######## block 1 ########
===== config.mk =====
export PLATFORM = sky130hd
export DESIGN_NAME = ram_port_arbiter_flat
export DESIGN_NICKNAME = d
export VERILOG_FILES = /design/src/rtl/ram_port_arbiter_pkg.sv /design/src/rtl/ram_port_arbiter_if.sv /design/src/rtl/ram_port_arbiter_rr_lock_arbiter2.sv /design/src/rtl/ram_port_arbiter.sv /design/src/flat_wrapper.sv
export SDC_FILE = /design/constraint.sdc
export NUM_CORES = 1
export LEC_CHECK = 0
export CAP_MARGIN = 5
export CELL_PAD_IN_SITES_DETAIL_PLACEMENT = 1
export CELL_PAD_IN_SITES_GLOBAL_PLACEMENT = 1
export CORE_AREA = 2 2 137 139
export DETAILED_ROUTE_END_ITERATION = 8
export DIE_AREA = 0 0 139 141
export GPL_TIMING_DRIVEN = 1
export PLACE_DENSITY_LB_ADDON = 0.1
export SETUP_SLACK_MARGIN = 0.02
export SYNTH_ARGS = -nofsm -noshare
export SYNTH_HDL_FRONTEND = slang
export SYNTH_SLANG_ARGS = --single-unit

===== constraint.sdc =====
create_clock -name clk -period 4.02 [get_ports clk]
set_input_delay 1.206 -clock clk [delete_from_list [all_inputs] [get_ports clk]]
set_output_delay 1.206 -clock clk [all_outputs]
set_load 0.02 [all_outputs]

===== src/rtl/ram_port_arbiter_pkg.sv =====
// Shared definitions for the two-master RAM port arbiter: master indices and
// the lock-state encoding.
package ram_port_arbiter_pkg;

  localparam logic M_CPU = 1'b0;
  localparam logic M_DBG = 1'b1;

  localparam logic [1:0] LK_NONE = 2'd0;
  localparam logic [1:0] LK_M0   = 2'd1;
  localparam logic [1:0] LK_M1   = 2'd2;

  function automatic logic [1:0] lk_of(input logic idx);
    return idx ? LK_M1 : LK_M0;
  endfunction

endpackage


===== src/rtl/ram_port_arbiter_if.sv =====
// One requester port of the RAM arbiter: request/lock/bus in, grant and
// registered read response out.
interface ram_port_arbiter_if;
  logic        req;
  logic        lock;
  logic [31:0] addr;
  logic [31:0] wdata;
  logic [3:0]  wenable;
  logic        gnt;
  logic        rvalid;
  logic [31:0] rdata;

  modport master (
    output req, lock, addr, wdata, wenable,
    input  gnt, rvalid, rdata
  );

  modport slave (
    input  req, lock, addr, wdata, wenable,
    output gnt, rvalid, rdata
  );
endinterface


===== src/rtl/ram_port_arbiter_rr_lock_arbiter2.sv =====
// Round-robin grant for two requesters with a bounded lock that lets one
// master keep the port for up to MAX_LOCK consecutive cycles.
//
// state   | meaning
// LK_NONE | no owner, plain round-robin between requesters
// LK_M0   | master 0 holds the lock, r_lock_cnt = cycles granted so far
// LK_M1   | master 1 holds the lock, r_lock_cnt = cycles granted so far
module rr_lock_arbiter2
  import ram_port_arbiter_pkg::*;
#(
  parameter int MAX_LOCK = 8,
  parameter int LOCK_W   = 8
) (
  input  logic       clk,
  input  logic       rst,
  input  logic [1:0] i_req,
  input  logic [1:0] i_lock,
  output logic [1:0] o_gnt
);

  localparam logic [LOCK_W-1:0] CNT_MAX = LOCK_W'(MAX_LOCK);

  logic              r_last_grant;
  logic [1:0]        r_lock_state;
  logic [LOCK_W-1:0] r_lock_cnt;

  logic       w_locked;
  logic       w_owner;
  logic       w_at_max;
  logic       w_handover;
  logic       w_gidx;
  logic [1:0] w_gnt;

  always_comb begin
    w_locked   = (r_lock_state != LK_NONE);
    w_owner    = (r_lock_state == LK_M1);
    w_at_max   = (r_lock_cnt >= CNT_MAX);
    w_handover = w_locked && w_at_max && (&i_req);
    w_gnt      = 2'b00;
    if (w_locked && i_req[w_owner] && !w_at_max)
      w_gnt[w_owner] = 1'b1;
    else if (i_req == 2'b01)
      w_gnt = 2'b01;
    else if (i_req == 2'b10)
      w_gnt = 2'b10;
    else if (i_req == 2'b11)
      w_gnt = (r_last_grant == M_CPU) ? 2'b10 : 2'b01;
    w_gidx = w_gnt[1];
  end

  assign o_gnt = rst ? 2'b00 : w_gnt;

  // A forced hand-over always drops to LK_NONE, whatever lock the grantee asks for.
  always_ff @(posedge clk or posedge rst) begin
    if (rst) begin
      r_last_grant <= M_DBG;
      r_lock_state <= LK_NONE;
      r_lock_cnt   <= '0;
    end else if (w_gnt == 2'b00) begin
      r_lock_state <= LK_NONE;
      r_lock_cnt   <= '0;
    end else begin
      r_last_grant <= w_gidx;
      if (w_handover || !i_lock[w_gidx]) begin
        r_lock_state <= LK_NONE;
        r_lock_cnt   <= '0;
      end else if (r_lock_state == lk_of(w_gidx)) begin
        if (!w_at_max)
          r_lock_cnt <= r_lock_cnt + LOCK_W'(1);
      end else begin
        r_lock_state <= lk_of(w_gidx);
        r_lock_cnt   <= LOCK_W'(1);
      end
    end
  end

endmodule


===== src/rtl/ram_port_arbiter.sv =====
// Shares one single-port word RAM between the CPU and the debug/DMA loader:
// steers the granted master onto the RAM bus and registers its read response.
module ram_port_arbiter
  import ram_port_arbiter_pkg::*;
#(
  parameter int MAX_LOCK = 8,
  parameter int LOCK_W   = 8
) (
  input  logic                clk,
  input  logic                rst,
  ram_port_arbiter_if.slave   m0,
  ram_port_arbiter_if.slave   m1,
  output logic [31:0]         ram_addr,
  output logic [31:0]         ram_wdata,
  output logic [3:0]          ram_wenable,
  input  logic [31:0]         ram_rdata
);

  logic [1:0]  w_gnt;
  logic        r_rvalid0;
  logic        r_rvalid1;
  logic [31:0] r_rdata0;
  logic [31:0] r_rdata1;

  rr_lock_arbiter2 #(
    .MAX_LOCK (MAX_LOCK),
    .LOCK_W   (LOCK_W)
  ) u_arb (
    .clk    (clk),
    .rst    (rst),
    .i_req  ({m1.req,  m0.req}),
    .i_lock ({m1.lock, m0.lock}),
    .o_gnt  (w_gnt)
  );

  // Master 0 drives the bus whenever master 1 is not granted, so idle cycles are deterministic.
  always_comb begin
    ram_addr    = m0.addr;
    ram_wdata   = m0.wdata;
    ram_wenable = w_gnt[M_CPU] ? m0.wenable : 4'b0000;
    if (rst) begin
      ram_addr    = '0;
      ram_wdata   = '0;
      ram_wenable = 4'b0000;
    end else if (w_gnt[M_DBG]) begin
      ram_addr    = m1.addr;
      ram_wdata   = m1.wdata;
      ram_wenable = m1.wenable;
    end
  end

  always_ff @(posedge clk or posedge rst) begin
    if (rst) begin
      r_rvalid0 <= 1'b0;
      r_rvalid1 <= 1'b0;
      r_rdata0  <= '0;
      r_rdata1  <= '0;
    end else begin
      r_rvalid0 <= w_gnt[M_CPU];
      r_rvalid1 <= w_gnt[M_DBG];
      if (w_gnt[M_CPU])
        r_rdata0 <= ram_rdata;
      if (w_gnt[M_DBG])
        r_rdata1 <= ram_rdata;
    end
  end

  assign m0.gnt    = w_gnt[M_CPU];
  assign m1.gnt    = w_gnt[M_DBG];
  assign m0.rvalid = r_rvalid0;
  assign m1.rvalid = r_rvalid1;
  assign m0.rdata  = r_rdata0;
  assign m1.rdata  = r_rdata1;

endmodule

===== src/flat_wrapper.sv =====
// flat-port wrapper written by rule: the top's interface ports become plain ports
module ram_port_arbiter_flat import ram_port_arbiter_pkg::*;
#(
  parameter int MAX_LOCK = 8,
  parameter int LOCK_W   = 8
)
  (clk, rst, ram_addr, ram_wdata, ram_wenable, ram_rdata, m0_req, m0_lock, m0_addr, m0_wdata, m0_wenable, m0_gnt, m0_rvalid, m0_rdata, m1_req, m1_lock, m1_addr, m1_wdata, m1_wenable, m1_gnt, m1_rvalid, m1_rdata);
  ram_port_arbiter_if m0_i ();
  ram_port_arbiter_if m1_i ();
  input  logic clk;
  input  logic rst;
  output logic [31:0] ram_addr;
  output logic [31:0] ram_wdata;
  output logic [3:0] ram_wenable;
  input  logic [31:0] ram_rdata;
  input wire logic [$bits(m0_i.req)-1:0] m0_req;
  input wire logic [$bits(m0_i.lock)-1:0] m0_lock;
  input wire logic [$bits(m0_i.addr)-1:0] m0_addr;
  input wire logic [$bits(m0_i.wdata)-1:0] m0_wdata;
  input wire logic [$bits(m0_i.wenable)-1:0] m0_wenable;
  output wire logic [$bits(m0_i.gnt)-1:0] m0_gnt;
  output wire logic [$bits(m0_i.rvalid)-1:0] m0_rvalid;
  output wire logic [$bits(m0_i.rdata)-1:0] m0_rdata;
  input wire logic [$bits(m1_i.req)-1:0] m1_req;
  input wire logic [$bits(m1_i.lock)-1:0] m1_lock;
  input wire logic [$bits(m1_i.addr)-1:0] m1_addr;
  input wire logic [$bits(m1_i.wdata)-1:0] m1_wdata;
  input wire logic [$bits(m1_i.wenable)-1:0] m1_wenable;
  output wire logic [$bits(m1_i.gnt)-1:0] m1_gnt;
  output wire logic [$bits(m1_i.rvalid)-1:0] m1_rvalid;
  output wire logic [$bits(m1_i.rdata)-1:0] m1_rdata;
  assign m0_i.req = m0_req;
  assign m0_i.lock = m0_lock;
  assign m0_i.addr = m0_addr;
  assign m0_i.wdata = m0_wdata;
  assign m0_i.wenable = m0_wenable;
  assign m0_gnt = m0_i.gnt;
  assign m0_rvalid = m0_i.rvalid;
  assign m0_rdata = m0_i.rdata;
  assign m1_i.req = m1_req;
  assign m1_i.lock = m1_lock;
  assign m1_i.addr = m1_addr;
  assign m1_i.wdata = m1_wdata;
  assign m1_i.wenable = m1_wenable;
  assign m1_gnt = m1_i.gnt;
  assign m1_rvalid = m1_i.rvalid;
  assign m1_rdata = m1_i.rdata;
  ram_port_arbiter #(.MAX_LOCK(MAX_LOCK), .LOCK_W(LOCK_W)) u_core (.clk(clk), .rst(rst), .m0(m0_i), .m1(m1_i), .ram_addr(ram_addr), .ram_wdata(ram_wdata), .ram_wenable(ram_wenable), .ram_rdata(ram_rdata));
endmodule

######## block 2 ########
<file path="src/rtl/aes_pkg.sv">
// Shared AES definitions: datapath widths, sequencer state encoding and the
// forward S-box used by the encryption-direction SubBytes path.
package aes_pkg;

  localparam int STATE_W = 128;
  localparam int WORD_W  = 32;
  localparam int ROUND_W = 4;

  typedef enum logic [1:0] {
    IDLE = 2'd0,
    SUB  = 2'd1,
    DONE = 2'd2
  } fsm_state_t;

  localparam logic [7:0] SBOX [256] = '{
    8'h63, 8'h7c, 8'h77, 8'h7b, 8'hf2, 8'h6b, 8'h6f, 8'hc5, 8'h30, 8'h01, 8'h67, 8'h2b, 8'hfe, 8'hd7, 8'hab, 8'h76,
    8'hca, 8'h82, 8'hc9, 8'h7d, 8'hfa, 8'h59, 8'h47, 8'hf0, 8'had, 8'hd4, 8'ha2, 8'haf, 8'h9c, 8'ha4, 8'h72, 8'hc0,
    8'hb7, 8'hfd, 8'h93, 8'h26, 8'h36, 8'h3f, 8'hf7, 8'hcc, 8'h34, 8'ha5, 8'he5, 8'hf1, 8'h71, 8'hd8, 8'h31, 8'h15,
    8'h04, 8'hc7, 8'h23, 8'hc3, 8'h18, 8'h96, 8'h05, 8'h9a, 8'h07, 8'h12, 8'h80, 8'he2, 8'heb, 8'h27, 8'hb2, 8'h75,
    8'h09, 8'h83, 8'h2c, 8'h1a, 8'h1b, 8'h6e, 8'h5a, 8'ha0, 8'h52, 8'h3b, 8'hd6, 8'hb3, 8'h29, 8'he3, 8'h2f, 8'h84,
    8'h53, 8'hd1, 8'h00, 8'hed, 8'h20, 8'hfc, 8'hb1, 8'h5b, 8'h6a, 8'hcb, 8'hbe, 8'h39, 8'h4a, 8'h4c, 8'h58, 8'hcf,
    8'hd0, 8'hef, 8'haa, 8'hfb, 8'h43, 8'h4d, 8'h33, 8'h85, 8'h45, 8'hf9, 8'h02, 8'h7f, 8'h50, 8'h3c, 8'h9f, 8'ha8,
    8'h51, 8'ha3, 8'h40, 8'h8f, 8'h92, 8'h9d, 8'h38, 8'hf5, 8'hbc, 8'hb6, 8'hda, 8'h21, 8'h10, 8'hff, 8'hf3, 8'hd2,
    8'hcd, 8'h0c, 8'h13, 8'hec, 8'h5f, 8'h97, 8'h44, 8'h17, 8'hc4, 8'ha7, 8'h7e, 8'h3d, 8'h64, 8'h5d, 8'h19, 8'h73,
    8'h60, 8'h81, 8'h4f, 8'hdc, 8'h22, 8'h2a, 8'h90, 8'h88, 8'h46, 8'hee, 8'hb8, 8'h14, 8'hde, 8'h5e, 8'h0b, 8'hdb,
    8'he0, 8'h32, 8'h3a, 8'h0a, 8'h49, 8'h06, 8'h24, 8'h5c, 8'hc2, 8'hd3, 8'hac, 8'h62, 8'h91, 8'h95, 8'he4, 8'h79,
    8'he7, 8'hc8, 8'h37, 8'h6d, 8'h8d, 8'hd5, 8'h4e, 8'ha9, 8'h6c, 8'h56, 8'hf4, 8'hea, 8'h65, 8'h7a, 8'hae, 8'h08,
    8'hba, 8'h78, 8'h25, 8'h2e, 8'h1c, 8'ha6, 8'hb4, 8'hc6, 8'he8, 8'hdd, 8'h74, 8'h1f, 8'h4b, 8'hbd, 8'h8b, 8'h8a,
    8'h70, 8'h3e, 8'hb5, 8'h66, 8'h48, 8'h03, 8'hf6, 8'h0e, 8'h61, 8'h35, 8'h57, 8'hb9, 8'h86, 8'hc1, 8'h1d, 8'h9e,
    8'he1, 8'hf8, 8'h98, 8'h11, 8'h69, 8'hd9, 8'h8e, 8'h94, 8'h9b, 8'h1e, 8'h87, 8'he9, 8'hce, 8'h55, 8'h28, 8'hdf,
    8'h8c, 8'ha1, 8'h89, 8'h0d, 8'hbf, 8'he6, 8'h42, 8'h68, 8'h41, 8'h99, 8'h2d, 8'h0f, 8'hb0, 8'h54, 8'hbb, 8'h16
  };

  function automatic logic [7:0] sbox_lookup(input logic [7:0] b);
    return SBOX[b];
  endfunction

endpackage

</file>
<file path="src/rtl/sub_bytes_four_fwd.sv">
// Combinational forward S-box applied to the four bytes of one 32-bit word.
module sub_bytes_four_fwd
  import aes_pkg::*;
(
  input  logic [WORD_W-1:0] word,
  output logic [WORD_W-1:0] sub_word
);

  // Substitute each byte independently; byte lanes keep their positions.
  always_comb begin
    sub_word = '0;
    for (int i = 0; i < WORD_W / 8; i++) begin
      sub_word[8*i +: 8] = sbox_lookup(word[8*i +: 8]);
    end
  end

endmodule

</file>
<file path="src/rtl/sub_bytes_state_seq.sv">
// Word-serial forward SubBytes over a 128-bit AES state. One shared 4-byte
// substitution unit processes words 0..3 (most significant first) over four
// cycles, then the result is held until the downstream handshake.
module sub_bytes_state_seq
  import aes_pkg::*;
(
  input  logic               clk,
  input  logic               rst_n,
  input  logic               in_valid,
  output logic               in_ready,
  input  logic [STATE_W-1:0] state_in,
  input  logic [ROUND_W-1:0] round_in,
  output logic               out_valid,
  input  logic               out_ready,
  output logic [STATE_W-1:0] state_out,
  output logic [ROUND_W-1:0] round_out
);

  fsm_state_t         state_q;
  fsm_state_t         state_d;
  logic [STATE_W-1:0] src_q;
  logic [STATE_W-1:0] res_q;
  logic [ROUND_W-1:0] round_q;
  logic [1:0]         cnt_q;
  logic [WORD_W-1:0]  sel_word;
  logic [WORD_W-1:0]  sub_word;

  // Pick the source word addressed by the word counter (word 0 is the MSW).
  always_comb begin
    sel_word = '0;
    case (cnt_q)
      2'd0:    sel_word = src_q[127:96];
      2'd1:    sel_word = src_q[95:64];
      2'd2:    sel_word = src_q[63:32];
      default: sel_word = src_q[31:0];
    endcase
  end

  sub_bytes_four_fwd u_sub_four (
    .word     (sel_word),
    .sub_word (sub_word)
  );

  // Sequencer state register.
  always_ff @(posedge clk or negedge rst_n) begin
    if (!rst_n) begin
      state_q <= IDLE;
    end else begin
      state_q <= state_d;
    end
  end

  // Next-state and handshake outputs; out_valid is only ever raised in DONE,
  // so a partially written result register is never presented.
  always_comb begin
    state_d   = state_q;
    in_ready  = 1'b0;
    out_valid = 1'b0;
    case (state_q)
      IDLE: begin
        in_ready = 1'b1;
        if (in_valid) begin
          state_d = SUB;
        end
      end
      SUB: begin
        if (cnt_q == 2'd3) begin
          state_d = DONE;
        end
      end
      DONE: begin
        out_valid = 1'b1;
        if (out_ready) begin
          state_d = IDLE;
        end
      end
      default: state_d = IDLE;
    endcase
  end

  // Capture on acceptance, then write one substituted word per SUB cycle.
  always_ff @(posedge clk or negedge rst_n) begin
    if (!rst_n) begin
      src_q   <= '0;
      res_q   <= '0;
      round_q <= '0;
      cnt_q   <= 2'd0;
    end else begin
      case (state_q)
        IDLE: begin
          if (in_valid) begin
            src_q   <= state_in;
            round_q <= round_in;
            cnt_q   <= 2'd0;
          end
        end
        SUB: begin
          case (cnt_q)
            2'd0:    res_q[127:96] <= sub_word;
            2'd1:    res_q[95:64]  <= sub_word;
            2'd2:    res_q[63:32]  <= sub_word;
            default: res_q[31:0]   <= sub_word;
          endcase
          cnt_q <= cnt_q + 2'd1;
        end
        default: begin
        end
      endcase
    end
  end

  assign state_out = res_q;
  assign round_out = round_q;

endmodule

</file>
<file path="config.mk">
export PLATFORM = sky130hd
export DESIGN_NAME = sub_bytes_state_seq
export DESIGN_NICKNAME = d
export VERILOG_FILES = /design/src/rtl/aes_pkg.sv /design/src/rtl/sub_bytes_four_fwd.sv /design/src/rtl/sub_bytes_state_seq.sv
export SDC_FILE = /design/constraint.sdc
export NUM_CORES = 1
export LEC_CHECK = 0
export ABC_AREA = 1
export CAP_MARGIN = 30
export CORE_MARGIN = 2
export CORE_UTILIZATION = 35
export CTS_CLUSTER_DIAMETER = 30
export CTS_CLUSTER_SIZE = 10
export DETAILED_ROUTE_END_ITERATION = 7
export PLACE_DENSITY = 0.59
export SLEW_MARGIN = 20
export SYNTH_ARGS = -nofsm -noshare
export SYNTH_HDL_FRONTEND = slang
export SYNTH_SLANG_ARGS = --single-unit
export TNS_END_PERCENT = 100
</file>
<file path="constraint.sdc">
create_clock -name clk -period 8.8 [get_ports clk]
set_input_delay 1.76 -clock clk [delete_from_list [all_inputs] [get_ports clk]]
set_output_delay 1.76 -clock clk [all_outputs]
set_load 0.05 [all_outputs]
</file>
######## block 3 ########
--- src/rtl/monopix_rx_pkg.sv ---
// Shared types and hit-word field layout for the MONOPIX readout controller.
package monopix_rx_pkg;

   typedef enum logic [2:0] {
      ST_IDLE,
      ST_FREEZE_WAIT,
      ST_READ_PULSE,
      ST_SHIFT,
      ST_CHECK,
      ST_HOLD
   } rx_state_t;

   // Hit word layout, MSB first on the wire: {COL, ROW, LE, TE}
   localparam int COL_W    = 6;
   localparam int ROW_W    = 8;
   localparam int LE_W     = 6;
   localparam int TE_W     = 6;
   localparam int TE_OFF   = 0;
   localparam int LE_OFF   = TE_OFF + TE_W;
   localparam int ROW_OFF  = LE_OFF + LE_W;
   localparam int COL_OFF  = ROW_OFF + ROW_W;
   localparam int HIT_BITS = COL_OFF + COL_W;

   // Width of the shared phase counter; must hold the longest phase length
   localparam int CNT_W    = 8;

endpackage

--- src/rtl/monopix_rx_outbuf.sv ---
// Two-entry skid buffer between the deserializer and the FIFO path.
// Pushes never stall; a push into a full buffer is dropped and counted,
// unless a pop happens in the same cycle and frees a slot.
module monopix_rx_outbuf
   import monopix_rx_pkg::*;
#(
   parameter int DATA_BITS = HIT_BITS
) (
   input  logic                 i_clk,
   input  logic                 i_nrst,
   input  logic                 i_push,
   input  logic [DATA_BITS-1:0] i_push_data,
   input  logic                 i_ready,
   output logic                 o_valid,
   output logic [DATA_BITS-1:0] o_data,
   output logic [7:0]           o_lost_cnt
);

   logic [DATA_BITS-1:0] r_slot0;
   logic [DATA_BITS-1:0] r_slot1;
   logic [1:0]           r_count;
   logic [7:0]           r_lost;
   logic                 w_pop;
   logic                 w_accept;
   logic                 w_drop;
   logic [1:0]           w_count_after_pop;

   function automatic logic [7:0] sat_inc(input logic [7:0] v);
      return (v == 8'hFF) ? v : v + 8'd1;
   endfunction

   assign w_pop             = (r_count != 2'd0) && i_ready;
   assign w_count_after_pop = r_count - {1'b0, w_pop};
   assign w_accept          = i_push && (w_count_after_pop != 2'd2);
   assign w_drop            = i_push && !w_accept;

   // Occupancy and saturating drop counter
   always_ff @(posedge i_clk) begin
      if (!i_nrst) begin
         r_count <= 2'd0;
         r_lost  <= 8'd0;
      end else begin
         r_count <= w_count_after_pop + {1'b0, w_accept};
         if (w_drop)
            r_lost <= sat_inc(r_lost);
      end
   end

   // Data slots, head of line in slot0; a push landing in an emptied slot0 overrides the shift
   always_ff @(posedge i_clk) begin
      if (w_pop)
         r_slot0 <= r_slot1;
      if (w_accept) begin
         if (w_count_after_pop == 2'd0)
            r_slot0 <= i_push_data;
         else
            r_slot1 <= i_push_data;
      end
   end

   assign o_valid    = (r_count != 2'd0);
   assign o_data     = r_slot0;
   assign o_lost_cnt = r_lost;

endmodule

--- src/rtl/monopix_rx_core.sv ---
// MONOPIX chip-side readout: TOKEN-triggered FREEZE/READ handshake, serial
// deserialization of hit words while CLK_OUT is gated on, tagged output words.
module monopix_rx_core
   import monopix_rx_pkg::*;
#(
   parameter logic [3:0] IDENTIFIER   = 4'b0001,
   parameter int         DATA_BITS    = 26,
   parameter int         FREEZE_SETUP = 2,
   parameter int         READ_LEN     = 2,
   parameter int         FREEZE_HOLD  = 2
) (
   input  logic        CLK,
   input  logic        nRST,
   input  logic        ENABLE,
   input  logic        TOKEN,
   input  logic        DATA,
   output logic        FREEZE,
   output logic        READ,
   output logic        CLK_OUT_EN,
   output logic [31:0] DATA_OUT,
   output logic        DATA_VALID,
   input  logic        DATA_READY,
   output logic [7:0]  LOST_CNT,
   output logic        BUSY
);

   localparam logic [CNT_W-1:0] SETUP_LAST = CNT_W'(FREEZE_SETUP - 1);
   localparam logic [CNT_W-1:0] READ_LAST  = CNT_W'(READ_LEN - 1);
   localparam logic [CNT_W-1:0] BITS_LAST  = CNT_W'(DATA_BITS - 1);
   localparam logic [CNT_W-1:0] HOLD_LAST  = CNT_W'(FREEZE_HOLD - 1);

   rx_state_t            r_state;
   rx_state_t            w_state_nxt;
   logic [CNT_W-1:0]     r_cnt;
   logic [CNT_W-1:0]     w_cnt_nxt;
   logic [DATA_BITS-2:0] r_shift;
   logic                 w_push;
   logic [DATA_BITS-1:0] w_word;
   logic [DATA_BITS-1:0] w_hit;
   logic                 w_valid;

   // State and phase counter; reset drops straight back to IDLE
   always_ff @(posedge CLK) begin
      if (!nRST) begin
         r_state <= ST_IDLE;
         r_cnt   <= '0;
      end else begin
         r_state <= w_state_nxt;
         r_cnt   <= w_cnt_nxt;
      end
   end

   // Next-state logic; the word is pushed on the edge that captures its last bit
   always_comb begin
      w_state_nxt = r_state;
      w_cnt_nxt   = r_cnt + 1'b1;
      w_push      = 1'b0;
      case (r_state)
         ST_IDLE: begin
            w_cnt_nxt = '0;
            if (ENABLE && TOKEN)
               w_state_nxt = ST_FREEZE_WAIT;
         end
         ST_FREEZE_WAIT: begin
            if (r_cnt == SETUP_LAST) begin
               w_state_nxt = ST_READ_PULSE;
               w_cnt_nxt   = '0;
            end
         end
         ST_READ_PULSE: begin
            if (r_cnt == READ_LAST) begin
               w_state_nxt = ST_SHIFT;
               w_cnt_nxt   = '0;
            end
         end
         ST_SHIFT: begin
            if (r_cnt == BITS_LAST) begin
               w_state_nxt = ST_CHECK;
               w_cnt_nxt   = '0;
               w_push      = 1'b1;
            end
         end
         ST_CHECK: begin
            w_cnt_nxt   = '0;
            w_state_nxt = TOKEN ? ST_READ_PULSE : ST_HOLD;
         end
         ST_HOLD: begin
            if (r_cnt == HOLD_LAST) begin
               w_state_nxt = ST_IDLE;
               w_cnt_nxt   = '0;
            end
         end
         default: begin
            w_state_nxt = ST_IDLE;
            w_cnt_nxt   = '0;
         end
      endcase
   end

   // Serial capture, MSB first; only the first DATA_BITS-1 bits need storing
   always_ff @(posedge CLK) begin
      if (r_state == ST_SHIFT)
         r_shift <= {r_shift[DATA_BITS-3:0], DATA};
   end

   assign w_word     = {r_shift, DATA};

   assign FREEZE     = (r_state != ST_IDLE);
   assign BUSY       = (r_state != ST_IDLE);
   assign READ       = (r_state == ST_READ_PULSE);
   assign CLK_OUT_EN = (r_state == ST_SHIFT);

   monopix_rx_outbuf #(
      .DATA_BITS (DATA_BITS)
   ) u_outbuf (
      .i_clk       (CLK),
      .i_nrst      (nRST),
      .i_push      (w_push),
      .i_push_data (w_word),
      .i_ready     (DATA_READY),
      .o_valid     (w_valid),
      .o_data      (w_hit),
      .o_lost_cnt  (LOST_CNT)
   );

   assign DATA_VALID = w_valid;
   assign DATA_OUT   = w_valid ? {IDENTIFIER, 2'b00, w_hit} : 32'h0;

endmodule

--- config.mk ---
export PLATFORM = sky130hd
export DESIGN_NAME = monopix_rx_core
export DESIGN_NICKNAME = d
export VERILOG_FILES = /design/src/rtl/monopix_rx_pkg.sv /design/src/rtl/monopix_rx_outbuf.sv /design/src/rtl/monopix_rx_core.sv
export SDC_FILE = /design/constraint.sdc
export NUM_CORES = 1
export LEC_CHECK = 0
export ABC_AREA = 1
export CAP_MARGIN = 5
export CORE_UTILIZATION = 30
export DETAILED_ROUTE_END_ITERATION = 8
export PLACE_DENSITY = 0.55
export SYNTH_ARGS = -nofsm -noshare
export SYNTH_HDL_FRONTEND = slang
export SYNTH_SLANG_ARGS = --single-unit
--- constraint.sdc ---
create_clock -name CLK -period 4.73 [get_ports CLK]
set_clock_uncertainty 0.2 [all_clocks]
set_input_delay 0.7095 -clock CLK [delete_from_list [all_inputs] [get_ports CLK]]
set_output_delay 0.7095 -clock CLK [all_outputs]
set_load 0.1 [all_outputs]
######## block 4 ########
--- src/rtl/mod_exp_seq.sv ---
// Square-and-multiply sequencer driving a modular multiplier over a start/end handshake.
// Optional build macro MOD_EXP_SEQ_CONST_TIME_EN: always issue the multiply step (constant request count).
module mod_exp_seq (
    input  logic        clk,
    input  logic        rstn,
    input  logic        start,
    input  logic [7:0]  len,
    input  logic [5:0]  exp_len,
    input  logic [31:0] base,
    input  logic [31:0] exponent,
    input  logic [31:0] modulus,
    output logic        mul_start,
    output logic [31:0] mul_a,
    output logic [31:0] mul_b,
    output logic [31:0] mul_mod,
    output logic [7:0]  mul_len,
    input  logic        mul_end,
    input  logic [31:0] mul_out,
    output logic        busy,
    output logic        done,
    output logic [31:0] result
);

    localparam logic [2:0] S_IDLE     = 3'd0;
    localparam logic [2:0] S_SQ_REQ   = 3'd1;
    localparam logic [2:0] S_SQ_WAIT  = 3'd2;
    localparam logic [2:0] S_MUL_REQ  = 3'd3;
    localparam logic [2:0] S_MUL_WAIT = 3'd4;
    localparam logic [2:0] S_DONE     = 3'd5;

    logic [2:0]  state_q, state_d;
    logic [31:0] acc_q, acc_d;
    logic [31:0] base_q, base_d;
    logic [31:0] exp_q, exp_d;
    logic [31:0] mod_q, mod_d;
    logic [7:0]  len_q, len_d;
    logic [4:0]  idx_q, idx_d;
    logic [31:0] result_q, result_d;

    logic [5:0]  exp_len_c;
    logic        bit_set;
    logic        last_bit;
    logic [31:0] mul_acc;

    assign exp_len_c = (exp_len > 6'd32) ? 6'd32 : exp_len;
    assign bit_set   = exp_q[idx_q];
    assign last_bit  = (idx_q == 5'd0);

`ifdef MOD_EXP_SEQ_CONST_TIME_EN
    // The product of a dummy multiply is dropped so timing does not depend on the bit.
    assign mul_acc = bit_set ? mul_out : acc_q;
`else
    assign mul_acc = mul_out;
`endif

    always_comb begin
        state_d  = state_q;
        acc_d    = acc_q;
        base_d   = base_q;
        exp_d    = exp_q;
        mod_d    = mod_q;
        len_d    = len_q;
        idx_d    = idx_q;
        result_d = result_q;
        case (state_q)
            S_IDLE: begin
                if (start) begin
                    base_d = base;
                    exp_d  = exponent;
                    mod_d  = modulus;
                    len_d  = len;
                    acc_d  = 32'd1;
                    // exp_len=32 wraps the low five bits to 0, so minus one lands on 31.
                    idx_d  = exp_len_c[4:0] - 5'd1;
                    if (exp_len_c == 6'd0) begin
                        result_d = 32'd1;
                        state_d  = S_DONE;
                    end else begin
                        state_d  = S_SQ_REQ;
                    end
                end
            end
            S_SQ_REQ:  state_d = S_SQ_WAIT;
            S_SQ_WAIT: begin
                if (mul_end) begin
                    acc_d = mul_out;
`ifdef MOD_EXP_SEQ_CONST_TIME_EN
                    state_d = S_MUL_REQ;
`else
                    if (bit_set) begin
                        state_d = S_MUL_REQ;
                    end else if (last_bit) begin
                        result_d = mul_out;
                        state_d  = S_DONE;
                    end else begin
                        idx_d   = idx_q - 5'd1;
                        state_d = S_SQ_REQ;
                    end
`endif
                end
            end
            S_MUL_REQ: state_d = S_MUL_WAIT;
            S_MUL_WAIT: begin
                if (mul_end) begin
                    acc_d = mul_acc;
                    if (last_bit) begin
                        result_d = mul_acc;
                        state_d  = S_DONE;
                    end else begin
                        idx_d   = idx_q - 5'd1;
                        state_d = S_SQ_REQ;
                    end
                end
            end
            S_DONE:  state_d = S_IDLE;
            default: state_d = S_IDLE;
        endcase
    end

    always_ff @(posedge clk or negedge rstn) begin
        if (!rstn) begin
            state_q  <= S_IDLE;
            acc_q    <= 32'd0;
            base_q   <= 32'd0;
            exp_q    <= 32'd0;
            mod_q    <= 32'd0;
            len_q    <= 8'd0;
            idx_q    <= 5'd0;
            result_q <= 32'd0;
        end else begin
            state_q  <= state_d;
            acc_q    <= acc_d;
            base_q   <= base_d;
            exp_q    <= exp_d;
            mod_q    <= mod_d;
            len_q    <= len_d;
            idx_q    <= idx_d;
            result_q <= result_d;
        end
    end

    // acc only moves on mul_end, so operands stay stable from request through completion.
    assign mul_start = (state_q == S_SQ_REQ) || (state_q == S_MUL_REQ);
    assign mul_a     = acc_q;
    assign mul_b     = ((state_q == S_MUL_REQ) || (state_q == S_MUL_WAIT)) ? base_q : acc_q;
    assign mul_mod   = mod_q;
    assign mul_len   = len_q;
    assign busy      = (state_q != S_IDLE) && (state_q != S_DONE);
    assign done      = (state_q == S_DONE);
    assign result    = result_q;

endmodule
--- config.mk ---
export PLATFORM = sky130hd
export DESIGN_NAME = mod_exp_seq
export DESIGN_NICKNAME = d
export VERILOG_FILES = /design/src/rtl/mod_exp_seq.sv
export SDC_FILE = /design/constraint.sdc
export NUM_CORES = 1
export LEC_CHECK = 0
export CORE_ASPECT_RATIO = 1.5
export CORE_MARGIN = 10
export CORE_UTILIZATION = 35
export DETAILED_ROUTE_END_ITERATION = 7
export PLACE_DENSITY = 0.65
export SLEW_MARGIN = 20
export SYNTH_ARGS = -nofsm -noshare
export SYNTH_HDL_FRONTEND = slang
export SYNTH_SLANG_ARGS = --single-unit
--- constraint.sdc ---
create_clock -name clk -period 5.85 [get_ports clk]
set_input_delay 1.17 -clock clk [delete_from_list [all_inputs] [get_ports clk]]
set_output_delay 1.17 -clock clk [all_outputs]
set_load 0.01 [all_outputs]

==> screenshots <==
Wire density map.
image #1
The die is cut into 24 by 24 equal tiles; white is low, dark blue is high, scaled to the fullest tile. Values are wire area over tile area, all layers added.
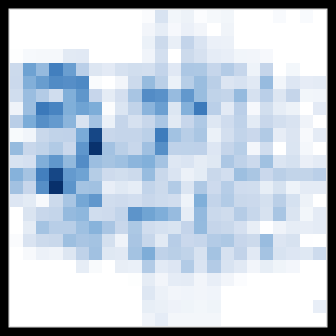
image #2
The die is cut into 14 by 20 equal tiles; white is low, dark blue is high, scaled to the fullest tile. Values are wire area over tile area, all layers added.
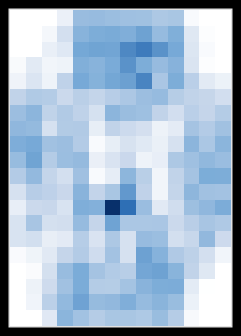
image #3
The die is cut into 28 by 28 equal tiles; white is low, dark blue is high, scaled to the fullest tile. Values are wire area over tile area, all layers added.
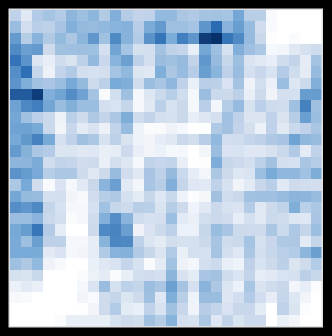
image #4
The die is cut into 26 by 26 equal tiles; white is low, dark blue is high, scaled to the fullest tile. Values are wire area over tile area, all layers added.
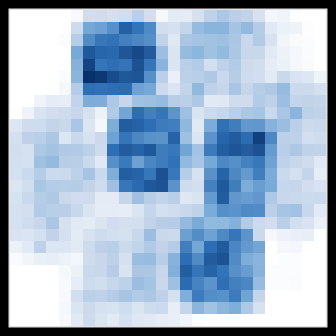
image #3: block 1
image #2: block 4
image #1: block 3
image #4: block 2

==> block_1/final_congestion.png <==
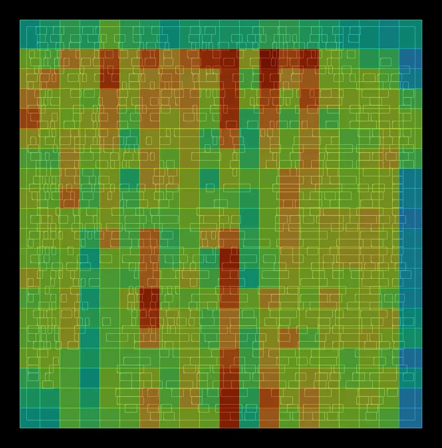
detail-routed net length per standard cell: 18.3 microns
GRT Util Overall: 18.2%
core occupancy in the finished layout: 44.2%

==> qor.yml, block 1 <==
status:
  result_of_the_run: "finished clean"
synth:
  synth.yosys.num_cells: 428
  synth_compound_gate_area_share_pct: 12.8
  yosysChipArea_sq_um: 4080
  common_cells: "sky130_fd_sc_hd__nand2_1, sky130_fd_sc_hd__dfrtp_1, sky130_fd_sc_hd__a21oi_1"
  top_area_cell: "sky130_fd_sc_hd__dfrtp_1"
  ys_top_logic_family: "multiplexers"
  synth.net_count: 604
  numSynthFlops: 77
  ys_warn_count: 0
sta:
  fmax_ghz: 0.253
  setup_repair_after_global_routing_missed_its_margin: "true"
  finalClockSkew_ns: 0.00885
global_route:
  grt_pass1_vias: 4901
  most_heavily_used_metal_layer_in_global_routing: "met2"
  grt_util_met1_pct: 21.0
  grt_overflow_total: 0
  antenna_found_initial: 0
clock_tree:
  cts_post_setup_buffers_inserted: 9
  clock_sinks: 77
  ctsHtreeMaxLevel: 3
  worstSkewPairLatency_ns: 0.33
min_path:
  timing.hold.worst.class: "flip-flop to flip-flop"
  min-delay-start: "u_core.m0.rdata[23]"
setup_path:
  worst_path_dominant_cell_family: "buffers and inverters"
  worstPathArrival_ns: 2.75
  critPathSlowestCell: "sky130_fd_sc_hd__a211oi_4"
  peak_per_stage_delay_on_the_critical_path_ns: 0.22
  worst-r2r-setup-slack_ns: 1.28
  critical_path_required_ns: 2.81
  r2r_end: "u_core.m1.rdata[25]"
final_layout:
  stdcell_area_sq_um: 8070
  layout_top_cell: "sky130_fd_sc_hd__clkdlybuf4s50_1"
  area.growth.synth_to_final_pct: 97.6
  nClkBuffers: 10
  drive_gt1_share_pct: 32.9
  dominant-cell-class: "non-clock buffers"
  nNetsFinal: 933
  logic_gate_fraction_of_the_total_cell_area_pct: 27.1
  multi_input_comb_area_sq_um: 2190
floorplan:
  rows: 50
  floorplan.core_util_pct: 22.3
routing:
  drt_drc_violations_left: 0
  drt.antenna.violating_nets: 0
  dr_total_vias: 4536
run:
  warning_count: 29
==> block_2/met1.png <==
The bar under the picture is 100 microns long. Cells faint in the background.
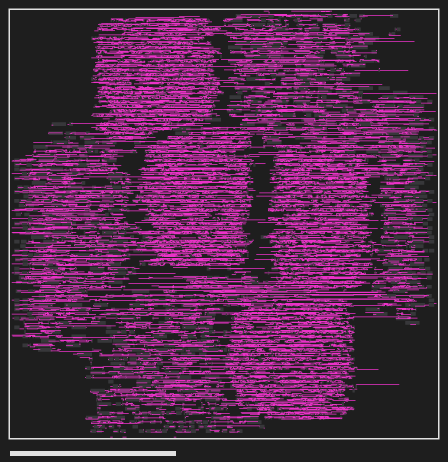
nets with wire on the layer = 3,735
main direction = horizontal
Final Routed Wirelength: 101,000 microns
DR vias: 28,000
routing usage on met1: 41.0%

==> qor.yml, block 2 <==
status:
  result_of_the_run: "finished, violations left"
  violations: "DRC"
routing:
  drt_drc_violations_left: 7
  drt_pre_antenna_iters: 8
clock_tree:
  cts_post_setup_buffers_inserted: 0
  cts_tree: "built"
  ctsHtreeMaxLevel: 3
  clock_sinks: 264
  cts_root_buffer: "sky130_fd_sc_hd__clkbuf_16"
global_route:
  grt_util_overall_pct: 29.7
  grt_max_degree: 149
  most_heavily_used_metal_layer_in_global_routing: "met2"
final_layout:
  finish.utilization_pct: 43.4
  ff_latch_area_sq_um: 6610
  inverters: 118
  logic_gate_count: 3159
  final.fill_count: 6741
  nNetsFinal: 4100
  nClkBuffers: 93
  drive_gt1_share_pct: 5.96
setup_path:
  critPathMaxFanout: 41
  timing_worst_setup_path_type: "flip-flop to flip-flop"
  worst_r2r_path_depth: 18
  endpoint: "state_out[53]"
  path_cells: "ha_1 > inv_2 > buf_4 > nor2_1 > nor2_2 > ha_1 > inv_1 > nand3_1 > nand2_1 > inv_1 > nand2_1 > nand3_1 > nand3_1 > nand3_1 > nand3_1 > nand2_1 > nand2_1 > nand2_1"
sta:
  hold_viol_final: 0
  timing.final.crit_period_ns: 4.79
  fmax_ghz: 0.209
  timing.hold.ws_ns: 0.472
floorplan:
  die_width_microns: 258
  rows: 93
placement:
  pre_cts_ws_ns: 4.12
  routabilityCongestion: 1.00
  io_buffer_count: 269
  placement.cell_area_sq_um: 25600
synth:
  synthMostInstantiatedCell: "sky130_fd_sc_hd__nand2_1"
  synth-main-ff-cell: "sky130_fd_sc_hd__dfrtp_1"
  asyncSetResetFlopFracSynth_pct: 100
  synth.mux.area_fraction_pct: 0
  synthesis.instances: 3800
  ys_top_logic_family: "simple AND/OR/NAND/NOR gates"
  enable_flop_cells: 0
  synthXorXnorAreaFrac_pct: 0
  common_cells: "sky130_fd_sc_hd__nand2_1, sky130_fd_sc_hd__nand3_1, sky130_fd_sc_hd__dfrtp_1"
min_path:
  min_delay_path_depth: 2
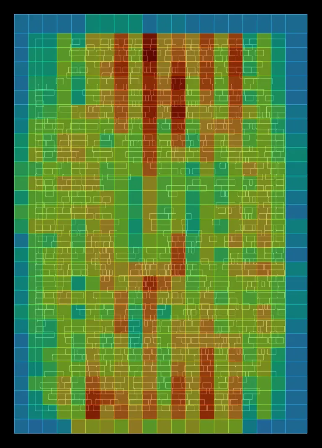
(block_4/final_congestion.png)
routing usage on met1: 16.8%
detail-routed net length per standard cell: 19.9 microns
most heavily used metal layer in global routing: met2
met2 Use GR: 29.3%
GRT Util Overall: 16.1%

==> block_4/met1.png <==
The bar under the picture is 50 microns long. Cells faint in the background.
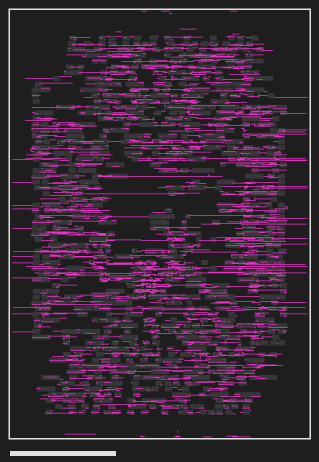
wire length on this layer = 8,450 microns
main direction = horizontal
longest straight run = 58.4 microns
share of all routed wire = 36%

==> qor.yml, block 4 <==
synth:
  area_leaders: "sky130_fd_sc_hd__dfrtp_1, sky130_fd_sc_hd__mux2_2, sky130_fd_sc_hd__mux2i_1"
  synth.lib_cells_used.distinct: 46
  ys_warn_count: 0
routing:
  maxUsedRoutingLayer: "met4"
  drt_pre_antenna_iters: 4
min_path:
  min_delay_worst_endpoint: "mul_len[5]"
final_layout:
  drive_gt1_share_pct: 22.6
  layout_top_cell: "sky130_fd_sc_hd__clkdlybuf4s50_1"
placement:
  placement.cell_area_sq_um: 10900
global_route:
  antenna_found_initial: 2
clock_tree:
  post_cts_resize_count: 0
status:
  result_of_the_run: "finished clean"
setup_path:
  critPathLaunch: "state_q[1]"
==> block_3/final_congestion.png <==
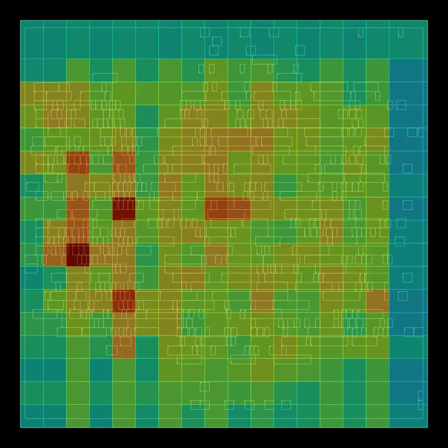
core occupancy in the finished layout: 36.7%
detail-routed net length per standard cell: 10.9 microns
routing usage on met1: 13.8%
most heavily used metal layer in global routing: met2
met3 Use GR: 4.07%

==> qor.yml, block 3 <==
status:
  result_of_the_run: "finished clean"
synth:
  synth.mux.area_fraction_pct: 0
  synthesis.instances: 502
  adder_share_pct: 1.16
  common_cells: "sky130_fd_sc_hd__inv_1, sky130_fd_sc_hd__nand2_1, sky130_fd_sc_hd__nor2_1"
  enable_flop_cells: 51
  yosysChipArea_sq_um: 4310
  synth_compound_gate_area_share_pct: 7.31
  avgSynthCellArea_sq_um: 8.59
routing:
  drt.antenna.violating_nets: 0
  maxUsedRoutingLayer: "met4"
  route.detailed.vias_per_inst: 4.20
  routed_wirelength_microns: 7920
  detail_route.iter0.violations: 164
global_route:
  grt_max_degree: 53
  grt_pass1_vias: 2950
  grt_overflow_total: 0
  antenna_found_initial: 0
setup_path:
  critPathSlowestCell: "sky130_fd_sc_hd__clkdlybuf4s50_1"
  worst_path_dominant_cell_family: "buffers and inverters"
  worst-r2r-setup-slack_ns: 2.41
  worst_r2r_path_depth: 13
  worstSetupEndpointType: "output pin"
  worstPathArrival_ns: 2.25
  critPathMaxFanout: 5
min_path:
  timing.hold.worst.class: "flip-flop to flip-flop"
  min-delay-start: "r_shift[24]"
floorplan:
  core_area_sq_um: 13900
  floorplan.tapcells: 180
  floorplan.core_util_pct: 31.0
  die_width_microns: 122
  chipArea_sq_um: 14900
final_layout:
  logic_gate_fraction_of_the_total_cell_area_pct: 25.5
  most_used_cells_in_the_layout_excluding_fill_and_tap_cells: "sky130_fd_sc_hd__inv_1, sky130_fd_sc_hd__nand2_1, sky130_fd_sc_hd__nor2_1, sky130_fd_sc_hd__edfxtp_1, sky130_fd_sc_hd__dfxtp_1"
  nNetsFinal: 553
  area.growth.synth_to_final_pct: 18.4
  logic_gate_count: 277
  inverters: 109
  layout_clock_area_share_pct: 5.73
  post_layout_nonfiller_instances: 728
  dominant-cell-class: "registers"
  nClkBuffers: 10
  layout_top_cell: "sky130_fd_sc_hd__inv_1"
clock_tree:
  worstSkewPairLatency_ns: 0.34
  ctsHtreeMaxLevel: 3
  clock_sinks: 98
  tritoncts.num_buffers: 9
  cts_post_setup_buffers_inserted: 0
sta:
  post-route-period-util_pct: 66.8
  hold_viol_final: 0
  final-setup-viol-count: 0
run:
  warning_count: 27
placement:
  io_buffer_count: 45

######## block 5 ########
## config.mk

```make
export PLATFORM = sky130hd
export DESIGN_NAME = pc_unit_flat
export DESIGN_NICKNAME = d
export VERILOG_FILES = /design/src/rtl/pc_if.sv /design/src/rtl/pc_unit.sv /design/src/flat_wrapper.sv
export SDC_FILE = /design/constraint.sdc
export NUM_CORES = 1
export LEC_CHECK = 0
export CAP_MARGIN = 20
export CORE_MARGIN = 5
export CORE_UTILIZATION = 29
export DETAILED_ROUTE_END_ITERATION = 10
export PLACE_DENSITY = 0.53
export RECOVER_POWER = 100
export SLEW_MARGIN = 20
export SYNTH_ARGS = -nofsm -noshare
export SYNTH_HDL_FRONTEND = slang
export SYNTH_SLANG_ARGS = --single-unit
```

## constraint.sdc

```tcl
create_clock -name clk -period 6.4 [get_ports clk]
set_clock_uncertainty 0.15 [all_clocks]
set_input_delay 0.64 -clock clk [delete_from_list [all_inputs] [get_ports clk]]
set_output_delay 0.64 -clock clk [all_outputs]
set_load 0.005 [all_outputs]
```

## src/rtl/pc_if.sv

```systemverilog
// Fetch-side control and status bundle between the pipeline front end and the PC unit.
interface pc_if #(
  parameter int WIDTH = 32
);
  logic             pc_write;
  logic             redirect_valid;
  logic [WIDTH-1:0] redirect_target;
  logic             trap;
  logic             eret;
  logic             call;
  logic             ret_pred;
  logic [WIDTH-1:0] pc;
  logic [WIDTH-1:0] epc;
  logic             ras_empty;
  logic             ras_full;

  modport master (
    output pc_write, redirect_valid, redirect_target, trap, eret, call, ret_pred,
    input  pc, epc, ras_empty, ras_full
  );

  modport slave (
    input  pc_write, redirect_valid, redirect_target, trap, eret, call, ret_pred,
    output pc, epc, ras_empty, ras_full
  );
endinterface

```

## src/rtl/pc_unit.sv

```systemverilog
// Fetch program counter: next-PC selection (trap, eret, redirect, RAS, step),
// EPC capture and a circular return-address stack.
module pc_unit #(
  parameter int               WIDTH     = 32,
  parameter logic [WIDTH-1:0] RESET_VEC = 32'h0000_0000,
  parameter logic [WIDTH-1:0] TRAP_VEC  = 32'h0000_0100,
  parameter int               STEP      = 4,
  parameter int               RAS_DEPTH = 4
) (
  input logic  clk,
  input logic  rst,
  pc_if.slave  bus
);
  localparam int               PW     = $clog2(RAS_DEPTH);
  localparam logic [WIDTH-1:0] W_STEP = WIDTH'(STEP);
  localparam logic [PW:0]      W_FULL = (PW+1)'(RAS_DEPTH);

  logic [WIDTH-1:0] r_pc;
  logic [WIDTH-1:0] r_epc;
  logic [WIDTH-1:0] r_ras [RAS_DEPTH];
  logic [PW-1:0]    r_top;
  logic [PW:0]      r_cnt;

  logic             w_flush;
  logic             w_push;
  logic             w_pop;
  logic [WIDTH-1:0] w_pc_inc;
  logic [WIDTH-1:0] w_redir_pc;
  logic [PW-1:0]    w_top_inc;
  logic [PW-1:0]    w_wr_idx;

  assign w_flush    = bus.trap | bus.eret | bus.redirect_valid;
  assign w_pc_inc   = r_pc + W_STEP;
  assign w_redir_pc = bus.redirect_target & ~(W_STEP - WIDTH'(1));
  assign w_push     = ~w_flush & bus.pc_write & bus.call;
  assign w_pop      = ~w_flush & bus.pc_write & bus.ret_pred & (r_cnt != '0);
  assign w_top_inc  = r_top + PW'(1);
  // Simultaneous call+return replaces the top in place instead of moving it.
  assign w_wr_idx   = w_pop ? r_top : w_top_inc;

  always_ff @(posedge clk or posedge rst) begin
    if (rst) begin
      r_pc  <= RESET_VEC;
      r_epc <= '0;
      r_top <= '0;
      r_cnt <= '0;
    end else begin
      if (bus.trap) begin
        r_pc  <= TRAP_VEC;
        r_epc <= r_pc;
      end else if (bus.eret)
        r_pc <= r_epc;
      else if (bus.redirect_valid)
        r_pc <= w_redir_pc;
      else if (w_pop)
        r_pc <= r_ras[r_top];
      else if (bus.pc_write)
        r_pc <= w_pc_inc;

      if (w_push && !w_pop) begin
        r_top <= w_top_inc;
        if (r_cnt != W_FULL)
          r_cnt <= r_cnt + (PW+1)'(1);
      end else if (w_pop && !w_push) begin
        r_top <= r_top - PW'(1);
        r_cnt <= r_cnt - (PW+1)'(1);
      end
    end
  end

  // Entry storage needs no reset; only count/top define validity.
  always_ff @(posedge clk) begin
    if (w_push)
      r_ras[w_wr_idx] <= w_pc_inc;
  end

  assign bus.pc        = r_pc;
  assign bus.epc       = r_epc;
  assign bus.ras_empty = (r_cnt == '0);
  assign bus.ras_full  = (r_cnt == W_FULL);
endmodule

```

## src/flat_wrapper.sv

```systemverilog
// flat-port wrapper written by rule: the top's interface ports become plain ports
module pc_unit_flat 
#(
  parameter int               WIDTH     = 32,
  parameter logic [WIDTH-1:0] RESET_VEC = 32'h0000_0000,
  parameter logic [WIDTH-1:0] TRAP_VEC  = 32'h0000_0100,
  parameter int               STEP      = 4,
  parameter int               RAS_DEPTH = 4
)
  (clk, rst, bus_pc_write, bus_redirect_valid, bus_redirect_target, bus_trap, bus_eret, bus_call, bus_ret_pred, bus_pc, bus_epc, bus_ras_empty, bus_ras_full);
  pc_if #(.WIDTH(WIDTH)) bus_i ();
  input logic clk;
  input logic rst;
  input wire logic [$bits(bus_i.pc_write)-1:0] bus_pc_write;
  input wire logic [$bits(bus_i.redirect_valid)-1:0] bus_redirect_valid;
  input wire logic [$bits(bus_i.redirect_target)-1:0] bus_redirect_target;
  input wire logic [$bits(bus_i.trap)-1:0] bus_trap;
  input wire logic [$bits(bus_i.eret)-1:0] bus_eret;
  input wire logic [$bits(bus_i.call)-1:0] bus_call;
  input wire logic [$bits(bus_i.ret_pred)-1:0] bus_ret_pred;
  output wire logic [$bits(bus_i.pc)-1:0] bus_pc;
  output wire logic [$bits(bus_i.epc)-1:0] bus_epc;
  output wire logic [$bits(bus_i.ras_empty)-1:0] bus_ras_empty;
  output wire logic [$bits(bus_i.ras_full)-1:0] bus_ras_full;
  assign bus_i.pc_write = bus_pc_write;
  assign bus_i.redirect_valid = bus_redirect_valid;
  assign bus_i.redirect_target = bus_redirect_target;
  assign bus_i.trap = bus_trap;
  assign bus_i.eret = bus_eret;
  assign bus_i.call = bus_call;
  assign bus_i.ret_pred = bus_ret_pred;
  assign bus_pc = bus_i.pc;
  assign bus_epc = bus_i.epc;
  assign bus_ras_empty = bus_i.ras_empty;
  assign bus_ras_full = bus_i.ras_full;
  pc_unit #(.WIDTH(WIDTH), .RESET_VEC(RESET_VEC), .TRAP_VEC(TRAP_VEC), .STEP(STEP), .RAS_DEPTH(RAS_DEPTH)) u_core (.clk(clk), .rst(rst), .bus(bus_i));
endmodule
```

######## block 6 ########
`src/rtl/n1_sbus_ctrl.sv`:
```
`default_nettype none
// ============================================================================
//  Module      : n1_sbus_ctrl
//  Description : Stack bus master. Runs one PRS access, with the AGU address
//                and PS/RS tag, as a single pipelined Wishbone cycle. Returns
//                read data and a done, bus-error or timeout pulse.
//  Revision    : 1.0 - initial release
// ============================================================================
module n1_sbus_ctrl #(
    parameter int SP_WIDTH    = 12,
    parameter int CELL_WIDTH  = 16,
    parameter int TOUT_CYCLES = 15
) (
    input  logic                  clk_i,
    input  logic                  async_rst_i,
    input  logic [SP_WIDTH-1:0]   sagu2sbus_adr_i,
    input  logic                  sagu2sbus_tga_ps_i,
    input  logic                  sagu2sbus_tga_rs_i,
    input  logic                  prs2sbus_req_i,
    input  logic                  prs2sbus_we_i,
    input  logic [CELL_WIDTH-1:0] prs2sbus_dat_i,
    output logic                  sbus2prs_busy_o,
    output logic                  sbus2prs_done_o,
    output logic [CELL_WIDTH-1:0] sbus2prs_dat_o,
    output logic                  sbus2excpt_berr_o,
    output logic                  sbus2excpt_tout_o,
    output logic                  sbus_cyc_o,
    output logic                  sbus_stb_o,
    output logic                  sbus_we_o,
    output logic [SP_WIDTH-1:0]   sbus_adr_o,
    output logic                  sbus_tga_ps_o,
    output logic                  sbus_tga_rs_o,
    output logic [CELL_WIDTH-1:0] sbus_dat_o,
    input  logic                  sbus_ack_i,
    input  logic                  sbus_err_i,
    input  logic                  sbus_stall_i,
    input  logic [CELL_WIDTH-1:0] sbus_dat_i
);

    localparam logic [1:0] IDLE = 2'd0;
    localparam logic [1:0] ADDR = 2'd1;
    localparam logic [1:0] DATA = 2'd2;

    // Timeout fires in the last allowed cycle so cyc is high for exactly
    // TOUT_CYCLES cycles; a zero setting disables the comparison entirely.
    localparam bit         TOUT_EN   = (TOUT_CYCLES != 0);
    localparam logic [7:0] TOUT_LAST = 8'(TOUT_CYCLES - 1);

    logic [1:0] state;
    logic [1:0] state_nxt;
    logic [7:0] tout_cnt;
    logic       tout_hit;
    logic       in_access;
    logic       accept;
    logic       done_set;
    logic       berr_set;
    logic       tout_set;
    logic       rd_capture;

    assign in_access = (state == ADDR) || (state == DATA);
    assign tout_hit  = TOUT_EN && in_access && (tout_cnt == TOUT_LAST);

    // State register
    always_ff @(posedge clk_i or negedge async_rst_i) begin
        if (!async_rst_i) begin
            state <= IDLE;
        end else begin
            state <= state_nxt;
        end
    end

    // Next-state logic; timeout overrides ack/err in the same cycle
    always_comb begin
        state_nxt = state;
        case (state)
            IDLE: begin
                if (prs2sbus_req_i) begin
                    state_nxt = ADDR;
                end
            end
            ADDR: begin
                if (tout_hit) begin
                    state_nxt = IDLE;
                end else if (!sbus_stall_i) begin
                    state_nxt = DATA;
                end
            end
            DATA: begin
                if (tout_hit || sbus_ack_i || sbus_err_i) begin
                    state_nxt = IDLE;
                end
            end
            default: state_nxt = IDLE;
        endcase
    end

    // Completion decode; err beats ack, timeout beats both
    always_comb begin
        accept     = (state == IDLE) && prs2sbus_req_i;
        tout_set   = tout_hit;
        berr_set   = (state == DATA) && sbus_err_i && !tout_hit;
        done_set   = (state == DATA) && sbus_ack_i && !sbus_err_i && !tout_hit;
        rd_capture = done_set && !sbus_we_o;
    end

    // Registered bus controls and completion pulses
    always_ff @(posedge clk_i or negedge async_rst_i) begin
        if (!async_rst_i) begin
            sbus_cyc_o        <= 1'b0;
            sbus_stb_o        <= 1'b0;
            sbus2prs_busy_o   <= 1'b0;
            sbus2prs_done_o   <= 1'b0;
            sbus2excpt_berr_o <= 1'b0;
            sbus2excpt_tout_o <= 1'b0;
        end else begin
            sbus_cyc_o        <= (state_nxt != IDLE);
            sbus_stb_o        <= (state_nxt == ADDR);
            sbus2prs_busy_o   <= (state_nxt != IDLE);
            sbus2prs_done_o   <= done_set;
            sbus2excpt_berr_o <= berr_set;
            sbus2excpt_tout_o <= tout_set;
        end
    end

    // Request capture: address, tags, direction and write data held for the access
    always_ff @(posedge clk_i or negedge async_rst_i) begin
        if (!async_rst_i) begin
            sbus_adr_o    <= '0;
            sbus_tga_ps_o <= 1'b0;
            sbus_tga_rs_o <= 1'b0;
            sbus_we_o     <= 1'b0;
            sbus_dat_o    <= '0;
        end else if (accept) begin
            sbus_adr_o    <= sagu2sbus_adr_i;
            sbus_tga_ps_o <= sagu2sbus_tga_ps_i;
            sbus_tga_rs_o <= sagu2sbus_tga_rs_i;
            sbus_we_o     <= prs2sbus_we_i;
            sbus_dat_o    <= prs2sbus_dat_i;
        end
    end

    // Read data is held until the next successful read
    always_ff @(posedge clk_i or negedge async_rst_i) begin
        if (!async_rst_i) begin
            sbus2prs_dat_o <= '0;
        end else if (rd_capture) begin
            sbus2prs_dat_o <= sbus_dat_i;
        end
    end

    // Timeout counter: cleared when an access is accepted, counts while on the bus
    always_ff @(posedge clk_i or negedge async_rst_i) begin
        if (!async_rst_i) begin
            tout_cnt <= 8'd0;
        end else if (accept) begin
            tout_cnt <= 8'd0;
        end else if (in_access) begin
            tout_cnt <= tout_cnt + 8'd1;
        end
    end

endmodule
`default_nettype wire
```
`config.mk`:
```
export PLATFORM = sky130hd
export DESIGN_NAME = n1_sbus_ctrl
export DESIGN_NICKNAME = d
export VERILOG_FILES = /design/src/rtl/n1_sbus_ctrl.sv
export SDC_FILE = /design/constraint.sdc
export NUM_CORES = 1
export LEC_CHECK = 0
export ABC_AREA = 0
export CAP_MARGIN = 20
export CORE_MARGIN = 4
export CORE_UTILIZATION = 46
export CTS_BUF_LIST = sky130_fd_sc_hd__clkbuf_16
export DETAILED_ROUTE_END_ITERATION = 12
export PLACE_DENSITY_LB_ADDON = 0.05
export SLEW_MARGIN = 20
export SYNTH_ARGS = -nofsm -noshare
export SYNTH_HDL_FRONTEND = slang
export SYNTH_SLANG_ARGS = --single-unit
```
`constraint.sdc`:
```
create_clock -name clk_i -period 3.9 [get_ports clk_i]
set_clock_uncertainty 0.05 [all_clocks]
set_input_delay 0.78 -clock clk_i [delete_from_list [all_inputs] [get_ports clk_i]]
set_output_delay 0.78 -clock clk_i [all_outputs]
set_load 0.03 [all_outputs]
```

==> layout pictures side by side <==
Wire density map.
panel A
The die is cut into 37 by 37 equal tiles; white is low, dark blue is high, scaled to the fullest tile. Values are wire area over tile area, all layers added.
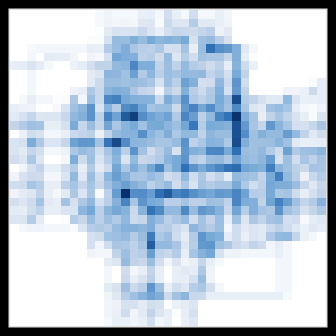
panel B
The die is cut into 17 by 17 equal tiles; white is low, dark blue is high, scaled to the fullest tile. Values are wire area over tile area, all layers added.
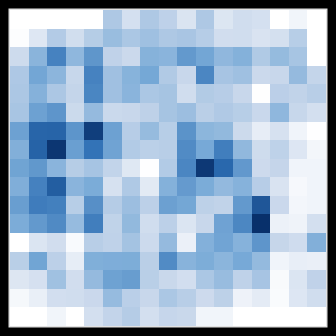
- panel A = block 5
- panel B = block 6

Key to panel B:
densest ninth of the die = west
mean over tiles = 0.14
fullest tile = 0.43
tiles over half the peak = 19%
nearly empty tiles = 7.6%

==> block_5/final_congestion.png <==
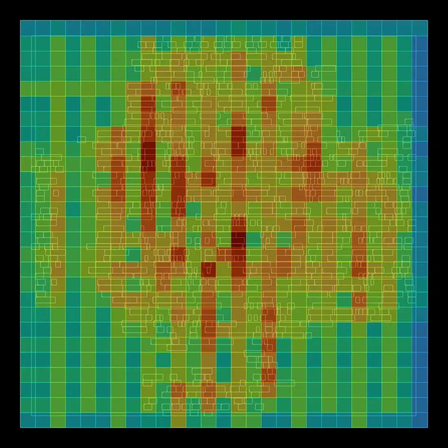
most heavily used metal layer in global routing: met2
detail-routed net length per standard cell: 22.1 microns
met3 Use GR: 3.40%
core occupancy in the finished layout: 35.9%
routing usage on met1: 19.6%

==> block_5/met1.png <==
The bar under the picture is 50 microns long. Cells faint in the background.
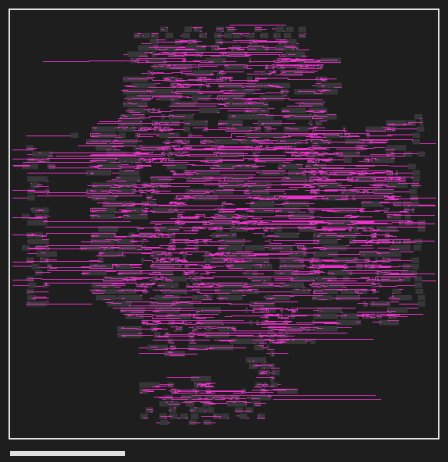
longest straight run = 80.0 microns
nets with wire on the layer = 713
wire length on this layer = 11,700 microns
share of all routed wire = 46%
main direction = horizontal
DR vias: 5,822
Final Routed Wirelength: 25,400 microns

==> qor.yml, block 5 <==
synth:
  summed_instance_area_of_the_synthesized_netlist_sq_um: 9040
  synth.yosys.num_cells: 642
  top_area_cell: "sky130_fd_sc_hd__edfxtp_1"
  synth.mux.area_fraction_pct: 13.3
  enable_flop_cells: 128
sta:
  setup_repair_after_global_routing_missed_its_margin: "false"
  timing.final.crit_period_ns: 4.59
  max_slew.worst_pin.slew_ns: 2.10
  report.final.slew_viol_count: 94
clock_tree:
  ctsHtreeMaxLevel: 4
  cts_tree: "built"
  clock_sinks: 197
run:
  drv.max_cap_violation_count: 4
setup_path:
  worstSetupPathDepth: 7
  worstSetupEndpointType: "flip-flop"
  critPathMaxFanout: 27
  worst-path-buf-inv: 2
  path_cells: "dlygate4sd3_1 > nand3b_1 > or3_1 > nor3_1 > a21oi_1 > nor2_1 > clkbuf_1"
final_layout:
  logic_gate_count: 384
  inverters: 15
  post_layout_nonfiller_instances: 1147
  nClkBuffers: 19
  multi_input_comb_area_sq_um: 3150
  register_with_the_most_flip_flops: "u_core.r_ras"
  ff_latch_area_sq_um: 5570
routing:
  route.detailed.vias_per_inst: 5.08
min_path:
  min-delay-start: "u_core.r_cnt[2]"
  timing.hold.worst.class: "flip-flop to flip-flop"
floorplan:
  die_width_microns: 187
  floorplan.core_util_pct: 29.5
status:
  result_of_the_run: "finished, violations left"
  violations: "capacitance limit, slew limit"
==> block_6/final_congestion.png <==
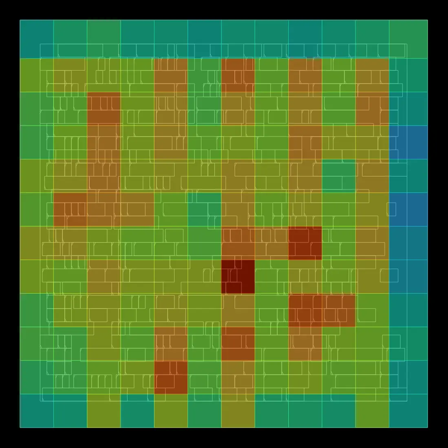
met2 Use GR: 27.3%
met3 Use GR: 9.18%
GRT Util Overall: 18.0%

==> block_6/met1.png <==
The bar under the picture is 20 microns long. Cells faint in the background.
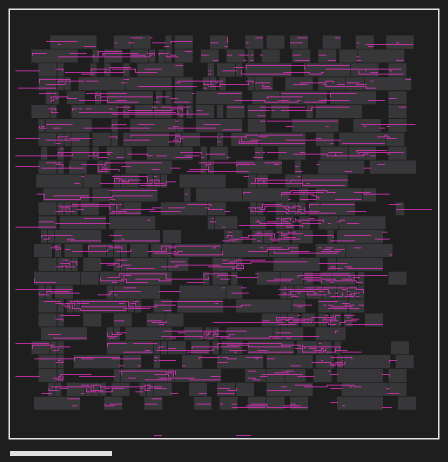
wire length on this layer = 2,460 microns
nets with wire on the layer = 342
longest straight run = 18.9 microns
DR vias: 2,074
Final Routed Wirelength: 6050 microns
routing usage on met1: 21.9%

==> qor.yml, block 6 <==
status:
  result_of_the_run: "finished clean"
placement:
  io_buffer_count: 105
  pre_cts_ws_ns: 1.23
setup_path:
  critical_path_required_ns: 4.04
  critPathSlowestCell: "sky130_fd_sc_hd__a21oi_4"
  critPathMaxFanout: 16
  path_cells: "inv_1 > ha_1 > and4bb_4 > a21oi_4 > mux2_2"
  worst-r2r-setup-slack_ns: 1.56
sta:
  post-route-period-util_pct: 60.1
  setup_repair_after_global_routing_missed_its_margin: "false"
synth:
  common_cells: "sky130_fd_sc_hd__nand2_1, sky130_fd_sc_hd__dfrtp_1, sky130_fd_sc_hd__mux2_4"
  area_leaders: "sky130_fd_sc_hd__dfrtp_1, sky130_fd_sc_hd__nand2_1, sky130_fd_sc_hd__mux2_4"
  synthesis.instances: 248
  yosysChipArea_sq_um: 2640
  ys_seq_share_pct: 58.7
routing:
  met3WireLength_microns: 539
  route.detailed.vias_per_inst: 4.81
run:
  warning_count: 30
global_route:
  antenna_found_initial: 0
final_layout:
  num_antenna_cells: 0
pwr:
  clkPwrFrac_pct: 21.3
  comb_power_share_pct: 47.2

######## block 7 ########
==> block_7/final_congestion.png <==
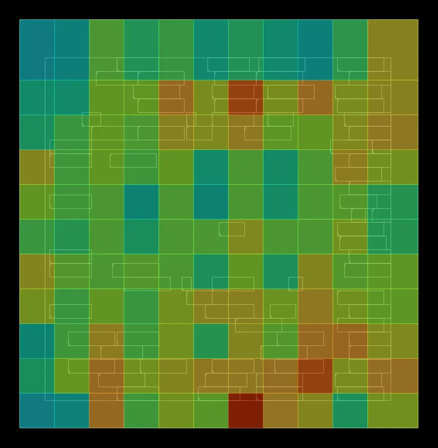

`src/rtl/y_mux_pkg.sv`:
```
// Shared definitions for the y_mux family: select width, select encoding and default data width.
package y_mux_pkg;

  localparam int SEL_W    = 2;
  localparam int DEF_SIZE = 32;

  typedef enum logic [SEL_W-1:0] {
    SEL_A0 = 2'd0,
    SEL_A1 = 2'd1,
    SEL_A2 = 2'd2,
    SEL_A3 = 2'd3
  } sel_t;

endpackage

```
`src/rtl/y_mux2to1.sv`:
```
// SIZE-bit 2-to-1 mux: z = c ? b : a, one NOT/AND/OR gate mux per bit.
module y_mux2to1
  import y_mux_pkg::*;
#(
  parameter int SIZE = DEF_SIZE
) (
  output logic [SIZE-1:0] z,
  input  logic [SIZE-1:0] a,
  input  logic [SIZE-1:0] b,
  input  logic            c
);

  wire            c_n;
  wire [SIZE-1:0] z_bits;

  // The inverted select is shared by every bit slice.
  not u_inv (c_n, c);

  for (genvar i = 0; i < SIZE; i++) begin : g_bit
    wire term_a;
    wire term_b;
    and u_and_a (term_a, a[i], c_n);
    and u_and_b (term_b, b[i], c);
    or  u_or    (z_bits[i], term_a, term_b);
  end

  assign z = z_bits;

endmodule

```
`src/rtl/y_mux4to1.sv`:
```
// SIZE-bit 4-to-1 mux with a combinational output and a registered copy of result and select.
module y_mux4to1
  import y_mux_pkg::*;
#(
  parameter int SIZE = DEF_SIZE
) (
  input  logic             clk,
  input  logic             rst_n,
  output logic [SIZE-1:0]  z,
  input  logic [SIZE-1:0]  a0,
  input  logic [SIZE-1:0]  a1,
  input  logic [SIZE-1:0]  a2,
  input  logic [SIZE-1:0]  a3,
  input  logic [SEL_W-1:0] c,
  output logic [SIZE-1:0]  z_q,
  output logic [SEL_W-1:0] sel_q
);

  logic [SIZE-1:0] lo;
  logic [SIZE-1:0] hi;

  // c[0] picks within each pair, c[1] picks between the pairs.
  y_mux2to1 #(.SIZE(SIZE)) u_lo (.z(lo), .a(a0), .b(a1), .c(c[0]));
  y_mux2to1 #(.SIZE(SIZE)) u_hi (.z(hi), .a(a2), .b(a3), .c(c[0]));
  y_mux2to1 #(.SIZE(SIZE)) u_out (.z(z), .a(lo), .b(hi), .c(c[1]));

  // Output register stage
  always_ff @(posedge clk or negedge rst_n) begin
    if (!rst_n) begin
      z_q   <= '0;
      sel_q <= '0;
    end else begin
      z_q   <= z;
      sel_q <= c;
    end
  end

endmodule

```
`config.mk`:
```
export PLATFORM = sky130hd
export DESIGN_NAME = y_mux4to1
export DESIGN_NICKNAME = d
export VERILOG_FILES = /design/src/rtl/y_mux_pkg.sv /design/src/rtl/y_mux2to1.sv /design/src/rtl/y_mux4to1.sv
export SDC_FILE = /design/constraint.sdc
export NUM_CORES = 1
export LEC_CHECK = 0
export CELL_PAD_IN_SITES_DETAIL_PLACEMENT = 0
export CELL_PAD_IN_SITES_GLOBAL_PLACEMENT = 1
export CORE_AREA = 5 5 74 76
export DETAILED_ROUTE_END_ITERATION = 8
export DIE_AREA = 0 0 79 81
export DONT_BUFFER_PORTS = 1
export PLACE_DENSITY = 0.75
export SLEW_MARGIN = 20
export SYNTH_ARGS = -nofsm -noshare
export SYNTH_HDL_FRONTEND = slang
export SYNTH_SLANG_ARGS = --single-unit
export TNS_END_PERCENT = 30
```
`constraint.sdc`:
```
create_clock -name clk -period 1 [get_ports clk]
set_input_delay 0.1 -clock clk [delete_from_list [all_inputs] [get_ports clk]]
set_output_delay 0.1 -clock clk [all_outputs]
set_load 0.02 [all_outputs]
```
######## block 8 ########
$ cat config.mk
export PLATFORM = sky130hd
export DESIGN_NAME = req_server
export DESIGN_NICKNAME = d
export VERILOG_FILES = /design/src/rtl/asyn_pkg.sv /design/src/rtl/req_sync.sv /design/src/rtl/req_server.sv
export SDC_FILE = /design/constraint.sdc
export NUM_CORES = 1
export LEC_CHECK = 0
export CORE_UTILIZATION = 48
export DETAILED_ROUTE_END_ITERATION = 10
export PLACE_DENSITY_LB_ADDON = 0.08
export SYNTH_ARGS = -nofsm -noshare
export SYNTH_HDL_FRONTEND = slang
export SYNTH_SLANG_ARGS = --single-unit
$ cat constraint.sdc
create_clock -name clk -period 2.7 [get_ports clk]
set_input_delay 0.54 -clock clk [delete_from_list [all_inputs] [get_ports clk]]
set_output_delay 0.54 -clock clk [all_outputs]
set_load 0.01 [all_outputs]
$ cat src/rtl/asyn_pkg.sv
// Shared definitions for the req/ack handshake server.
// Holds the FSM state encoding, the LFSR feedback taps, the default seed and
// small helper functions used by req_server.
package asyn_pkg;

    typedef enum logic [1:0] {
        StIdle,
        StWait,
        StAckHi,
        StAckLo
    } state_e;

    localparam logic [31:0] LfsrTaps    = 32'h0040_0007;
    localparam logic [31:0] DefaultSeed = 32'h0000_0001;

    // One Galois-style step: shift left, fold taps back in when the MSB falls out.
    function automatic logic [31:0] lfsr_step(input logic [31:0] x);
        return {x[30:0], 1'b0} ^ (x[31] ? LfsrTaps : 32'h0000_0000);
    endfunction

    // An all-zero LFSR would lock up, so a zero seed falls back to the default.
    function automatic logic [31:0] effective_seed(input logic [31:0] seed);
        return (seed == 32'h0000_0000) ? DefaultSeed : seed;
    endfunction

endpackage

$ cat src/rtl/req_sync.sv
// Multi-flop synchronizer for the asynchronous req input.
// Ports:
//   clk  - sampling clock
//   rst  - asynchronous active-high reset, clears the whole chain
//   d    - asynchronous input
//   q    - synchronized output (last flop of the chain)
module req_sync #(
    parameter int unsigned STAGES = 2
) (
    input  logic clk,
    input  logic rst,
    input  logic d,
    output logic q
);

    logic [STAGES-1:0] sync_q;

    always_ff @(posedge clk or posedge rst) begin
        if (rst) begin
            sync_q <= '0;
        end else begin
            sync_q <= {sync_q[STAGES-2:0], d};
        end
    end

    assign q = sync_q[STAGES-1];

endmodule

$ cat src/rtl/req_server.sv
// 4-phase req/ack handshake server.
// A client raises req; after synchronization and RESP_DELAY wait cycles the
// server raises ack and presents an LFSR word on data_out together with a
// running checksum of all words served. When req drops, ack drops, the LFSR
// advances and the completed-handshake counter increments.
// Ports:
//   clk           - rising-edge clock
//   rst           - asynchronous active-high reset
//   req           - client request, asynchronous to clk
//   ack           - registered acknowledge
//   data_out      - current LFSR word, stable while ack=1
//   data_test_out - modulo-2^32 sum of all words served, stable while ack=1
//   txn_count     - completed handshakes, wraps silently
//   busy          - high whenever the FSM is not idle
module req_server
    import asyn_pkg::*;
#(
    parameter int unsigned SYNC_STAGES = 2,
    parameter int unsigned RESP_DELAY  = 3,
    parameter logic [31:0] DATA_SEED   = DefaultSeed
) (
    input  logic        clk,
    input  logic        rst,
    input  logic        req,
    output logic        ack,
    output logic [31:0] data_out,
    output logic [31:0] data_test_out,
    output logic [15:0] txn_count,
    output logic        busy
);

    localparam logic [31:0] SeedEff   = effective_seed(DATA_SEED);
    localparam logic [3:0]  DelayLoad = (RESP_DELAY == 0) ? 4'd0 : 4'(RESP_DELAY - 1);

    logic        req_s;
    state_e      state_q, state_d;
    logic [3:0]  cnt_q, cnt_d;
    logic        ack_q, ack_d;
    logic [31:0] lfsr_q, lfsr_d;
    logic [31:0] sum_q, sum_d;
    logic [15:0] txn_count_q, txn_count_d;

    req_sync #(
        .STAGES(SYNC_STAGES)
    ) u_req_sync (
        .clk(clk),
        .rst(rst),
        .d  (req),
        .q  (req_s)
    );

    always_ff @(posedge clk or posedge rst) begin
        if (rst) begin
            state_q     <= StIdle;
            cnt_q       <= 4'd0;
            ack_q       <= 1'b0;
            lfsr_q      <= SeedEff;
            sum_q       <= 32'h0000_0000;
            txn_count_q <= 16'h0000;
        end else begin
            state_q     <= state_d;
            cnt_q       <= cnt_d;
            ack_q       <= ack_d;
            lfsr_q      <= lfsr_d;
            sum_q       <= sum_d;
            txn_count_q <= txn_count_d;
        end
    end

    always_comb begin
        state_d     = state_q;
        cnt_d       = cnt_q;
        lfsr_d      = lfsr_q;
        sum_d       = sum_q;
        txn_count_d = txn_count_q;

        unique case (state_q)
            StIdle: begin
                if (req_s) begin
                    if (RESP_DELAY == 0) begin
                        state_d = StAckHi;
                        sum_d   = sum_q + lfsr_q;
                    end else begin
                        state_d = StWait;
                        cnt_d   = DelayLoad;
                    end
                end
            end
            StWait: begin
                // Abort takes priority over the delay expiring.
                if (!req_s) begin
                    state_d = StIdle;
                    cnt_d   = 4'd0;
                end else if (cnt_q == 4'd0) begin
                    state_d = StAckHi;
                    sum_d   = sum_q + lfsr_q;
                end else begin
                    cnt_d = cnt_q - 4'd1;
                end
            end
            StAckHi: begin
                if (!req_s) begin
                    state_d = StAckLo;
                end
            end
            StAckLo: begin
                lfsr_d      = lfsr_step(lfsr_q);
                txn_count_d = txn_count_q + 16'd1;
                state_d     = StIdle;
            end
            default: begin
                state_d = StIdle;
            end
        endcase

        ack_d = (state_d == StAckHi);
    end

    assign ack           = ack_q;
    assign data_out      = lfsr_q;
    assign data_test_out = sum_q;
    assign txn_count     = txn_count_q;
    assign busy          = (state_q != StIdle);

endmodule

######## block 9 ########
--- src/rtl/adder_sched_pkg.sv ---
// Shared types and helpers for the round-robin adder scheduler.
package adder_sched_pkg;

    typedef enum logic [1:0] {
        IDLE = 2'd0,
        CALC = 2'd1,
        RESP = 2'd2
    } state_e;

    localparam int DEF_WIDTH = 4;
    localparam int DEF_N_REQ = 4;

    function automatic int rr_next(input int ptr, input int n);
        return (ptr + 1 >= n) ? 0 : ptr + 1;
    endfunction

endpackage

--- src/rtl/adder_core.sv ---
// Registered WIDTH-bit adder with carry out; result updates only when enabled.
module adder_core #(
    parameter int WIDTH = 4
) (
    input  logic             clk,
    input  logic             reset,
    input  logic             en_i,
    input  logic [WIDTH-1:0] a_i,
    input  logic [WIDTH-1:0] b_i,
    output logic [WIDTH-1:0] sum_o,
    output logic             carry_o
);

    logic [WIDTH:0] res_q;

    always_ff @(posedge clk) begin
        if (reset) begin
            res_q <= '0;
        end else if (en_i) begin
            res_q <= {1'b0, a_i} + {1'b0, b_i};
        end
    end

    assign sum_o   = res_q[WIDTH-1:0];
    assign carry_o = res_q[WIDTH];

endmodule

--- src/rtl/adder_rr_scheduler.sv ---
// Round-robin sharing of one registered adder among N_REQ valid/ready requesters.
//   state | meaning
//   IDLE  | scanning requests from rr_ptr, grant accepted this cycle
//   CALC  | captured operands being added
//   RESP  | result presented, waiting for rsp_ready
module adder_rr_scheduler
    import adder_sched_pkg::*;
#(
    parameter int N_REQ = DEF_N_REQ,
    parameter int WIDTH = DEF_WIDTH,
    localparam int ID_W = $clog2(N_REQ)
) (
    input  logic                   clk,
    input  logic                   reset,
    input  logic [N_REQ-1:0]       req_valid,
    input  logic [N_REQ*WIDTH-1:0] req_a,
    input  logic [N_REQ*WIDTH-1:0] req_b,
    output logic [N_REQ-1:0]       req_ready,
    output logic                   rsp_valid,
    input  logic                   rsp_ready,
    output logic [ID_W-1:0]        rsp_id,
    output logic [WIDTH-1:0]       rsp_sum,
    output logic                   rsp_carry,
    output logic                   busy
);

    state_e           state_q;
    logic [ID_W-1:0]  rr_ptr_q;
    logic [ID_W-1:0]  id_q;
    logic [WIDTH-1:0] a_q;
    logic [WIDTH-1:0] b_q;
    logic             rsp_valid_q;

    logic             grant_vld;
    logic [ID_W-1:0]  grant_idx;
    logic [ID_W-1:0]  scan_idx;
    logic             accept;

    always_comb begin
        grant_vld = 1'b0;
        grant_idx = '0;
        scan_idx  = '0;
        for (int k = 0; k < N_REQ; k++) begin
            scan_idx = ID_W'((int'(rr_ptr_q) + k) % N_REQ);
            if (!grant_vld && req_valid[scan_idx]) begin
                grant_vld = 1'b1;
                grant_idx = scan_idx;
            end
        end
    end

    // Gate on reset so no accept strobe is seen while reset is held.
    assign accept = (state_q == IDLE) && grant_vld && !reset;

    always_comb begin
        req_ready = '0;
        if (accept) begin
            req_ready[grant_idx] = 1'b1;
        end
    end

    always_ff @(posedge clk) begin
        if (reset) begin
            state_q     <= IDLE;
            rr_ptr_q    <= '0;
            id_q        <= '0;
            a_q         <= '0;
            b_q         <= '0;
            rsp_valid_q <= 1'b0;
        end else begin
            case (state_q)
                IDLE: begin
                    if (accept) begin
                        a_q     <= req_a[int'(grant_idx)*WIDTH +: WIDTH];
                        b_q     <= req_b[int'(grant_idx)*WIDTH +: WIDTH];
                        id_q    <= grant_idx;
                        state_q <= CALC;
                    end
                end
                CALC: begin
                    state_q     <= RESP;
                    rsp_valid_q <= 1'b1;
                end
                RESP: begin
                    if (rsp_ready) begin
                        state_q     <= IDLE;
                        rsp_valid_q <= 1'b0;
                        rr_ptr_q    <= ID_W'(rr_next(int'(id_q), N_REQ));
                    end
                end
                default: begin
                    state_q     <= IDLE;
                    rsp_valid_q <= 1'b0;
                end
            endcase
        end
    end

    adder_core #(.WIDTH(WIDTH)) u_core (
        .clk     (clk),
        .reset   (reset),
        .en_i    (state_q == CALC),
        .a_i     (a_q),
        .b_i     (b_q),
        .sum_o   (rsp_sum),
        .carry_o (rsp_carry)
    );

    assign rsp_valid = rsp_valid_q;
    assign rsp_id    = id_q;
    assign busy      = (state_q != IDLE);

endmodule

--- config.mk ---
export PLATFORM = sky130hd
export DESIGN_NAME = adder_rr_scheduler
export DESIGN_NICKNAME = d
export VERILOG_FILES = /design/src/rtl/adder_sched_pkg.sv /design/src/rtl/adder_core.sv /design/src/rtl/adder_rr_scheduler.sv
export SDC_FILE = /design/constraint.sdc
export NUM_CORES = 1
export LEC_CHECK = 0
export ABC_AREA = 0
export CAP_MARGIN = 30
export CORE_ASPECT_RATIO = 0.9
export CORE_UTILIZATION = 33
export DETAILED_ROUTE_END_ITERATION = 10
export PLACE_DENSITY_LB_ADDON = 0.12
export SYNTH_ARGS = -nofsm -noshare
export SYNTH_HDL_FRONTEND = slang
export SYNTH_SLANG_ARGS = --single-unit
--- constraint.sdc ---
create_clock -name clk -period 2.6 [get_ports clk]
set_clock_uncertainty 0.05 [all_clocks]
set_input_delay 0.52 -clock clk [delete_from_list [all_inputs] [get_ports clk]]
set_output_delay 0.52 -clock clk [all_outputs]
set_load 0.05 [all_outputs]
######## block 10 ########
**src/rtl/ctrl_seq_pkg.sv**
```systemverilog
// Shared decode tables, control-flag bundle and FSM encodings for ctrl_seq.
package ctrl_seq_pkg;

   typedef enum logic [1:0] {
      MODE_ARITH  = 2'b00,
      MODE_MEM    = 2'b01,
      MODE_BRANCH = 2'b10,
      MODE_BLOCK  = 2'b11
   } mode_e;

   typedef enum logic {
      ST_IDLE = 1'b0,
      ST_XFER = 1'b1
   } state_e;

   localparam logic [3:0] OP_MOV = 4'b1101;
   localparam logic [3:0] OP_MVN = 4'b1111;
   localparam logic [3:0] OP_ADD = 4'b0100;
   localparam logic [3:0] OP_ADC = 4'b0101;
   localparam logic [3:0] OP_SUB = 4'b0010;
   localparam logic [3:0] OP_SBC = 4'b0110;
   localparam logic [3:0] OP_AND = 4'b0000;
   localparam logic [3:0] OP_ORR = 4'b1100;
   localparam logic [3:0] OP_EOR = 4'b0001;
   localparam logic [3:0] OP_CMP = 4'b1010;
   localparam logic [3:0] OP_TST = 4'b1000;

   localparam logic [3:0] MOV_EXE = 4'b0001;
   localparam logic [3:0] MVN_EXE = 4'b1001;
   localparam logic [3:0] ADD_EXE = 4'b0010;
   localparam logic [3:0] ADC_EXE = 4'b0011;
   localparam logic [3:0] SUB_EXE = 4'b0100;
   localparam logic [3:0] SBC_EXE = 4'b0101;
   localparam logic [3:0] AND_EXE = 4'b0110;
   localparam logic [3:0] ORR_EXE = 4'b0111;
   localparam logic [3:0] EOR_EXE = 4'b1000;
   localparam logic [3:0] TST_EXE = 4'b0110;

   typedef struct packed {
      logic mem_read;
      logic mem_write;
      logic wb_en;
      logic s_out;
      logic b;
      logic is_ldr;
   } flags_t;

   typedef struct packed {
      logic       valid;
      logic [3:0] exe;
      logic       wb;
   } arith_dec_t;

   function automatic arith_dec_t decode_arith(input logic [3:0] op);
      arith_dec_t d;
      d = '0;
      d.valid = 1'b1;
      case (op)
         OP_MOV:  begin d.exe = MOV_EXE; d.wb = 1'b1; end
         OP_MVN:  begin d.exe = MVN_EXE; d.wb = 1'b1; end
         OP_ADD:  begin d.exe = ADD_EXE; d.wb = 1'b1; end
         OP_ADC:  begin d.exe = ADC_EXE; d.wb = 1'b1; end
         OP_SUB:  begin d.exe = SUB_EXE; d.wb = 1'b1; end
         OP_SBC:  begin d.exe = SBC_EXE; d.wb = 1'b1; end
         OP_AND:  begin d.exe = AND_EXE; d.wb = 1'b1; end
         OP_ORR:  begin d.exe = ORR_EXE; d.wb = 1'b1; end
         OP_EOR:  begin d.exe = EOR_EXE; d.wb = 1'b1; end
         OP_CMP:  d.exe = SUB_EXE;
         OP_TST:  d.exe = TST_EXE;
         default: d = '0;
      endcase
      return d;
   endfunction

   // Memory accesses and block beats share one flag pattern, keyed on load/store.
   function automatic flags_t mem_flags(input logic load);
      flags_t f;
      f = '0;
      f.s_out = load;
      if (load) begin
         f.mem_read = 1'b1;
         f.wb_en    = 1'b1;
         f.is_ldr   = 1'b1;
      end else begin
         f.mem_write = 1'b1;
      end
      return f;
   endfunction

endpackage

```
**src/rtl/ctrl_seq_prio_enc.sv**
```systemverilog
// Lowest-set-bit encoder over a register mask, plus the mask with that bit cleared.
module prio_enc
   import ctrl_seq_pkg::*;
#(
   parameter int unsigned NREG = 16,
   parameter int unsigned RI_W = $clog2(NREG)
) (
   input  logic [NREG-1:0] mask,
   output logic [RI_W-1:0] idx,
   output logic            any,
   output logic            more,
   output logic [NREG-1:0] rest
);

   logic hit;

   always_comb begin
      idx = '0;
      hit = 1'b0;
      for (int unsigned i = 0; i < NREG; i++) begin
         if (!hit && mask[i]) begin
            idx = RI_W'(i);
            hit = 1'b1;
         end
      end
   end

   assign rest = mask & (mask - NREG'(1));
   assign any  = |mask;
   assign more = |rest;

endmodule

```
**src/rtl/ctrl_seq.sv**
```systemverilog
// Registered instruction controller: single-cycle decode plus a block-transfer
// sequencer that walks a register mask one beat per unstalled cycle.
module ctrl_seq
   import ctrl_seq_pkg::*;
#(
   parameter int unsigned NREG  = 16,
   parameter int unsigned CMD_W = 4,
   parameter int unsigned RI_W  = $clog2(NREG)
) (
   input  logic             clk,
   input  logic             rst_n,
   input  logic             in_valid,
   input  logic             S,
   input  logic [1:0]       mode,
   input  logic [3:0]       op_code,
   input  logic [NREG-1:0]  reg_list,
   input  logic             stall,
   input  logic             flush,
   output logic             out_valid,
   output logic [CMD_W-1:0] exe_cmd,
   output logic             mem_read,
   output logic             mem_write,
   output logic             wb_en,
   output logic             S_out,
   output logic             B,
   output logic             is_ldr,
   output logic [RI_W-1:0]  xfer_reg,
   output logic [RI_W-1:0]  xfer_ofs,
   output logic             busy
);

   state_e            state_q, state_d;
   logic [NREG-1:0]   mask_q, mask_d;
   logic              load_q, load_d;
   logic              valid_q, valid_d;
   logic [CMD_W-1:0]  exe_q, exe_d;
   flags_t            flags_q, flags_d;
   logic [RI_W-1:0]   reg_q, reg_d;
   logic [RI_W-1:0]   ofs_q, ofs_d;

   logic [NREG-1:0]   enc_mask;
   logic [RI_W-1:0]   enc_idx;
   logic              enc_any;
   logic              enc_more;
   logic [NREG-1:0]   enc_rest;
   logic              accept;
   arith_dec_t        dec;

   // One encoder serves both the accepting instruction and the in-flight mask.
   assign enc_mask = (state_q == ST_XFER) ? mask_q : reg_list;

   prio_enc #(
      .NREG (NREG),
      .RI_W (RI_W)
   ) u_prio_enc (
      .mask (enc_mask),
      .idx  (enc_idx),
      .any  (enc_any),
      .more (enc_more),
      .rest (enc_rest)
   );

   assign dec    = decode_arith(op_code);
   assign accept = in_valid && !stall && !flush && (state_q == ST_IDLE);
   assign busy   = (state_q == ST_XFER) ||
                   (accept && (mode_e'(mode) == MODE_BLOCK) && enc_more);

   always_comb begin
      state_d = state_q;
      mask_d  = mask_q;
      load_d  = load_q;
      valid_d = valid_q;
      exe_d   = exe_q;
      flags_d = flags_q;
      reg_d   = reg_q;
      ofs_d   = ofs_q;

      if (flush) begin
         state_d = ST_IDLE;
         mask_d  = '0;
         load_d  = 1'b0;
         valid_d = 1'b0;
         exe_d   = '0;
         flags_d = '0;
         reg_d   = '0;
         ofs_d   = '0;
      end else if (!stall) begin
         case (state_q)
            ST_IDLE: begin
               valid_d = 1'b0;
               exe_d   = '0;
               flags_d = '0;
               reg_d   = '0;
               ofs_d   = '0;
               mask_d  = '0;
               if (in_valid) begin
                  valid_d = 1'b1;
                  case (mode_e'(mode))
                     MODE_ARITH: begin
                        if (dec.valid) begin
                           exe_d         = CMD_W'(dec.exe);
                           flags_d.wb_en = dec.wb;
                           flags_d.s_out = S;
                        end
                     end
                     MODE_MEM: begin
                        exe_d   = CMD_W'(ADD_EXE);
                        flags_d = mem_flags(S);
                     end
                     MODE_BRANCH: begin
                        flags_d.b = 1'b1;
                     end
                     MODE_BLOCK: begin
                        if (enc_any) begin
                           exe_d   = CMD_W'(ADD_EXE);
                           flags_d = mem_flags(S);
                           reg_d   = enc_idx;
                           load_d  = S;
                           if (enc_more) begin
                              mask_d  = enc_rest;
                              state_d = ST_XFER;
                           end
                        end
                     end
                     default: ;
                  endcase
               end
            end
            ST_XFER: begin
               valid_d = 1'b1;
               exe_d   = CMD_W'(ADD_EXE);
               flags_d = mem_flags(load_q);
               reg_d   = enc_idx;
               ofs_d   = ofs_q + RI_W'(1);
               mask_d  = enc_rest;
               if (!enc_more) begin
                  state_d = ST_IDLE;
               end
            end
            default: begin
               state_d = ST_IDLE;
               mask_d  = '0;
            end
         endcase
      end
   end

   always_ff @(posedge clk or negedge rst_n) begin
      if (!rst_n) begin
         state_q <= ST_IDLE;
         mask_q  <= '0;
         load_q  <= 1'b0;
         valid_q <= 1'b0;
         exe_q   <= '0;
         flags_q <= '0;
         reg_q   <= '0;
         ofs_q   <= '0;
      end else begin
         state_q <= state_d;
         mask_q  <= mask_d;
         load_q  <= load_d;
         valid_q <= valid_d;
         exe_q   <= exe_d;
         flags_q <= flags_d;
         reg_q   <= reg_d;
         ofs_q   <= ofs_d;
      end
   end

   assign out_valid = valid_q;
   assign exe_cmd   = exe_q;
   assign mem_read  = flags_q.mem_read;
   assign mem_write = flags_q.mem_write;
   assign wb_en     = flags_q.wb_en;
   assign S_out     = flags_q.s_out;
   assign B         = flags_q.b;
   assign is_ldr    = flags_q.is_ldr;
   assign xfer_reg  = reg_q;
   assign xfer_ofs  = ofs_q;

endmodule

```
**config.mk**
```make
export PLATFORM = sky130hd
export DESIGN_NAME = ctrl_seq
export DESIGN_NICKNAME = d
export VERILOG_FILES = /design/src/rtl/ctrl_seq_pkg.sv /design/src/rtl/ctrl_seq_prio_enc.sv /design/src/rtl/ctrl_seq.sv
export SDC_FILE = /design/constraint.sdc
export NUM_CORES = 1
export LEC_CHECK = 0
export CAP_MARGIN = 40
export CORE_ASPECT_RATIO = 0.7
export CORE_MARGIN = 4
export CORE_UTILIZATION = 40
export DETAILED_ROUTE_END_ITERATION = 6
export GPL_TIMING_DRIVEN = 1
export HOLD_SLACK_MARGIN = 0.12
export SLEW_MARGIN = 20
export SYNTH_ARGS = -nofsm -noshare
export SYNTH_HDL_FRONTEND = slang
export SYNTH_SLANG_ARGS = --single-unit
```
**constraint.sdc**
```tcl
create_clock -name clk -period 3.76 [get_ports clk]
set_input_delay 0.564 -clock clk [delete_from_list [all_inputs] [get_ports clk]]
set_output_delay 0.564 -clock clk [all_outputs]
set_load 0.02 [all_outputs]
```
==> block_10/final_congestion.png <==
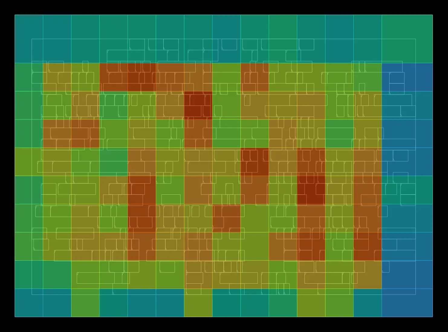
GRT Util Overall: 21.0%
routing usage on met1: 32.6%
met2 Use GR: 30.2%

==> qor.yml, block 10 <==
placement:
  pre_cts_ws_ns: -0.154
  io_buffer_count: 47
  placement.cell_area_sq_um: 3140
clock_tree:
  cts_tree: "built"
  clkSlewWorstSetupHoldPaths_ns: 0.08
  deepest_clock_path_buffer_count: 2
  cts_hold_buf: 0
synth:
  synth_compound_gate_area_share_pct: 27.9
  synth-main-ff-cell: "sky130_fd_sc_hd__dfrtp_1"
  synthMostInstantiatedCell: "sky130_fd_sc_hd__dfrtp_1"
  enable_flop_cells: 0
  asyncSetResetFlopFracSynth_pct: 100
  ys_warn_count: 0
  summed_instance_area_of_the_synthesized_netlist_sq_um: 2480
  avgSynthCellArea_sq_um: 8.56
status:
  result_of_the_run: "finished clean"
routing:
  drt.antenna.violating_nets: 0
  post_drt_wl_per_cell_microns: 17.8
  detail_route.iter0.violations: 188
  wl_met1_microns: 3790
setup_path:
  worst_r2r_path_depth: 8
  peak_per_stage_delay_on_the_critical_path_ns: 0.42
  launch_point_of_the_worst_reg_to_reg_path: "state_q"
  worst-path-buf-inv: 3
  worstSetupEndpointType: "output pin"
  worst_path_dominant_cell_family: "simple AND/OR/NAND/NOR gates"
  critPathMaxFanout: 7
final_layout:
  logic_gate_fraction_of_the_total_cell_area_pct: 45.2
  stdcell_area_sq_um: 3260
  finish.utilization_pct: 55.5
  final-nonclk-buf-share_pct: 20.4
  layout_clock_area_share_pct: 3.27
  drive_gt1_share_pct: 14.0
  register_with_the_most_flip_flops: "mask_q"
  multi_input_comb_area_sq_um: 1470
  dominant-cell-class: "combinational gates"
  area.growth.synth_to_final_pct: 31.2
  final.fill_count: 577
  ff_latch_area_sq_um: 877
pwr:
  cell_internal_pwr_mw: 0.677
  power_sequential_mw: 0.393
  clkPwrFrac_pct: 36.8
  cellPowerDensity_nw_per_um2: 291
  power.switching_fraction_pct: 28.6
  fin_total_pwr_mw: 0.948
  power.static_leakage_nw: 1.34
sta:
  setup_repair_after_global_routing_missed_its_margin: "false"
  max-slew-margin-rel_pct: 49.2
  timing.final.crit_period_ns: 3.46
  post-route-period-util_pct: 92.0
  fmax_ghz: 0.289
run:
  drv.max_cap_violation_count: 0
  warning_count: 26
global_route:
  antenna_found_initial: 0
min_path:
  timing.hold.worst.class: "input pin to asynchronous set/reset pin"
floorplan:
  die_width_microns: 102
  floorplan.core_util_pct: 42.3
  chipArea_sq_um: 7550
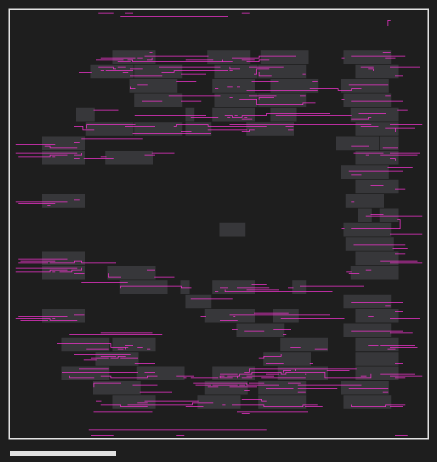
(block_7/met1.png)
The bar under the picture is 20 microns long. Cells faint in the background.
share of all routed wire = 28%
wire length on this layer = 1,410 microns
nets with wire on the layer = 168
main direction = horizontal
longest straight run = 33.6 microns

Notes on block_7/final_congestion.png above:
met2 Use GR: 26.4%
routing usage on met1: 13.7%

==> qor.yml, block 7 <==
status:
  result_of_the_run: "finished clean"
placement:
  io_buffer_count: 0
pwr:
  psw_mw: 0.980
  cell_internal_pwr_mw: 2.22
synth:
  numSynthFlops: 34
  ys_seq_share_pct: 51.1
sta:
  hold_viol_final: 0
  post-route-period-util_pct: 98.2
  final-setup-viol-count: 0
global_route:
  antenna_found_initial: 0
setup_path:
  worstSetupEndpointType: "output pin"
  worst-path-buf-inv: 1
  worstPathArrival_ns: 0.88
final_layout:
  largest_registers: "z_q: 32 flops, sel_q: 2 flops"
  nClkBuffers: 5
routing:
  maxUsedRoutingLayer: "met4"
  drt_pre_antenna_iters: 4
clock_tree:
  cts_hold_buf: 4
min_path:
  min-delay-start: "c[1]"
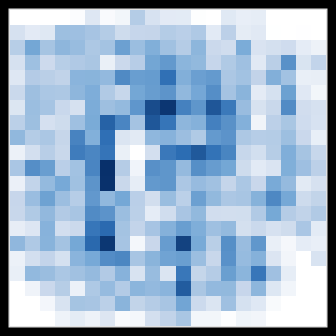
(block_8/wire_density.png)
The die is cut into 21 by 21 equal tiles; white is low, dark blue is high, scaled to the fullest tile. Values are wire area over tile area, all layers added.
nearly empty tiles = 7.9%
mean over tiles = 0.15
fullest tile = 0.47
tiles over half the peak = 20%
GRT Util Overall: 20.8%
detail-routed net length per standard cell: 14.7 microns
Final Routed Wirelength: 10,700 microns
DR vias: 4,013

==> qor.yml, block 8 <==
final_layout:
  post_layout_nonfiller_instances: 731
  final-nonclk-buf-share_pct: 15.6
  final.fill_count: 836
global_route:
  grt_first_pass_wirelength_microns: 18500
sta:
  hold_viol_final: 0
  timing.final.crit_period_ns: 2.59
  layout_setup_ws_ns: 0.109
setup_path:
  worst_path_dominant_cell_family: "simple AND/OR/NAND/NOR gates"
  critPathSlowestCell: "sky130_fd_sc_hd__dfrtp_1"
  critical_path.startpoint_type: "flip-flop"
synth:
  synthXorXnorAreaFrac_pct: 7.88
  adder_share_pct: 8.91
  yosysChipArea_sq_um: 5000
pwr:
  power_sequential_mw: 1.50
placement:
  io_buffer_count: 84
floorplan:
  die_height_microns: 104
status:
  result_of_the_run: "finished clean"
clock_tree:
  cts_post_setup_buffers_inserted: 0
==> block_9/wire_density.png <==
The die is cut into 13 by 11 equal tiles; white is low, dark blue is high, scaled to the fullest tile. Values are wire area over tile area, all layers added.
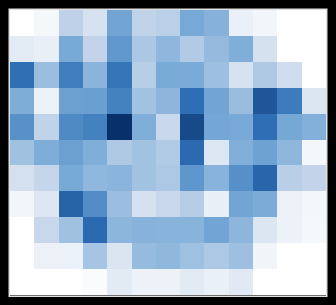
emptiest ninth of the die = south-east
mean over tiles = 0.11
fullest tile = 0.33
nearly empty tiles = 11%
tiles over half the peak = 24%
Final Routed Wirelength: 2670 microns
GRT Util Overall: 15.4%
DR vias: 1,102
detail-routed net length per standard cell: 11.6 microns

==> qor.yml, block 9 <==
setup_path:
  endpoint: "req_ready[1]"
  critical_path_required_ns: 2.03
  peak_per_stage_delay_on_the_critical_path_ns: 0.44
  critPathMaxFanout: 3
  worstPathArrival_ns: 1.94
  launch_point_of_the_worst_reg_to_reg_path: "rr_ptr_q[0]"
  timing_worst_setup_path_type: "input pin to output pin"
  worstSetupEndpointType: "output pin"
  r2r_end: "b_q[1]"
status:
  result_of_the_run: "finished clean"
synth:
  synth.mux.area_fraction_pct: 15.1
  synthesis.instances: 123
  ys_warn_count: 0
  enable_flop_cells: 0
  yosysChipArea_sq_um: 1130
  synth-main-ff-cell: "sky130_fd_sc_hd__dfxtp_1"
  ys_top_logic_family: "simple AND/OR/NAND/NOR gates"
  synth.yosys.num_cells: 123
  avgSynthCellArea_sq_um: 9.16
  synth_simple_gate_area_share_pct: 20.0
  synthMostInstantiatedCell: "sky130_fd_sc_hd__dfxtp_1"
  ys_seq_share_pct: 35.6
clock_tree:
  ctsHtreeMaxLevel: 1
  clkSlewWorstSetupHoldPaths_ns: 0.07
  worstSkewPairLatency_ns: 0.25
  post_cts_resize_count: 10
final_layout:
  nClkBuffers: 4
  nNetsFinal: 233
  drive_gt1_share_pct: 19.8
  largest_reg_flops: 5
  layout_top_cell: "sky130_fd_sc_hd__clkdlybuf4s50_1"
  num_antenna_cells: 0
  buffers: 64
floorplan:
  design.portCount: 52
  floorplan.core_util_pct: 35.6
  rows: 19
  die_height_microns: 57.4
  core_area_sq_um: 3160
sta:
  timing.hold.ws_ns: 0.405
  layout_setup_ws_ns: 0.0879
  timing.final.crit_period_ns: 2.51
  post-route-period-util_pct: 96.6
  setup_repair_after_global_routing_missed_its_margin: "false"
  fmax_ghz: 0.398
global_route:
  grt_util_met1_pct: 17.6
  antenna_found_initial: 0
  most_heavily_used_metal_layer_in_global_routing: "met2"
  grt_overflow_total: 0
pwr:
  register_share_of_total_power_pct: 38.8
  power.static_leakage_nw: 0.795
  power.switching_fraction_pct: 30.9
run:
  warning_count: 27
placement:
  placement.cell_area_sq_um: 1770
  placed_instances: 223
  routabilityCongestion: 0.685
  pre_cts_ws_ns: -0.103
min_path:
  min_delay_path_depth: 2

######## block 11 ########
==> block_11/met1.png <==
The bar under the picture is 20 microns long. Cells faint in the background.
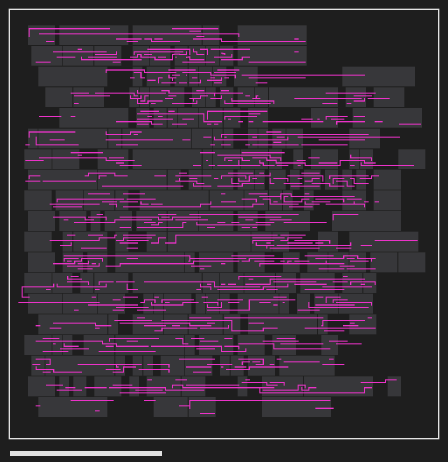

==> src/rtl/count_seq_ctrl.sv <==
// Triangle-sweep counter controller: counts lo->hi, holds at hi for a
// configurable dwell, counts back down to lo, then either stops or repeats.
module count_seq_ctrl #(
  parameter int WIDTH   = 4,
  parameter int DWELL_W = 4
) (
  input  logic               clk,
  input  logic               rst,
  input  logic               start,
  input  logic               stop,
  input  logic               mode,
  input  logic [WIDTH-1:0]   lo,
  input  logic [WIDTH-1:0]   hi,
  input  logic [DWELL_W-1:0] dwell,
  output logic [WIDTH-1:0]   counter,
  output logic               up_down,
  output logic               busy,
  output logic               done,
  output logic               err,
  output logic [1:0]         state
);

  typedef enum logic [1:0] {
    IDLE = 2'd0,
    UP   = 2'd1,
    HOLD = 2'd2,
    DOWN = 2'd3
  } state_e;

  state_e               state_q, state_d;
  logic [WIDTH-1:0]     cnt_q, cnt_d;
  logic                 ud_q, ud_d;
  logic [WIDTH-1:0]     lo_q, lo_d;
  logic [WIDTH-1:0]     hi_q, hi_d;
  logic [DWELL_W-1:0]   dwell_q, dwell_d;
  logic                 mode_q, mode_d;
  logic [DWELL_W-1:0]   dcnt_q, dcnt_d;
  logic                 done_q, done_d;
  logic                 err_q, err_d;

  // State, datapath and pulse registers; reset clears everything but direction.
  always_ff @(posedge clk or negedge rst) begin
    if (!rst) begin
      state_q <= IDLE;
      cnt_q   <= '0;
      ud_q    <= 1'b1;
      lo_q    <= '0;
      hi_q    <= '0;
      dwell_q <= '0;
      mode_q  <= 1'b0;
      dcnt_q  <= '0;
      done_q  <= 1'b0;
      err_q   <= 1'b0;
    end else begin
      state_q <= state_d;
      cnt_q   <= cnt_d;
      ud_q    <= ud_d;
      lo_q    <= lo_d;
      hi_q    <= hi_d;
      dwell_q <= dwell_d;
      mode_q  <= mode_d;
      dcnt_q  <= dcnt_d;
      done_q  <= done_d;
      err_q   <= err_d;
    end
  end

  // Next-state logic: sweep sequencing works only from the latched config,
  // and the bounds comparisons keep the counter from ever wrapping.
  always_comb begin
    state_d = state_q;
    cnt_d   = cnt_q;
    ud_d    = ud_q;
    lo_d    = lo_q;
    hi_d    = hi_q;
    dwell_d = dwell_q;
    mode_d  = mode_q;
    dcnt_d  = dcnt_q;
    done_d  = 1'b0;
    err_d   = 1'b0;
    case (state_q)
      IDLE: begin
        if (start) begin
          if (lo < hi) begin
            lo_d    = lo;
            hi_d    = hi;
            dwell_d = dwell;
            mode_d  = mode;
            cnt_d   = lo;
            ud_d    = 1'b1;
            state_d = UP;
          end else begin
            err_d = 1'b1;
          end
        end
      end
      UP: begin
        if (stop) begin
          state_d = IDLE;
        end else if (cnt_q < hi_q) begin
          cnt_d = cnt_q + 1'b1;
        end else begin
          dcnt_d  = dwell_q;
          state_d = HOLD;
        end
      end
      HOLD: begin
        if (stop) begin
          state_d = IDLE;
        end else if (dcnt_q != '0) begin
          dcnt_d = dcnt_q - 1'b1;
        end else begin
          ud_d    = 1'b0;
          state_d = DOWN;
        end
      end
      DOWN: begin
        if (stop) begin
          state_d = IDLE;
        end else if (cnt_q > lo_q) begin
          cnt_d = cnt_q - 1'b1;
        end else if (mode_q) begin
          ud_d    = 1'b1;
          state_d = UP;
        end else begin
          done_d  = 1'b1;
          state_d = IDLE;
        end
      end
      default: state_d = IDLE;
    endcase
  end

  // Outputs come straight from registers so nothing combinational leaks out.
  always_comb begin
    counter = cnt_q;
    up_down = ud_q;
    busy    = (state_q != IDLE);
    done    = done_q;
    err     = err_q;
    state   = state_q;
  end

endmodule

==> config.mk <==
export PLATFORM = sky130hd
export DESIGN_NAME = count_seq_ctrl
export DESIGN_NICKNAME = d
export VERILOG_FILES = /design/src/rtl/count_seq_ctrl.sv
export SDC_FILE = /design/constraint.sdc
export NUM_CORES = 1
export LEC_CHECK = 0
export ABC_CLOCK_PERIOD_IN_PS = 3050
export CORE_MARGIN = 1.5
export CORE_UTILIZATION = 60
export CTS_BUF_LIST = sky130_fd_sc_hd__clkbuf_4 sky130_fd_sc_hd__clkbuf_8
export DETAILED_ROUTE_END_ITERATION = 10
export GPL_TIMING_DRIVEN = 0
export PLACE_DENSITY = 0.88
export SLEW_MARGIN = 20
export SYNTH_ARGS = -nofsm -noshare
export SYNTH_HDL_FRONTEND = slang
export SYNTH_SLANG_ARGS = --single-unit
==> constraint.sdc <==
create_clock -name clk -period 3.05 [get_ports clk]
set_input_delay 0.61 -clock clk [delete_from_list [all_inputs] [get_ports clk]]
set_output_delay 0.61 -clock clk [all_outputs]
set_load 0.05 [all_outputs]
######## block 12 ########
$ cat src/rtl/onehot_seq_if.sv
// Command/status bundle for onehot_seq; mask_i exists only with ONEHOT_SEQ_MASK_EN.
// master drives commands, slave (the sequencer) returns the registered position.
interface onehot_seq_if #(
  parameter int P_BIT     = 5,
  parameter int P_OUT_BIT = 32
);
  logic                 clr_i;
  logic                 load_i;
  logic [P_BIT-1:0]     idx_i;
  logic                 step_i;
  logic                 dir_i;
`ifdef ONEHOT_SEQ_MASK_EN
  logic [P_OUT_BIT-1:0] mask_i;
`endif
  logic [P_OUT_BIT-1:0] sig_o;
  logic [P_BIT-1:0]     idx_o;
  logic                 vld_o;
  logic                 wrap_o;
  logic                 err_o;

  modport master (
`ifdef ONEHOT_SEQ_MASK_EN
    output mask_i,
`endif
    output clr_i, output load_i, output idx_i, output step_i, output dir_i,
    input  sig_o, input  idx_o,  input  vld_o, input  wrap_o, input  err_o
  );

  modport slave (
`ifdef ONEHOT_SEQ_MASK_EN
    input  mask_i,
`endif
    input  clr_i, input  load_i, input  idx_i, input  step_i, input  dir_i,
    output sig_o, output idx_o,  output vld_o, output wrap_o, output err_o
  );
endinterface

$ cat src/rtl/onehot_seq.sv
// Registered one-hot position sequencer (load/step/clear); ONEHOT_SEQ_MASK_EN adds a skip mask.
// Latency: 1 cycle from command to every output, all outputs registered.
// Backpressure: none, a command is accepted every cycle (clr > load > step).
module onehot_seq #(
  parameter int P_BIT     = 5,
  parameter int P_OUT_BIT = 32
) (
  input  logic         clk_i,
  input  logic         rst_n_i,
  onehot_seq_if.slave  bus
);

  localparam int               LP_SPAN = 2 ** P_BIT;
  localparam logic [P_BIT:0]   LP_N    = (P_BIT + 1)'(P_OUT_BIT);

  typedef enum logic {
    ST_IDLE   = 1'b0,
    ST_ACTIVE = 1'b1
  } state_e;

  state_e                 state_q, state_d;
  logic [P_BIT-1:0]       idx_q, idx_d;
  logic [P_OUT_BIT-1:0]   sig_q, sig_d;
  logic                   wrap_q, wrap_d;
  logic                   err_q, err_d;

  logic [P_OUT_BIT-1:0]   mask_eff;
  logic [LP_SPAN-1:0]     mask_ext;
  logic                   load_ok;
  logic                   step_found;
  logic                   step_wrap;
  logic [P_BIT-1:0]       step_idx;
  logic [P_BIT:0]         cand;
  logic                   crossed;

`ifdef ONEHOT_SEQ_MASK_EN
  assign mask_eff = bus.mask_i;
`else
  assign mask_eff = '1;
`endif

  // Zero-extend to the full index space so any idx value selects a defined bit.
  always_comb begin
    mask_ext                  = '0;
    mask_ext[P_OUT_BIT-1:0]   = mask_eff;
  end

  // Range check is done one bit wider so P_OUT_BIT == 2**P_BIT compares exactly.
  assign load_ok = ({1'b0, bus.idx_i} < LP_N) && mask_ext[bus.idx_i];

  // Circular search for the nearest allowed position in the step direction.
  always_comb begin
    step_found = 1'b0;
    step_wrap  = 1'b0;
    step_idx   = idx_q;
    cand       = '0;
    crossed    = 1'b0;
    for (int k = 1; k < P_OUT_BIT; k++) begin
      if (!step_found) begin
        if (!bus.dir_i) begin
          cand    = {1'b0, idx_q} + (P_BIT + 1)'(k);
          crossed = (cand >= LP_N);
          if (crossed) begin
            cand = cand - LP_N;
          end
        end else begin
          crossed = ((P_BIT + 1)'(k) > {1'b0, idx_q});
          cand    = crossed ? ({1'b0, idx_q} + LP_N - (P_BIT + 1)'(k))
                            : ({1'b0, idx_q} - (P_BIT + 1)'(k));
        end
        if (mask_ext[cand[P_BIT-1:0]]) begin
          step_found = 1'b1;
          step_wrap  = crossed;
          step_idx   = cand[P_BIT-1:0];
        end
      end
    end
  end

  always_comb begin
    state_d = state_q;
    idx_d   = idx_q;
    wrap_d  = 1'b0;
    err_d   = 1'b0;
    if (bus.clr_i) begin
      state_d = ST_IDLE;
      idx_d   = '0;
    end else if (bus.load_i) begin
      if (load_ok) begin
        state_d = ST_ACTIVE;
        idx_d   = bus.idx_i;
      end else begin
        state_d = ST_IDLE;
        idx_d   = '0;
        err_d   = 1'b1;
      end
    end else if (bus.step_i && (state_q == ST_ACTIVE)) begin
      if (step_found) begin
        idx_d  = step_idx;
        wrap_d = step_wrap;
      end else if (!mask_ext[idx_q]) begin
        // Nothing else allowed and the current slot is masked too: mask is empty.
        state_d = ST_IDLE;
        idx_d   = '0;
        err_d   = 1'b1;
      end
    end
  end

  always_comb begin
    sig_d = '0;
    for (int i = 0; i < P_OUT_BIT; i++) begin
      sig_d[i] = (state_d == ST_ACTIVE) && (idx_d == P_BIT'(i));
    end
  end

  always_ff @(posedge clk_i or negedge rst_n_i) begin
    if (!rst_n_i) begin
      state_q <= ST_IDLE;
      idx_q   <= '0;
      sig_q   <= '0;
      wrap_q  <= 1'b0;
      err_q   <= 1'b0;
    end else begin
      state_q <= state_d;
      idx_q   <= idx_d;
      sig_q   <= sig_d;
      wrap_q  <= wrap_d;
      err_q   <= err_d;
    end
  end

  assign bus.sig_o  = sig_q;
  assign bus.idx_o  = idx_q;
  assign bus.vld_o  = (state_q == ST_ACTIVE);
  assign bus.wrap_o = wrap_q;
  assign bus.err_o  = err_q;

endmodule
$ cat src/flat_wrapper.sv
// flat-port wrapper written by rule: the top's interface ports become plain ports
module onehot_seq_flat 
#(
  parameter int P_BIT     = 5,
  parameter int P_OUT_BIT = 32
)
  (clk_i, rst_n_i, bus_clr_i, bus_load_i, bus_idx_i, bus_step_i, bus_dir_i, bus_sig_o, bus_idx_o, bus_vld_o, bus_wrap_o, bus_err_o);
  onehot_seq_if #(.P_BIT(P_BIT), .P_OUT_BIT(P_OUT_BIT)) bus_i ();
  input  logic clk_i;
  input  logic rst_n_i;
  input wire logic [$bits(bus_i.clr_i)-1:0] bus_clr_i;
  input wire logic [$bits(bus_i.load_i)-1:0] bus_load_i;
  input wire logic [$bits(bus_i.idx_i)-1:0] bus_idx_i;
  input wire logic [$bits(bus_i.step_i)-1:0] bus_step_i;
  input wire logic [$bits(bus_i.dir_i)-1:0] bus_dir_i;
  output wire logic [$bits(bus_i.sig_o)-1:0] bus_sig_o;
  output wire logic [$bits(bus_i.idx_o)-1:0] bus_idx_o;
  output wire logic [$bits(bus_i.vld_o)-1:0] bus_vld_o;
  output wire logic [$bits(bus_i.wrap_o)-1:0] bus_wrap_o;
  output wire logic [$bits(bus_i.err_o)-1:0] bus_err_o;
  assign bus_i.clr_i = bus_clr_i;
  assign bus_i.load_i = bus_load_i;
  assign bus_i.idx_i = bus_idx_i;
  assign bus_i.step_i = bus_step_i;
  assign bus_i.dir_i = bus_dir_i;
  assign bus_sig_o = bus_i.sig_o;
  assign bus_idx_o = bus_i.idx_o;
  assign bus_vld_o = bus_i.vld_o;
  assign bus_wrap_o = bus_i.wrap_o;
  assign bus_err_o = bus_i.err_o;
  onehot_seq #(.P_BIT(P_BIT), .P_OUT_BIT(P_OUT_BIT)) u_core (.clk_i(clk_i), .rst_n_i(rst_n_i), .bus(bus_i));
endmodule
$ cat config.mk
export PLATFORM = sky130hd
export DESIGN_NAME = onehot_seq_flat
export DESIGN_NICKNAME = d
export VERILOG_FILES = /design/src/rtl/onehot_seq_if.sv /design/src/rtl/onehot_seq.sv /design/src/flat_wrapper.sv
export SDC_FILE = /design/constraint.sdc
export NUM_CORES = 1
export LEC_CHECK = 0
export ABC_AREA = 1
export CAP_MARGIN = 0
export CELL_PAD_IN_SITES_DETAIL_PLACEMENT = 2
export CELL_PAD_IN_SITES_GLOBAL_PLACEMENT = 2
export CORE_UTILIZATION = 24
export DETAILED_ROUTE_END_ITERATION = 10
export GPL_TIMING_DRIVEN = 0
export PLACE_DENSITY_LB_ADDON = 0.1
export SYNTH_ARGS = -nofsm -noshare
export SYNTH_HDL_FRONTEND = slang
export SYNTH_SLANG_ARGS = --single-unit
export TNS_END_PERCENT = 5
$ cat constraint.sdc
create_clock -name clk_i -period 1.7 [get_ports clk_i]
set_clock_uncertainty 0.2 [all_clocks]
set_input_delay 0.255 -clock clk_i [delete_from_list [all_inputs] [get_ports clk_i]]
set_output_delay 0.255 -clock clk_i [all_outputs]
set_load 0.05 [all_outputs]
==> block_11/wire_density.png <==
The die is cut into 11 by 11 equal tiles; white is low, dark blue is high, scaled to the fullest tile. Values are wire area over tile area, all layers added.
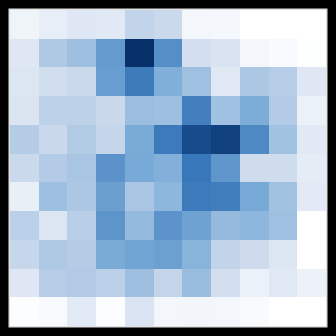
tiles over half the peak = 19%
nearly empty tiles = 8.3%
densest ninth of the die = centre

==> block_11/final_congestion.png <==
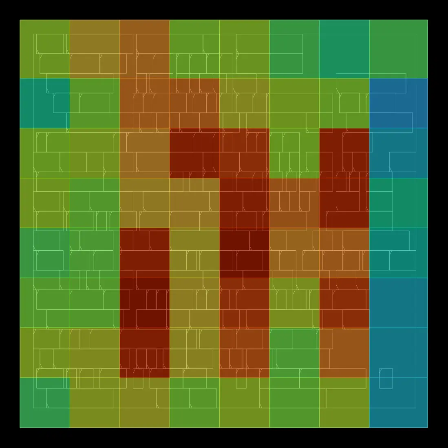
most heavily used metal layer in global routing: met2
detail-routed net length per standard cell: 16.8 microns
core occupancy in the finished layout: 74.8%
routing usage on met1: 33.4%

Notes on block_11/met1.png above:
longest straight run = 26.2 microns
share of all routed wire = 44%
main direction = horizontal
Final Routed Wirelength: 3910 microns
DR vias: 1,440

==> qor.yml, block 11 <==
synth:
  summed_instance_area_of_the_synthesized_netlist_sq_um: 1710
  numSynthFlops: 26
  synth.lib_cells_used.distinct: 54
  common_cells: "sky130_fd_sc_hd__dfrtp_1, sky130_fd_sc_hd__inv_1, sky130_fd_sc_hd__ha_1"
  ys_top_logic_family: "AND-OR/OR-AND gates"
  asyncSetResetFlopFracSynth_pct: 100
  enable_flop_cells: 0
  synthDominantCellAreaShare_pct: 36.6
  synth-main-ff-cell: "sky130_fd_sc_hd__dfrtp_1"
  synth_compound_gate_area_share_pct: 20.1
placement:
  placed_instances: 229
  placement.cell_area_sq_um: 1990
  routabilityCongestion: 0.888
  pre_cts_ws_ns: 0.312
final_layout:
  flop-count: 26
  nNetsFinal: 234
  ff_latch_area_sq_um: 652
  num_antenna_cells: 0
  buffers: 29
  sh_seq_area_pct: 31.9
global_route:
  antenna_found_initial: 0
  gr-usage-met3_pct: 4.15
  grt_overflow_total: 0
setup_path:
  timing_worst_setup_path_type: "flip-flop to output pin"
  critPathSlowestCell: "sky130_fd_sc_hd__clkdlybuf4s50_1"
  worst-r2r-setup-slack_ns: 0.85
  worstSetupPathDepth: 3
  launch_point_of_the_worst_reg_to_reg_path: "counter[2]"
pwr:
  clkPwrFrac_pct: 10.2
  psw_mw: 1.09
sta:
  post-route-period-util_pct: 86.1
  hold_viol_final: 0
  max_slew.worst_pin.slew_ns: 0.572
  finalClockSkew_ns: 0.00513
routing:
  drt_drc_violations_left: 0
  detailroute.wirelength.met2_microns: 1900
status:
  result_of_the_run: "finished clean"
clock_tree:
  clkSlewWorstSetupHoldPaths_ns: 0.15
run:
  drv.max_cap_violation_count: 0
floorplan:
  core_area_sq_um: 2730
==> block_12/final_congestion.png <==
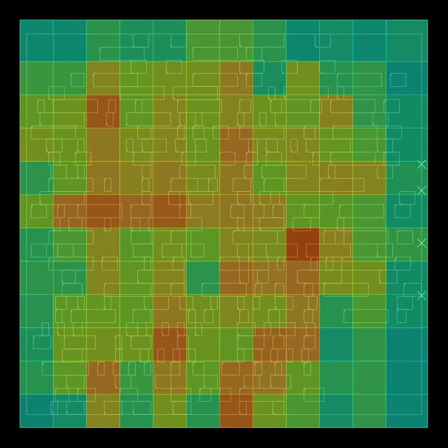
core occupancy in the finished layout: 40.2%
met2 Use GR: 26.9%
detail-routed net length per standard cell: 16.1 microns
routing usage on met1: 19.1%

==> block_12/wire_density.png <==
The die is cut into 17 by 17 equal tiles; white is low, dark blue is high, scaled to the fullest tile. Values are wire area over tile area, all layers added.
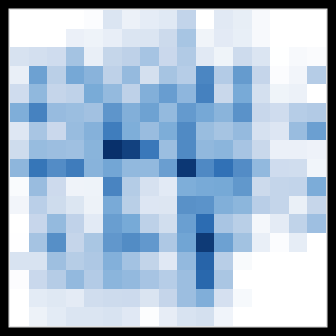
tiles over half the peak = 16%
nearly empty tiles = 15%
emptiest ninth of the die = south-east
densest ninth of the die = centre
mean over tiles = 0.11

==> qor.yml, block 12 <==
final_layout:
  stdcell_area_sq_um: 2600
  ff_latch_area_sq_um: 980
  inverters: 16
  post_layout_nonfiller_instances: 320
  nClkBuffers: 6
  buffers: 67
  largest_reg_flops: 32
  num_antenna_cells: 0
  nNetsFinal: 255
  layout_clock_area_share_pct: 5.11
  logic_gate_count: 113
sta:
  hold_viol_final: 0
  max-slew-margin-rel_pct: 43.7
  final-setup-viol-count: 35
  setup_tns_ns: -5.52
  layout_setup_ws_ns: -0.217
  post-route-period-util_pct: 113
  timing.final.crit_period_ns: 1.92
synth:
  yosysChipArea_sq_um: 1630
  synthesis.instances: 172
  ys_warn_count: 0
  synth_simple_gate_area_share_pct: 29.7
  avgSynthCellArea_sq_um: 9.50
pwr:
  largest_vdd_supply_drop_uv: 312
  power.static_leakage_nw: 1.34
  register_share_of_total_power_pct: 41.5
  pg_clk_mw: 0.922
  power_sequential_mw: 0.964
  comb_power_mw: 0.437
  cell_internal_pwr_mw: 1.68
  psw_mw: 0.641
placement:
  pre_cts_ws_ns: -0.495
  post-dp-hpwl_microns: 3660
  placement.cell_area_sq_um: 2250
  io_buffer_count: 49
status:
  result_of_the_run: "finished, violations left"
  violations: "DRC, setup timing"
global_route:
  grt_overflow_total: 0
  grt_pass1_vias: 1635
floorplan:
  core_area_sq_um: 6460
  die_height_microns: 84.5
  die_width_microns: 84.5
  floorplan.tapcells: 77
  rows: 29
routing:
  maxUsedRoutingLayer: "met4"
  drt_drc_violations_left: 8
  wl_met1_microns: 2230
  drt_pre_antenna_iters: 7
clock_tree:
  ctsHtreeMaxLevel: 2
  cts_root_buffer: "sky130_fd_sc_hd__clkbuf_8"
  tritoncts.num_buffers: 5
  cts_hold_buf: 1
min_path:
  timing.hold.worst.class: "input pin to asynchronous set/reset pin"
setup_path:
  timing_worst_setup_path_type: "flip-flop to flip-flop"
  worst-path-buf-inv: 1
  critical_path_required_ns: 1.73
  r2r_end: "u_core.bus.sig_o[10]"
  worstSetupEndpointType: "flip-flop"
  worst_r2r_path_depth: 10
  peak_per_stage_delay_on_the_critical_path_ns: 0.45
run:
  drv.max_cap_violation_count: 0

## Gallery

Close-up of the layout.
shot_01.png
The bar under the picture is 5 microns long. Region (53, 53) to (73, 73) microns. Cells in grey, sequential cells in the stronger grey; small squares are vias.
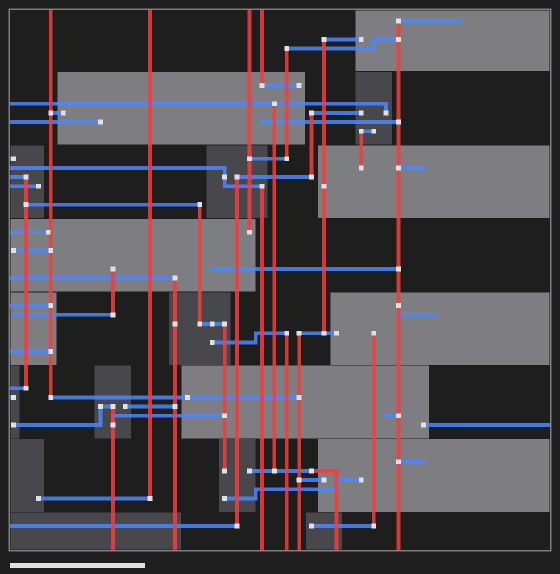
shot_02.png
The bar under the picture is 5 microns long. Region (32, 32) to (52, 52) microns. Cells in grey, sequential cells in the stronger grey; small squares are vias.
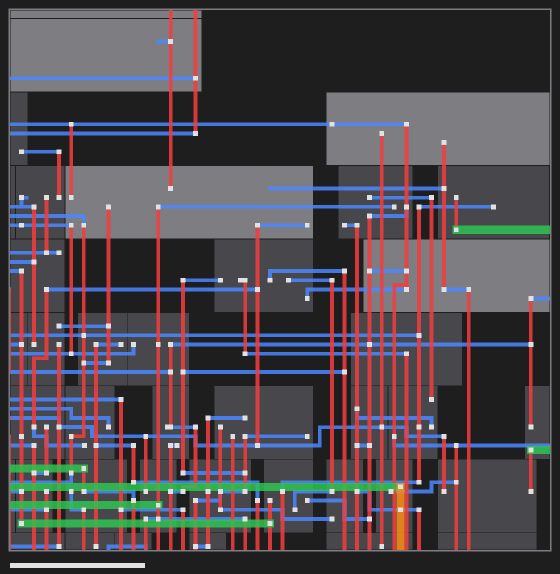
shot_01.png is block 12.
shot_02.png is block 11.

Key to shot_02.png:
met3 -> green
met4 -> orange
met1 -> blue
met2 -> red
sequential cells in the window = 4
netlist names of flops here include = state (2)
most frequent = a21oi_1 (3), dfrtp_1 (3)
cells with their middle in the window = 27



## Gallery

Track usage over the die.
(a)
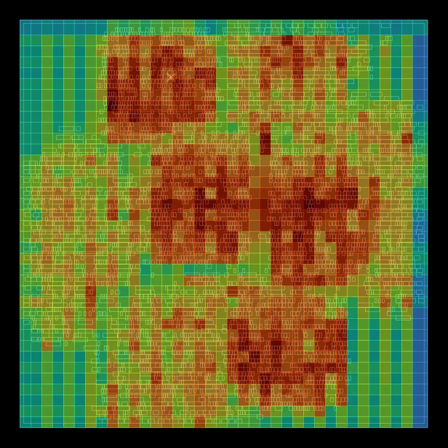
(b)
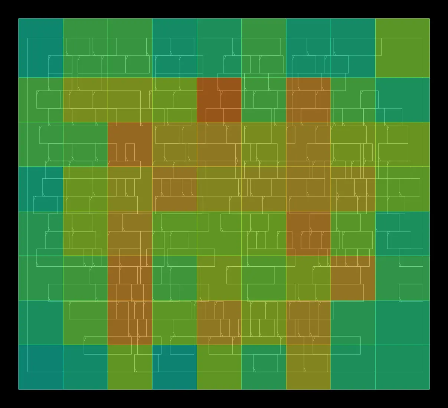
(c)
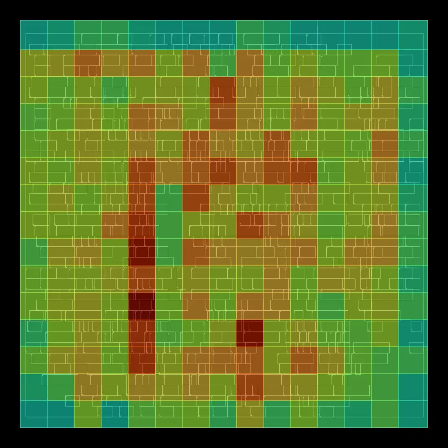
(a): block 2
(c): block 8
(b): block 9
- most wire per cell: (a)
- highest track usage: (a)


==> gallery <==
Metal 1.
Plate I
The bar under the picture is 20 microns long. Cells faint in the background.
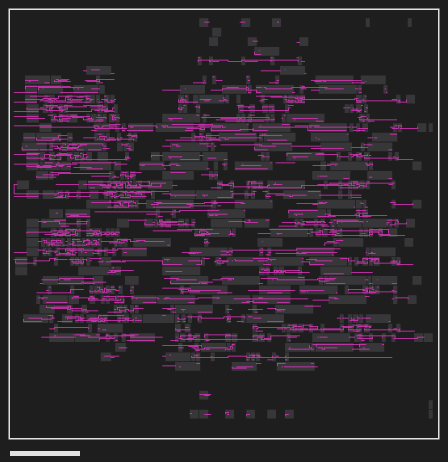
Plate II
The bar under the picture is 20 microns long. Cells faint in the background.
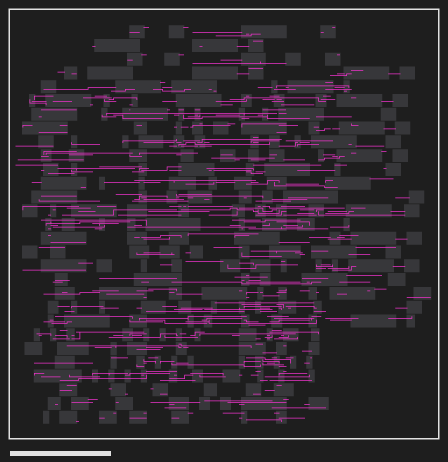
Plate III
The bar under the picture is 20 microns long. Cells faint in the background.
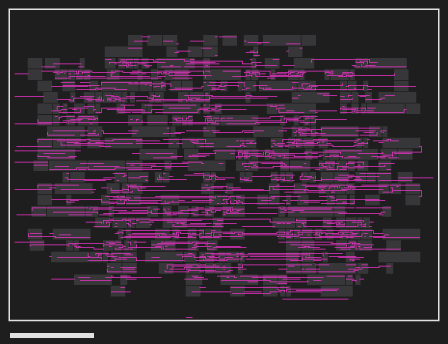
Plate IV
The bar under the picture is 20 microns long. Cells faint in the background.
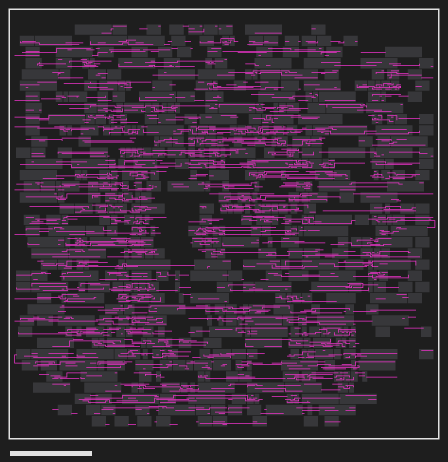
Plate V
The bar under the picture is 50 microns long. Cells faint in the background.
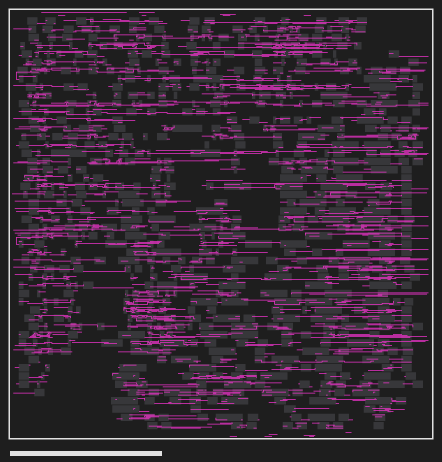
Plate VI
The bar under the picture is 20 microns long. Cells faint in the background.
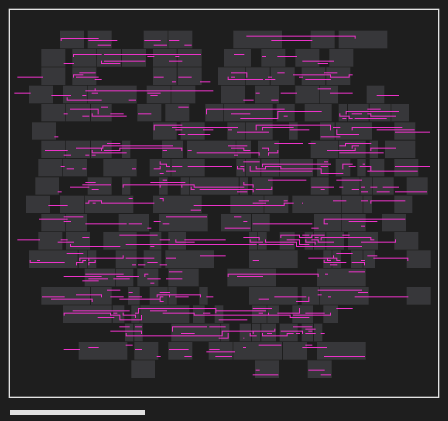
Plate II comes from block 12.
Plate III comes from block 10.
Plate V comes from block 1.
Plate VI comes from block 9.
Plate I comes from block 3.
Plate IV comes from block 8.
Of these, smallest die: Plate VI
Of these, largest die: Plate V

Power figures rest on the tool's default switching activity, not on a simulated workload.
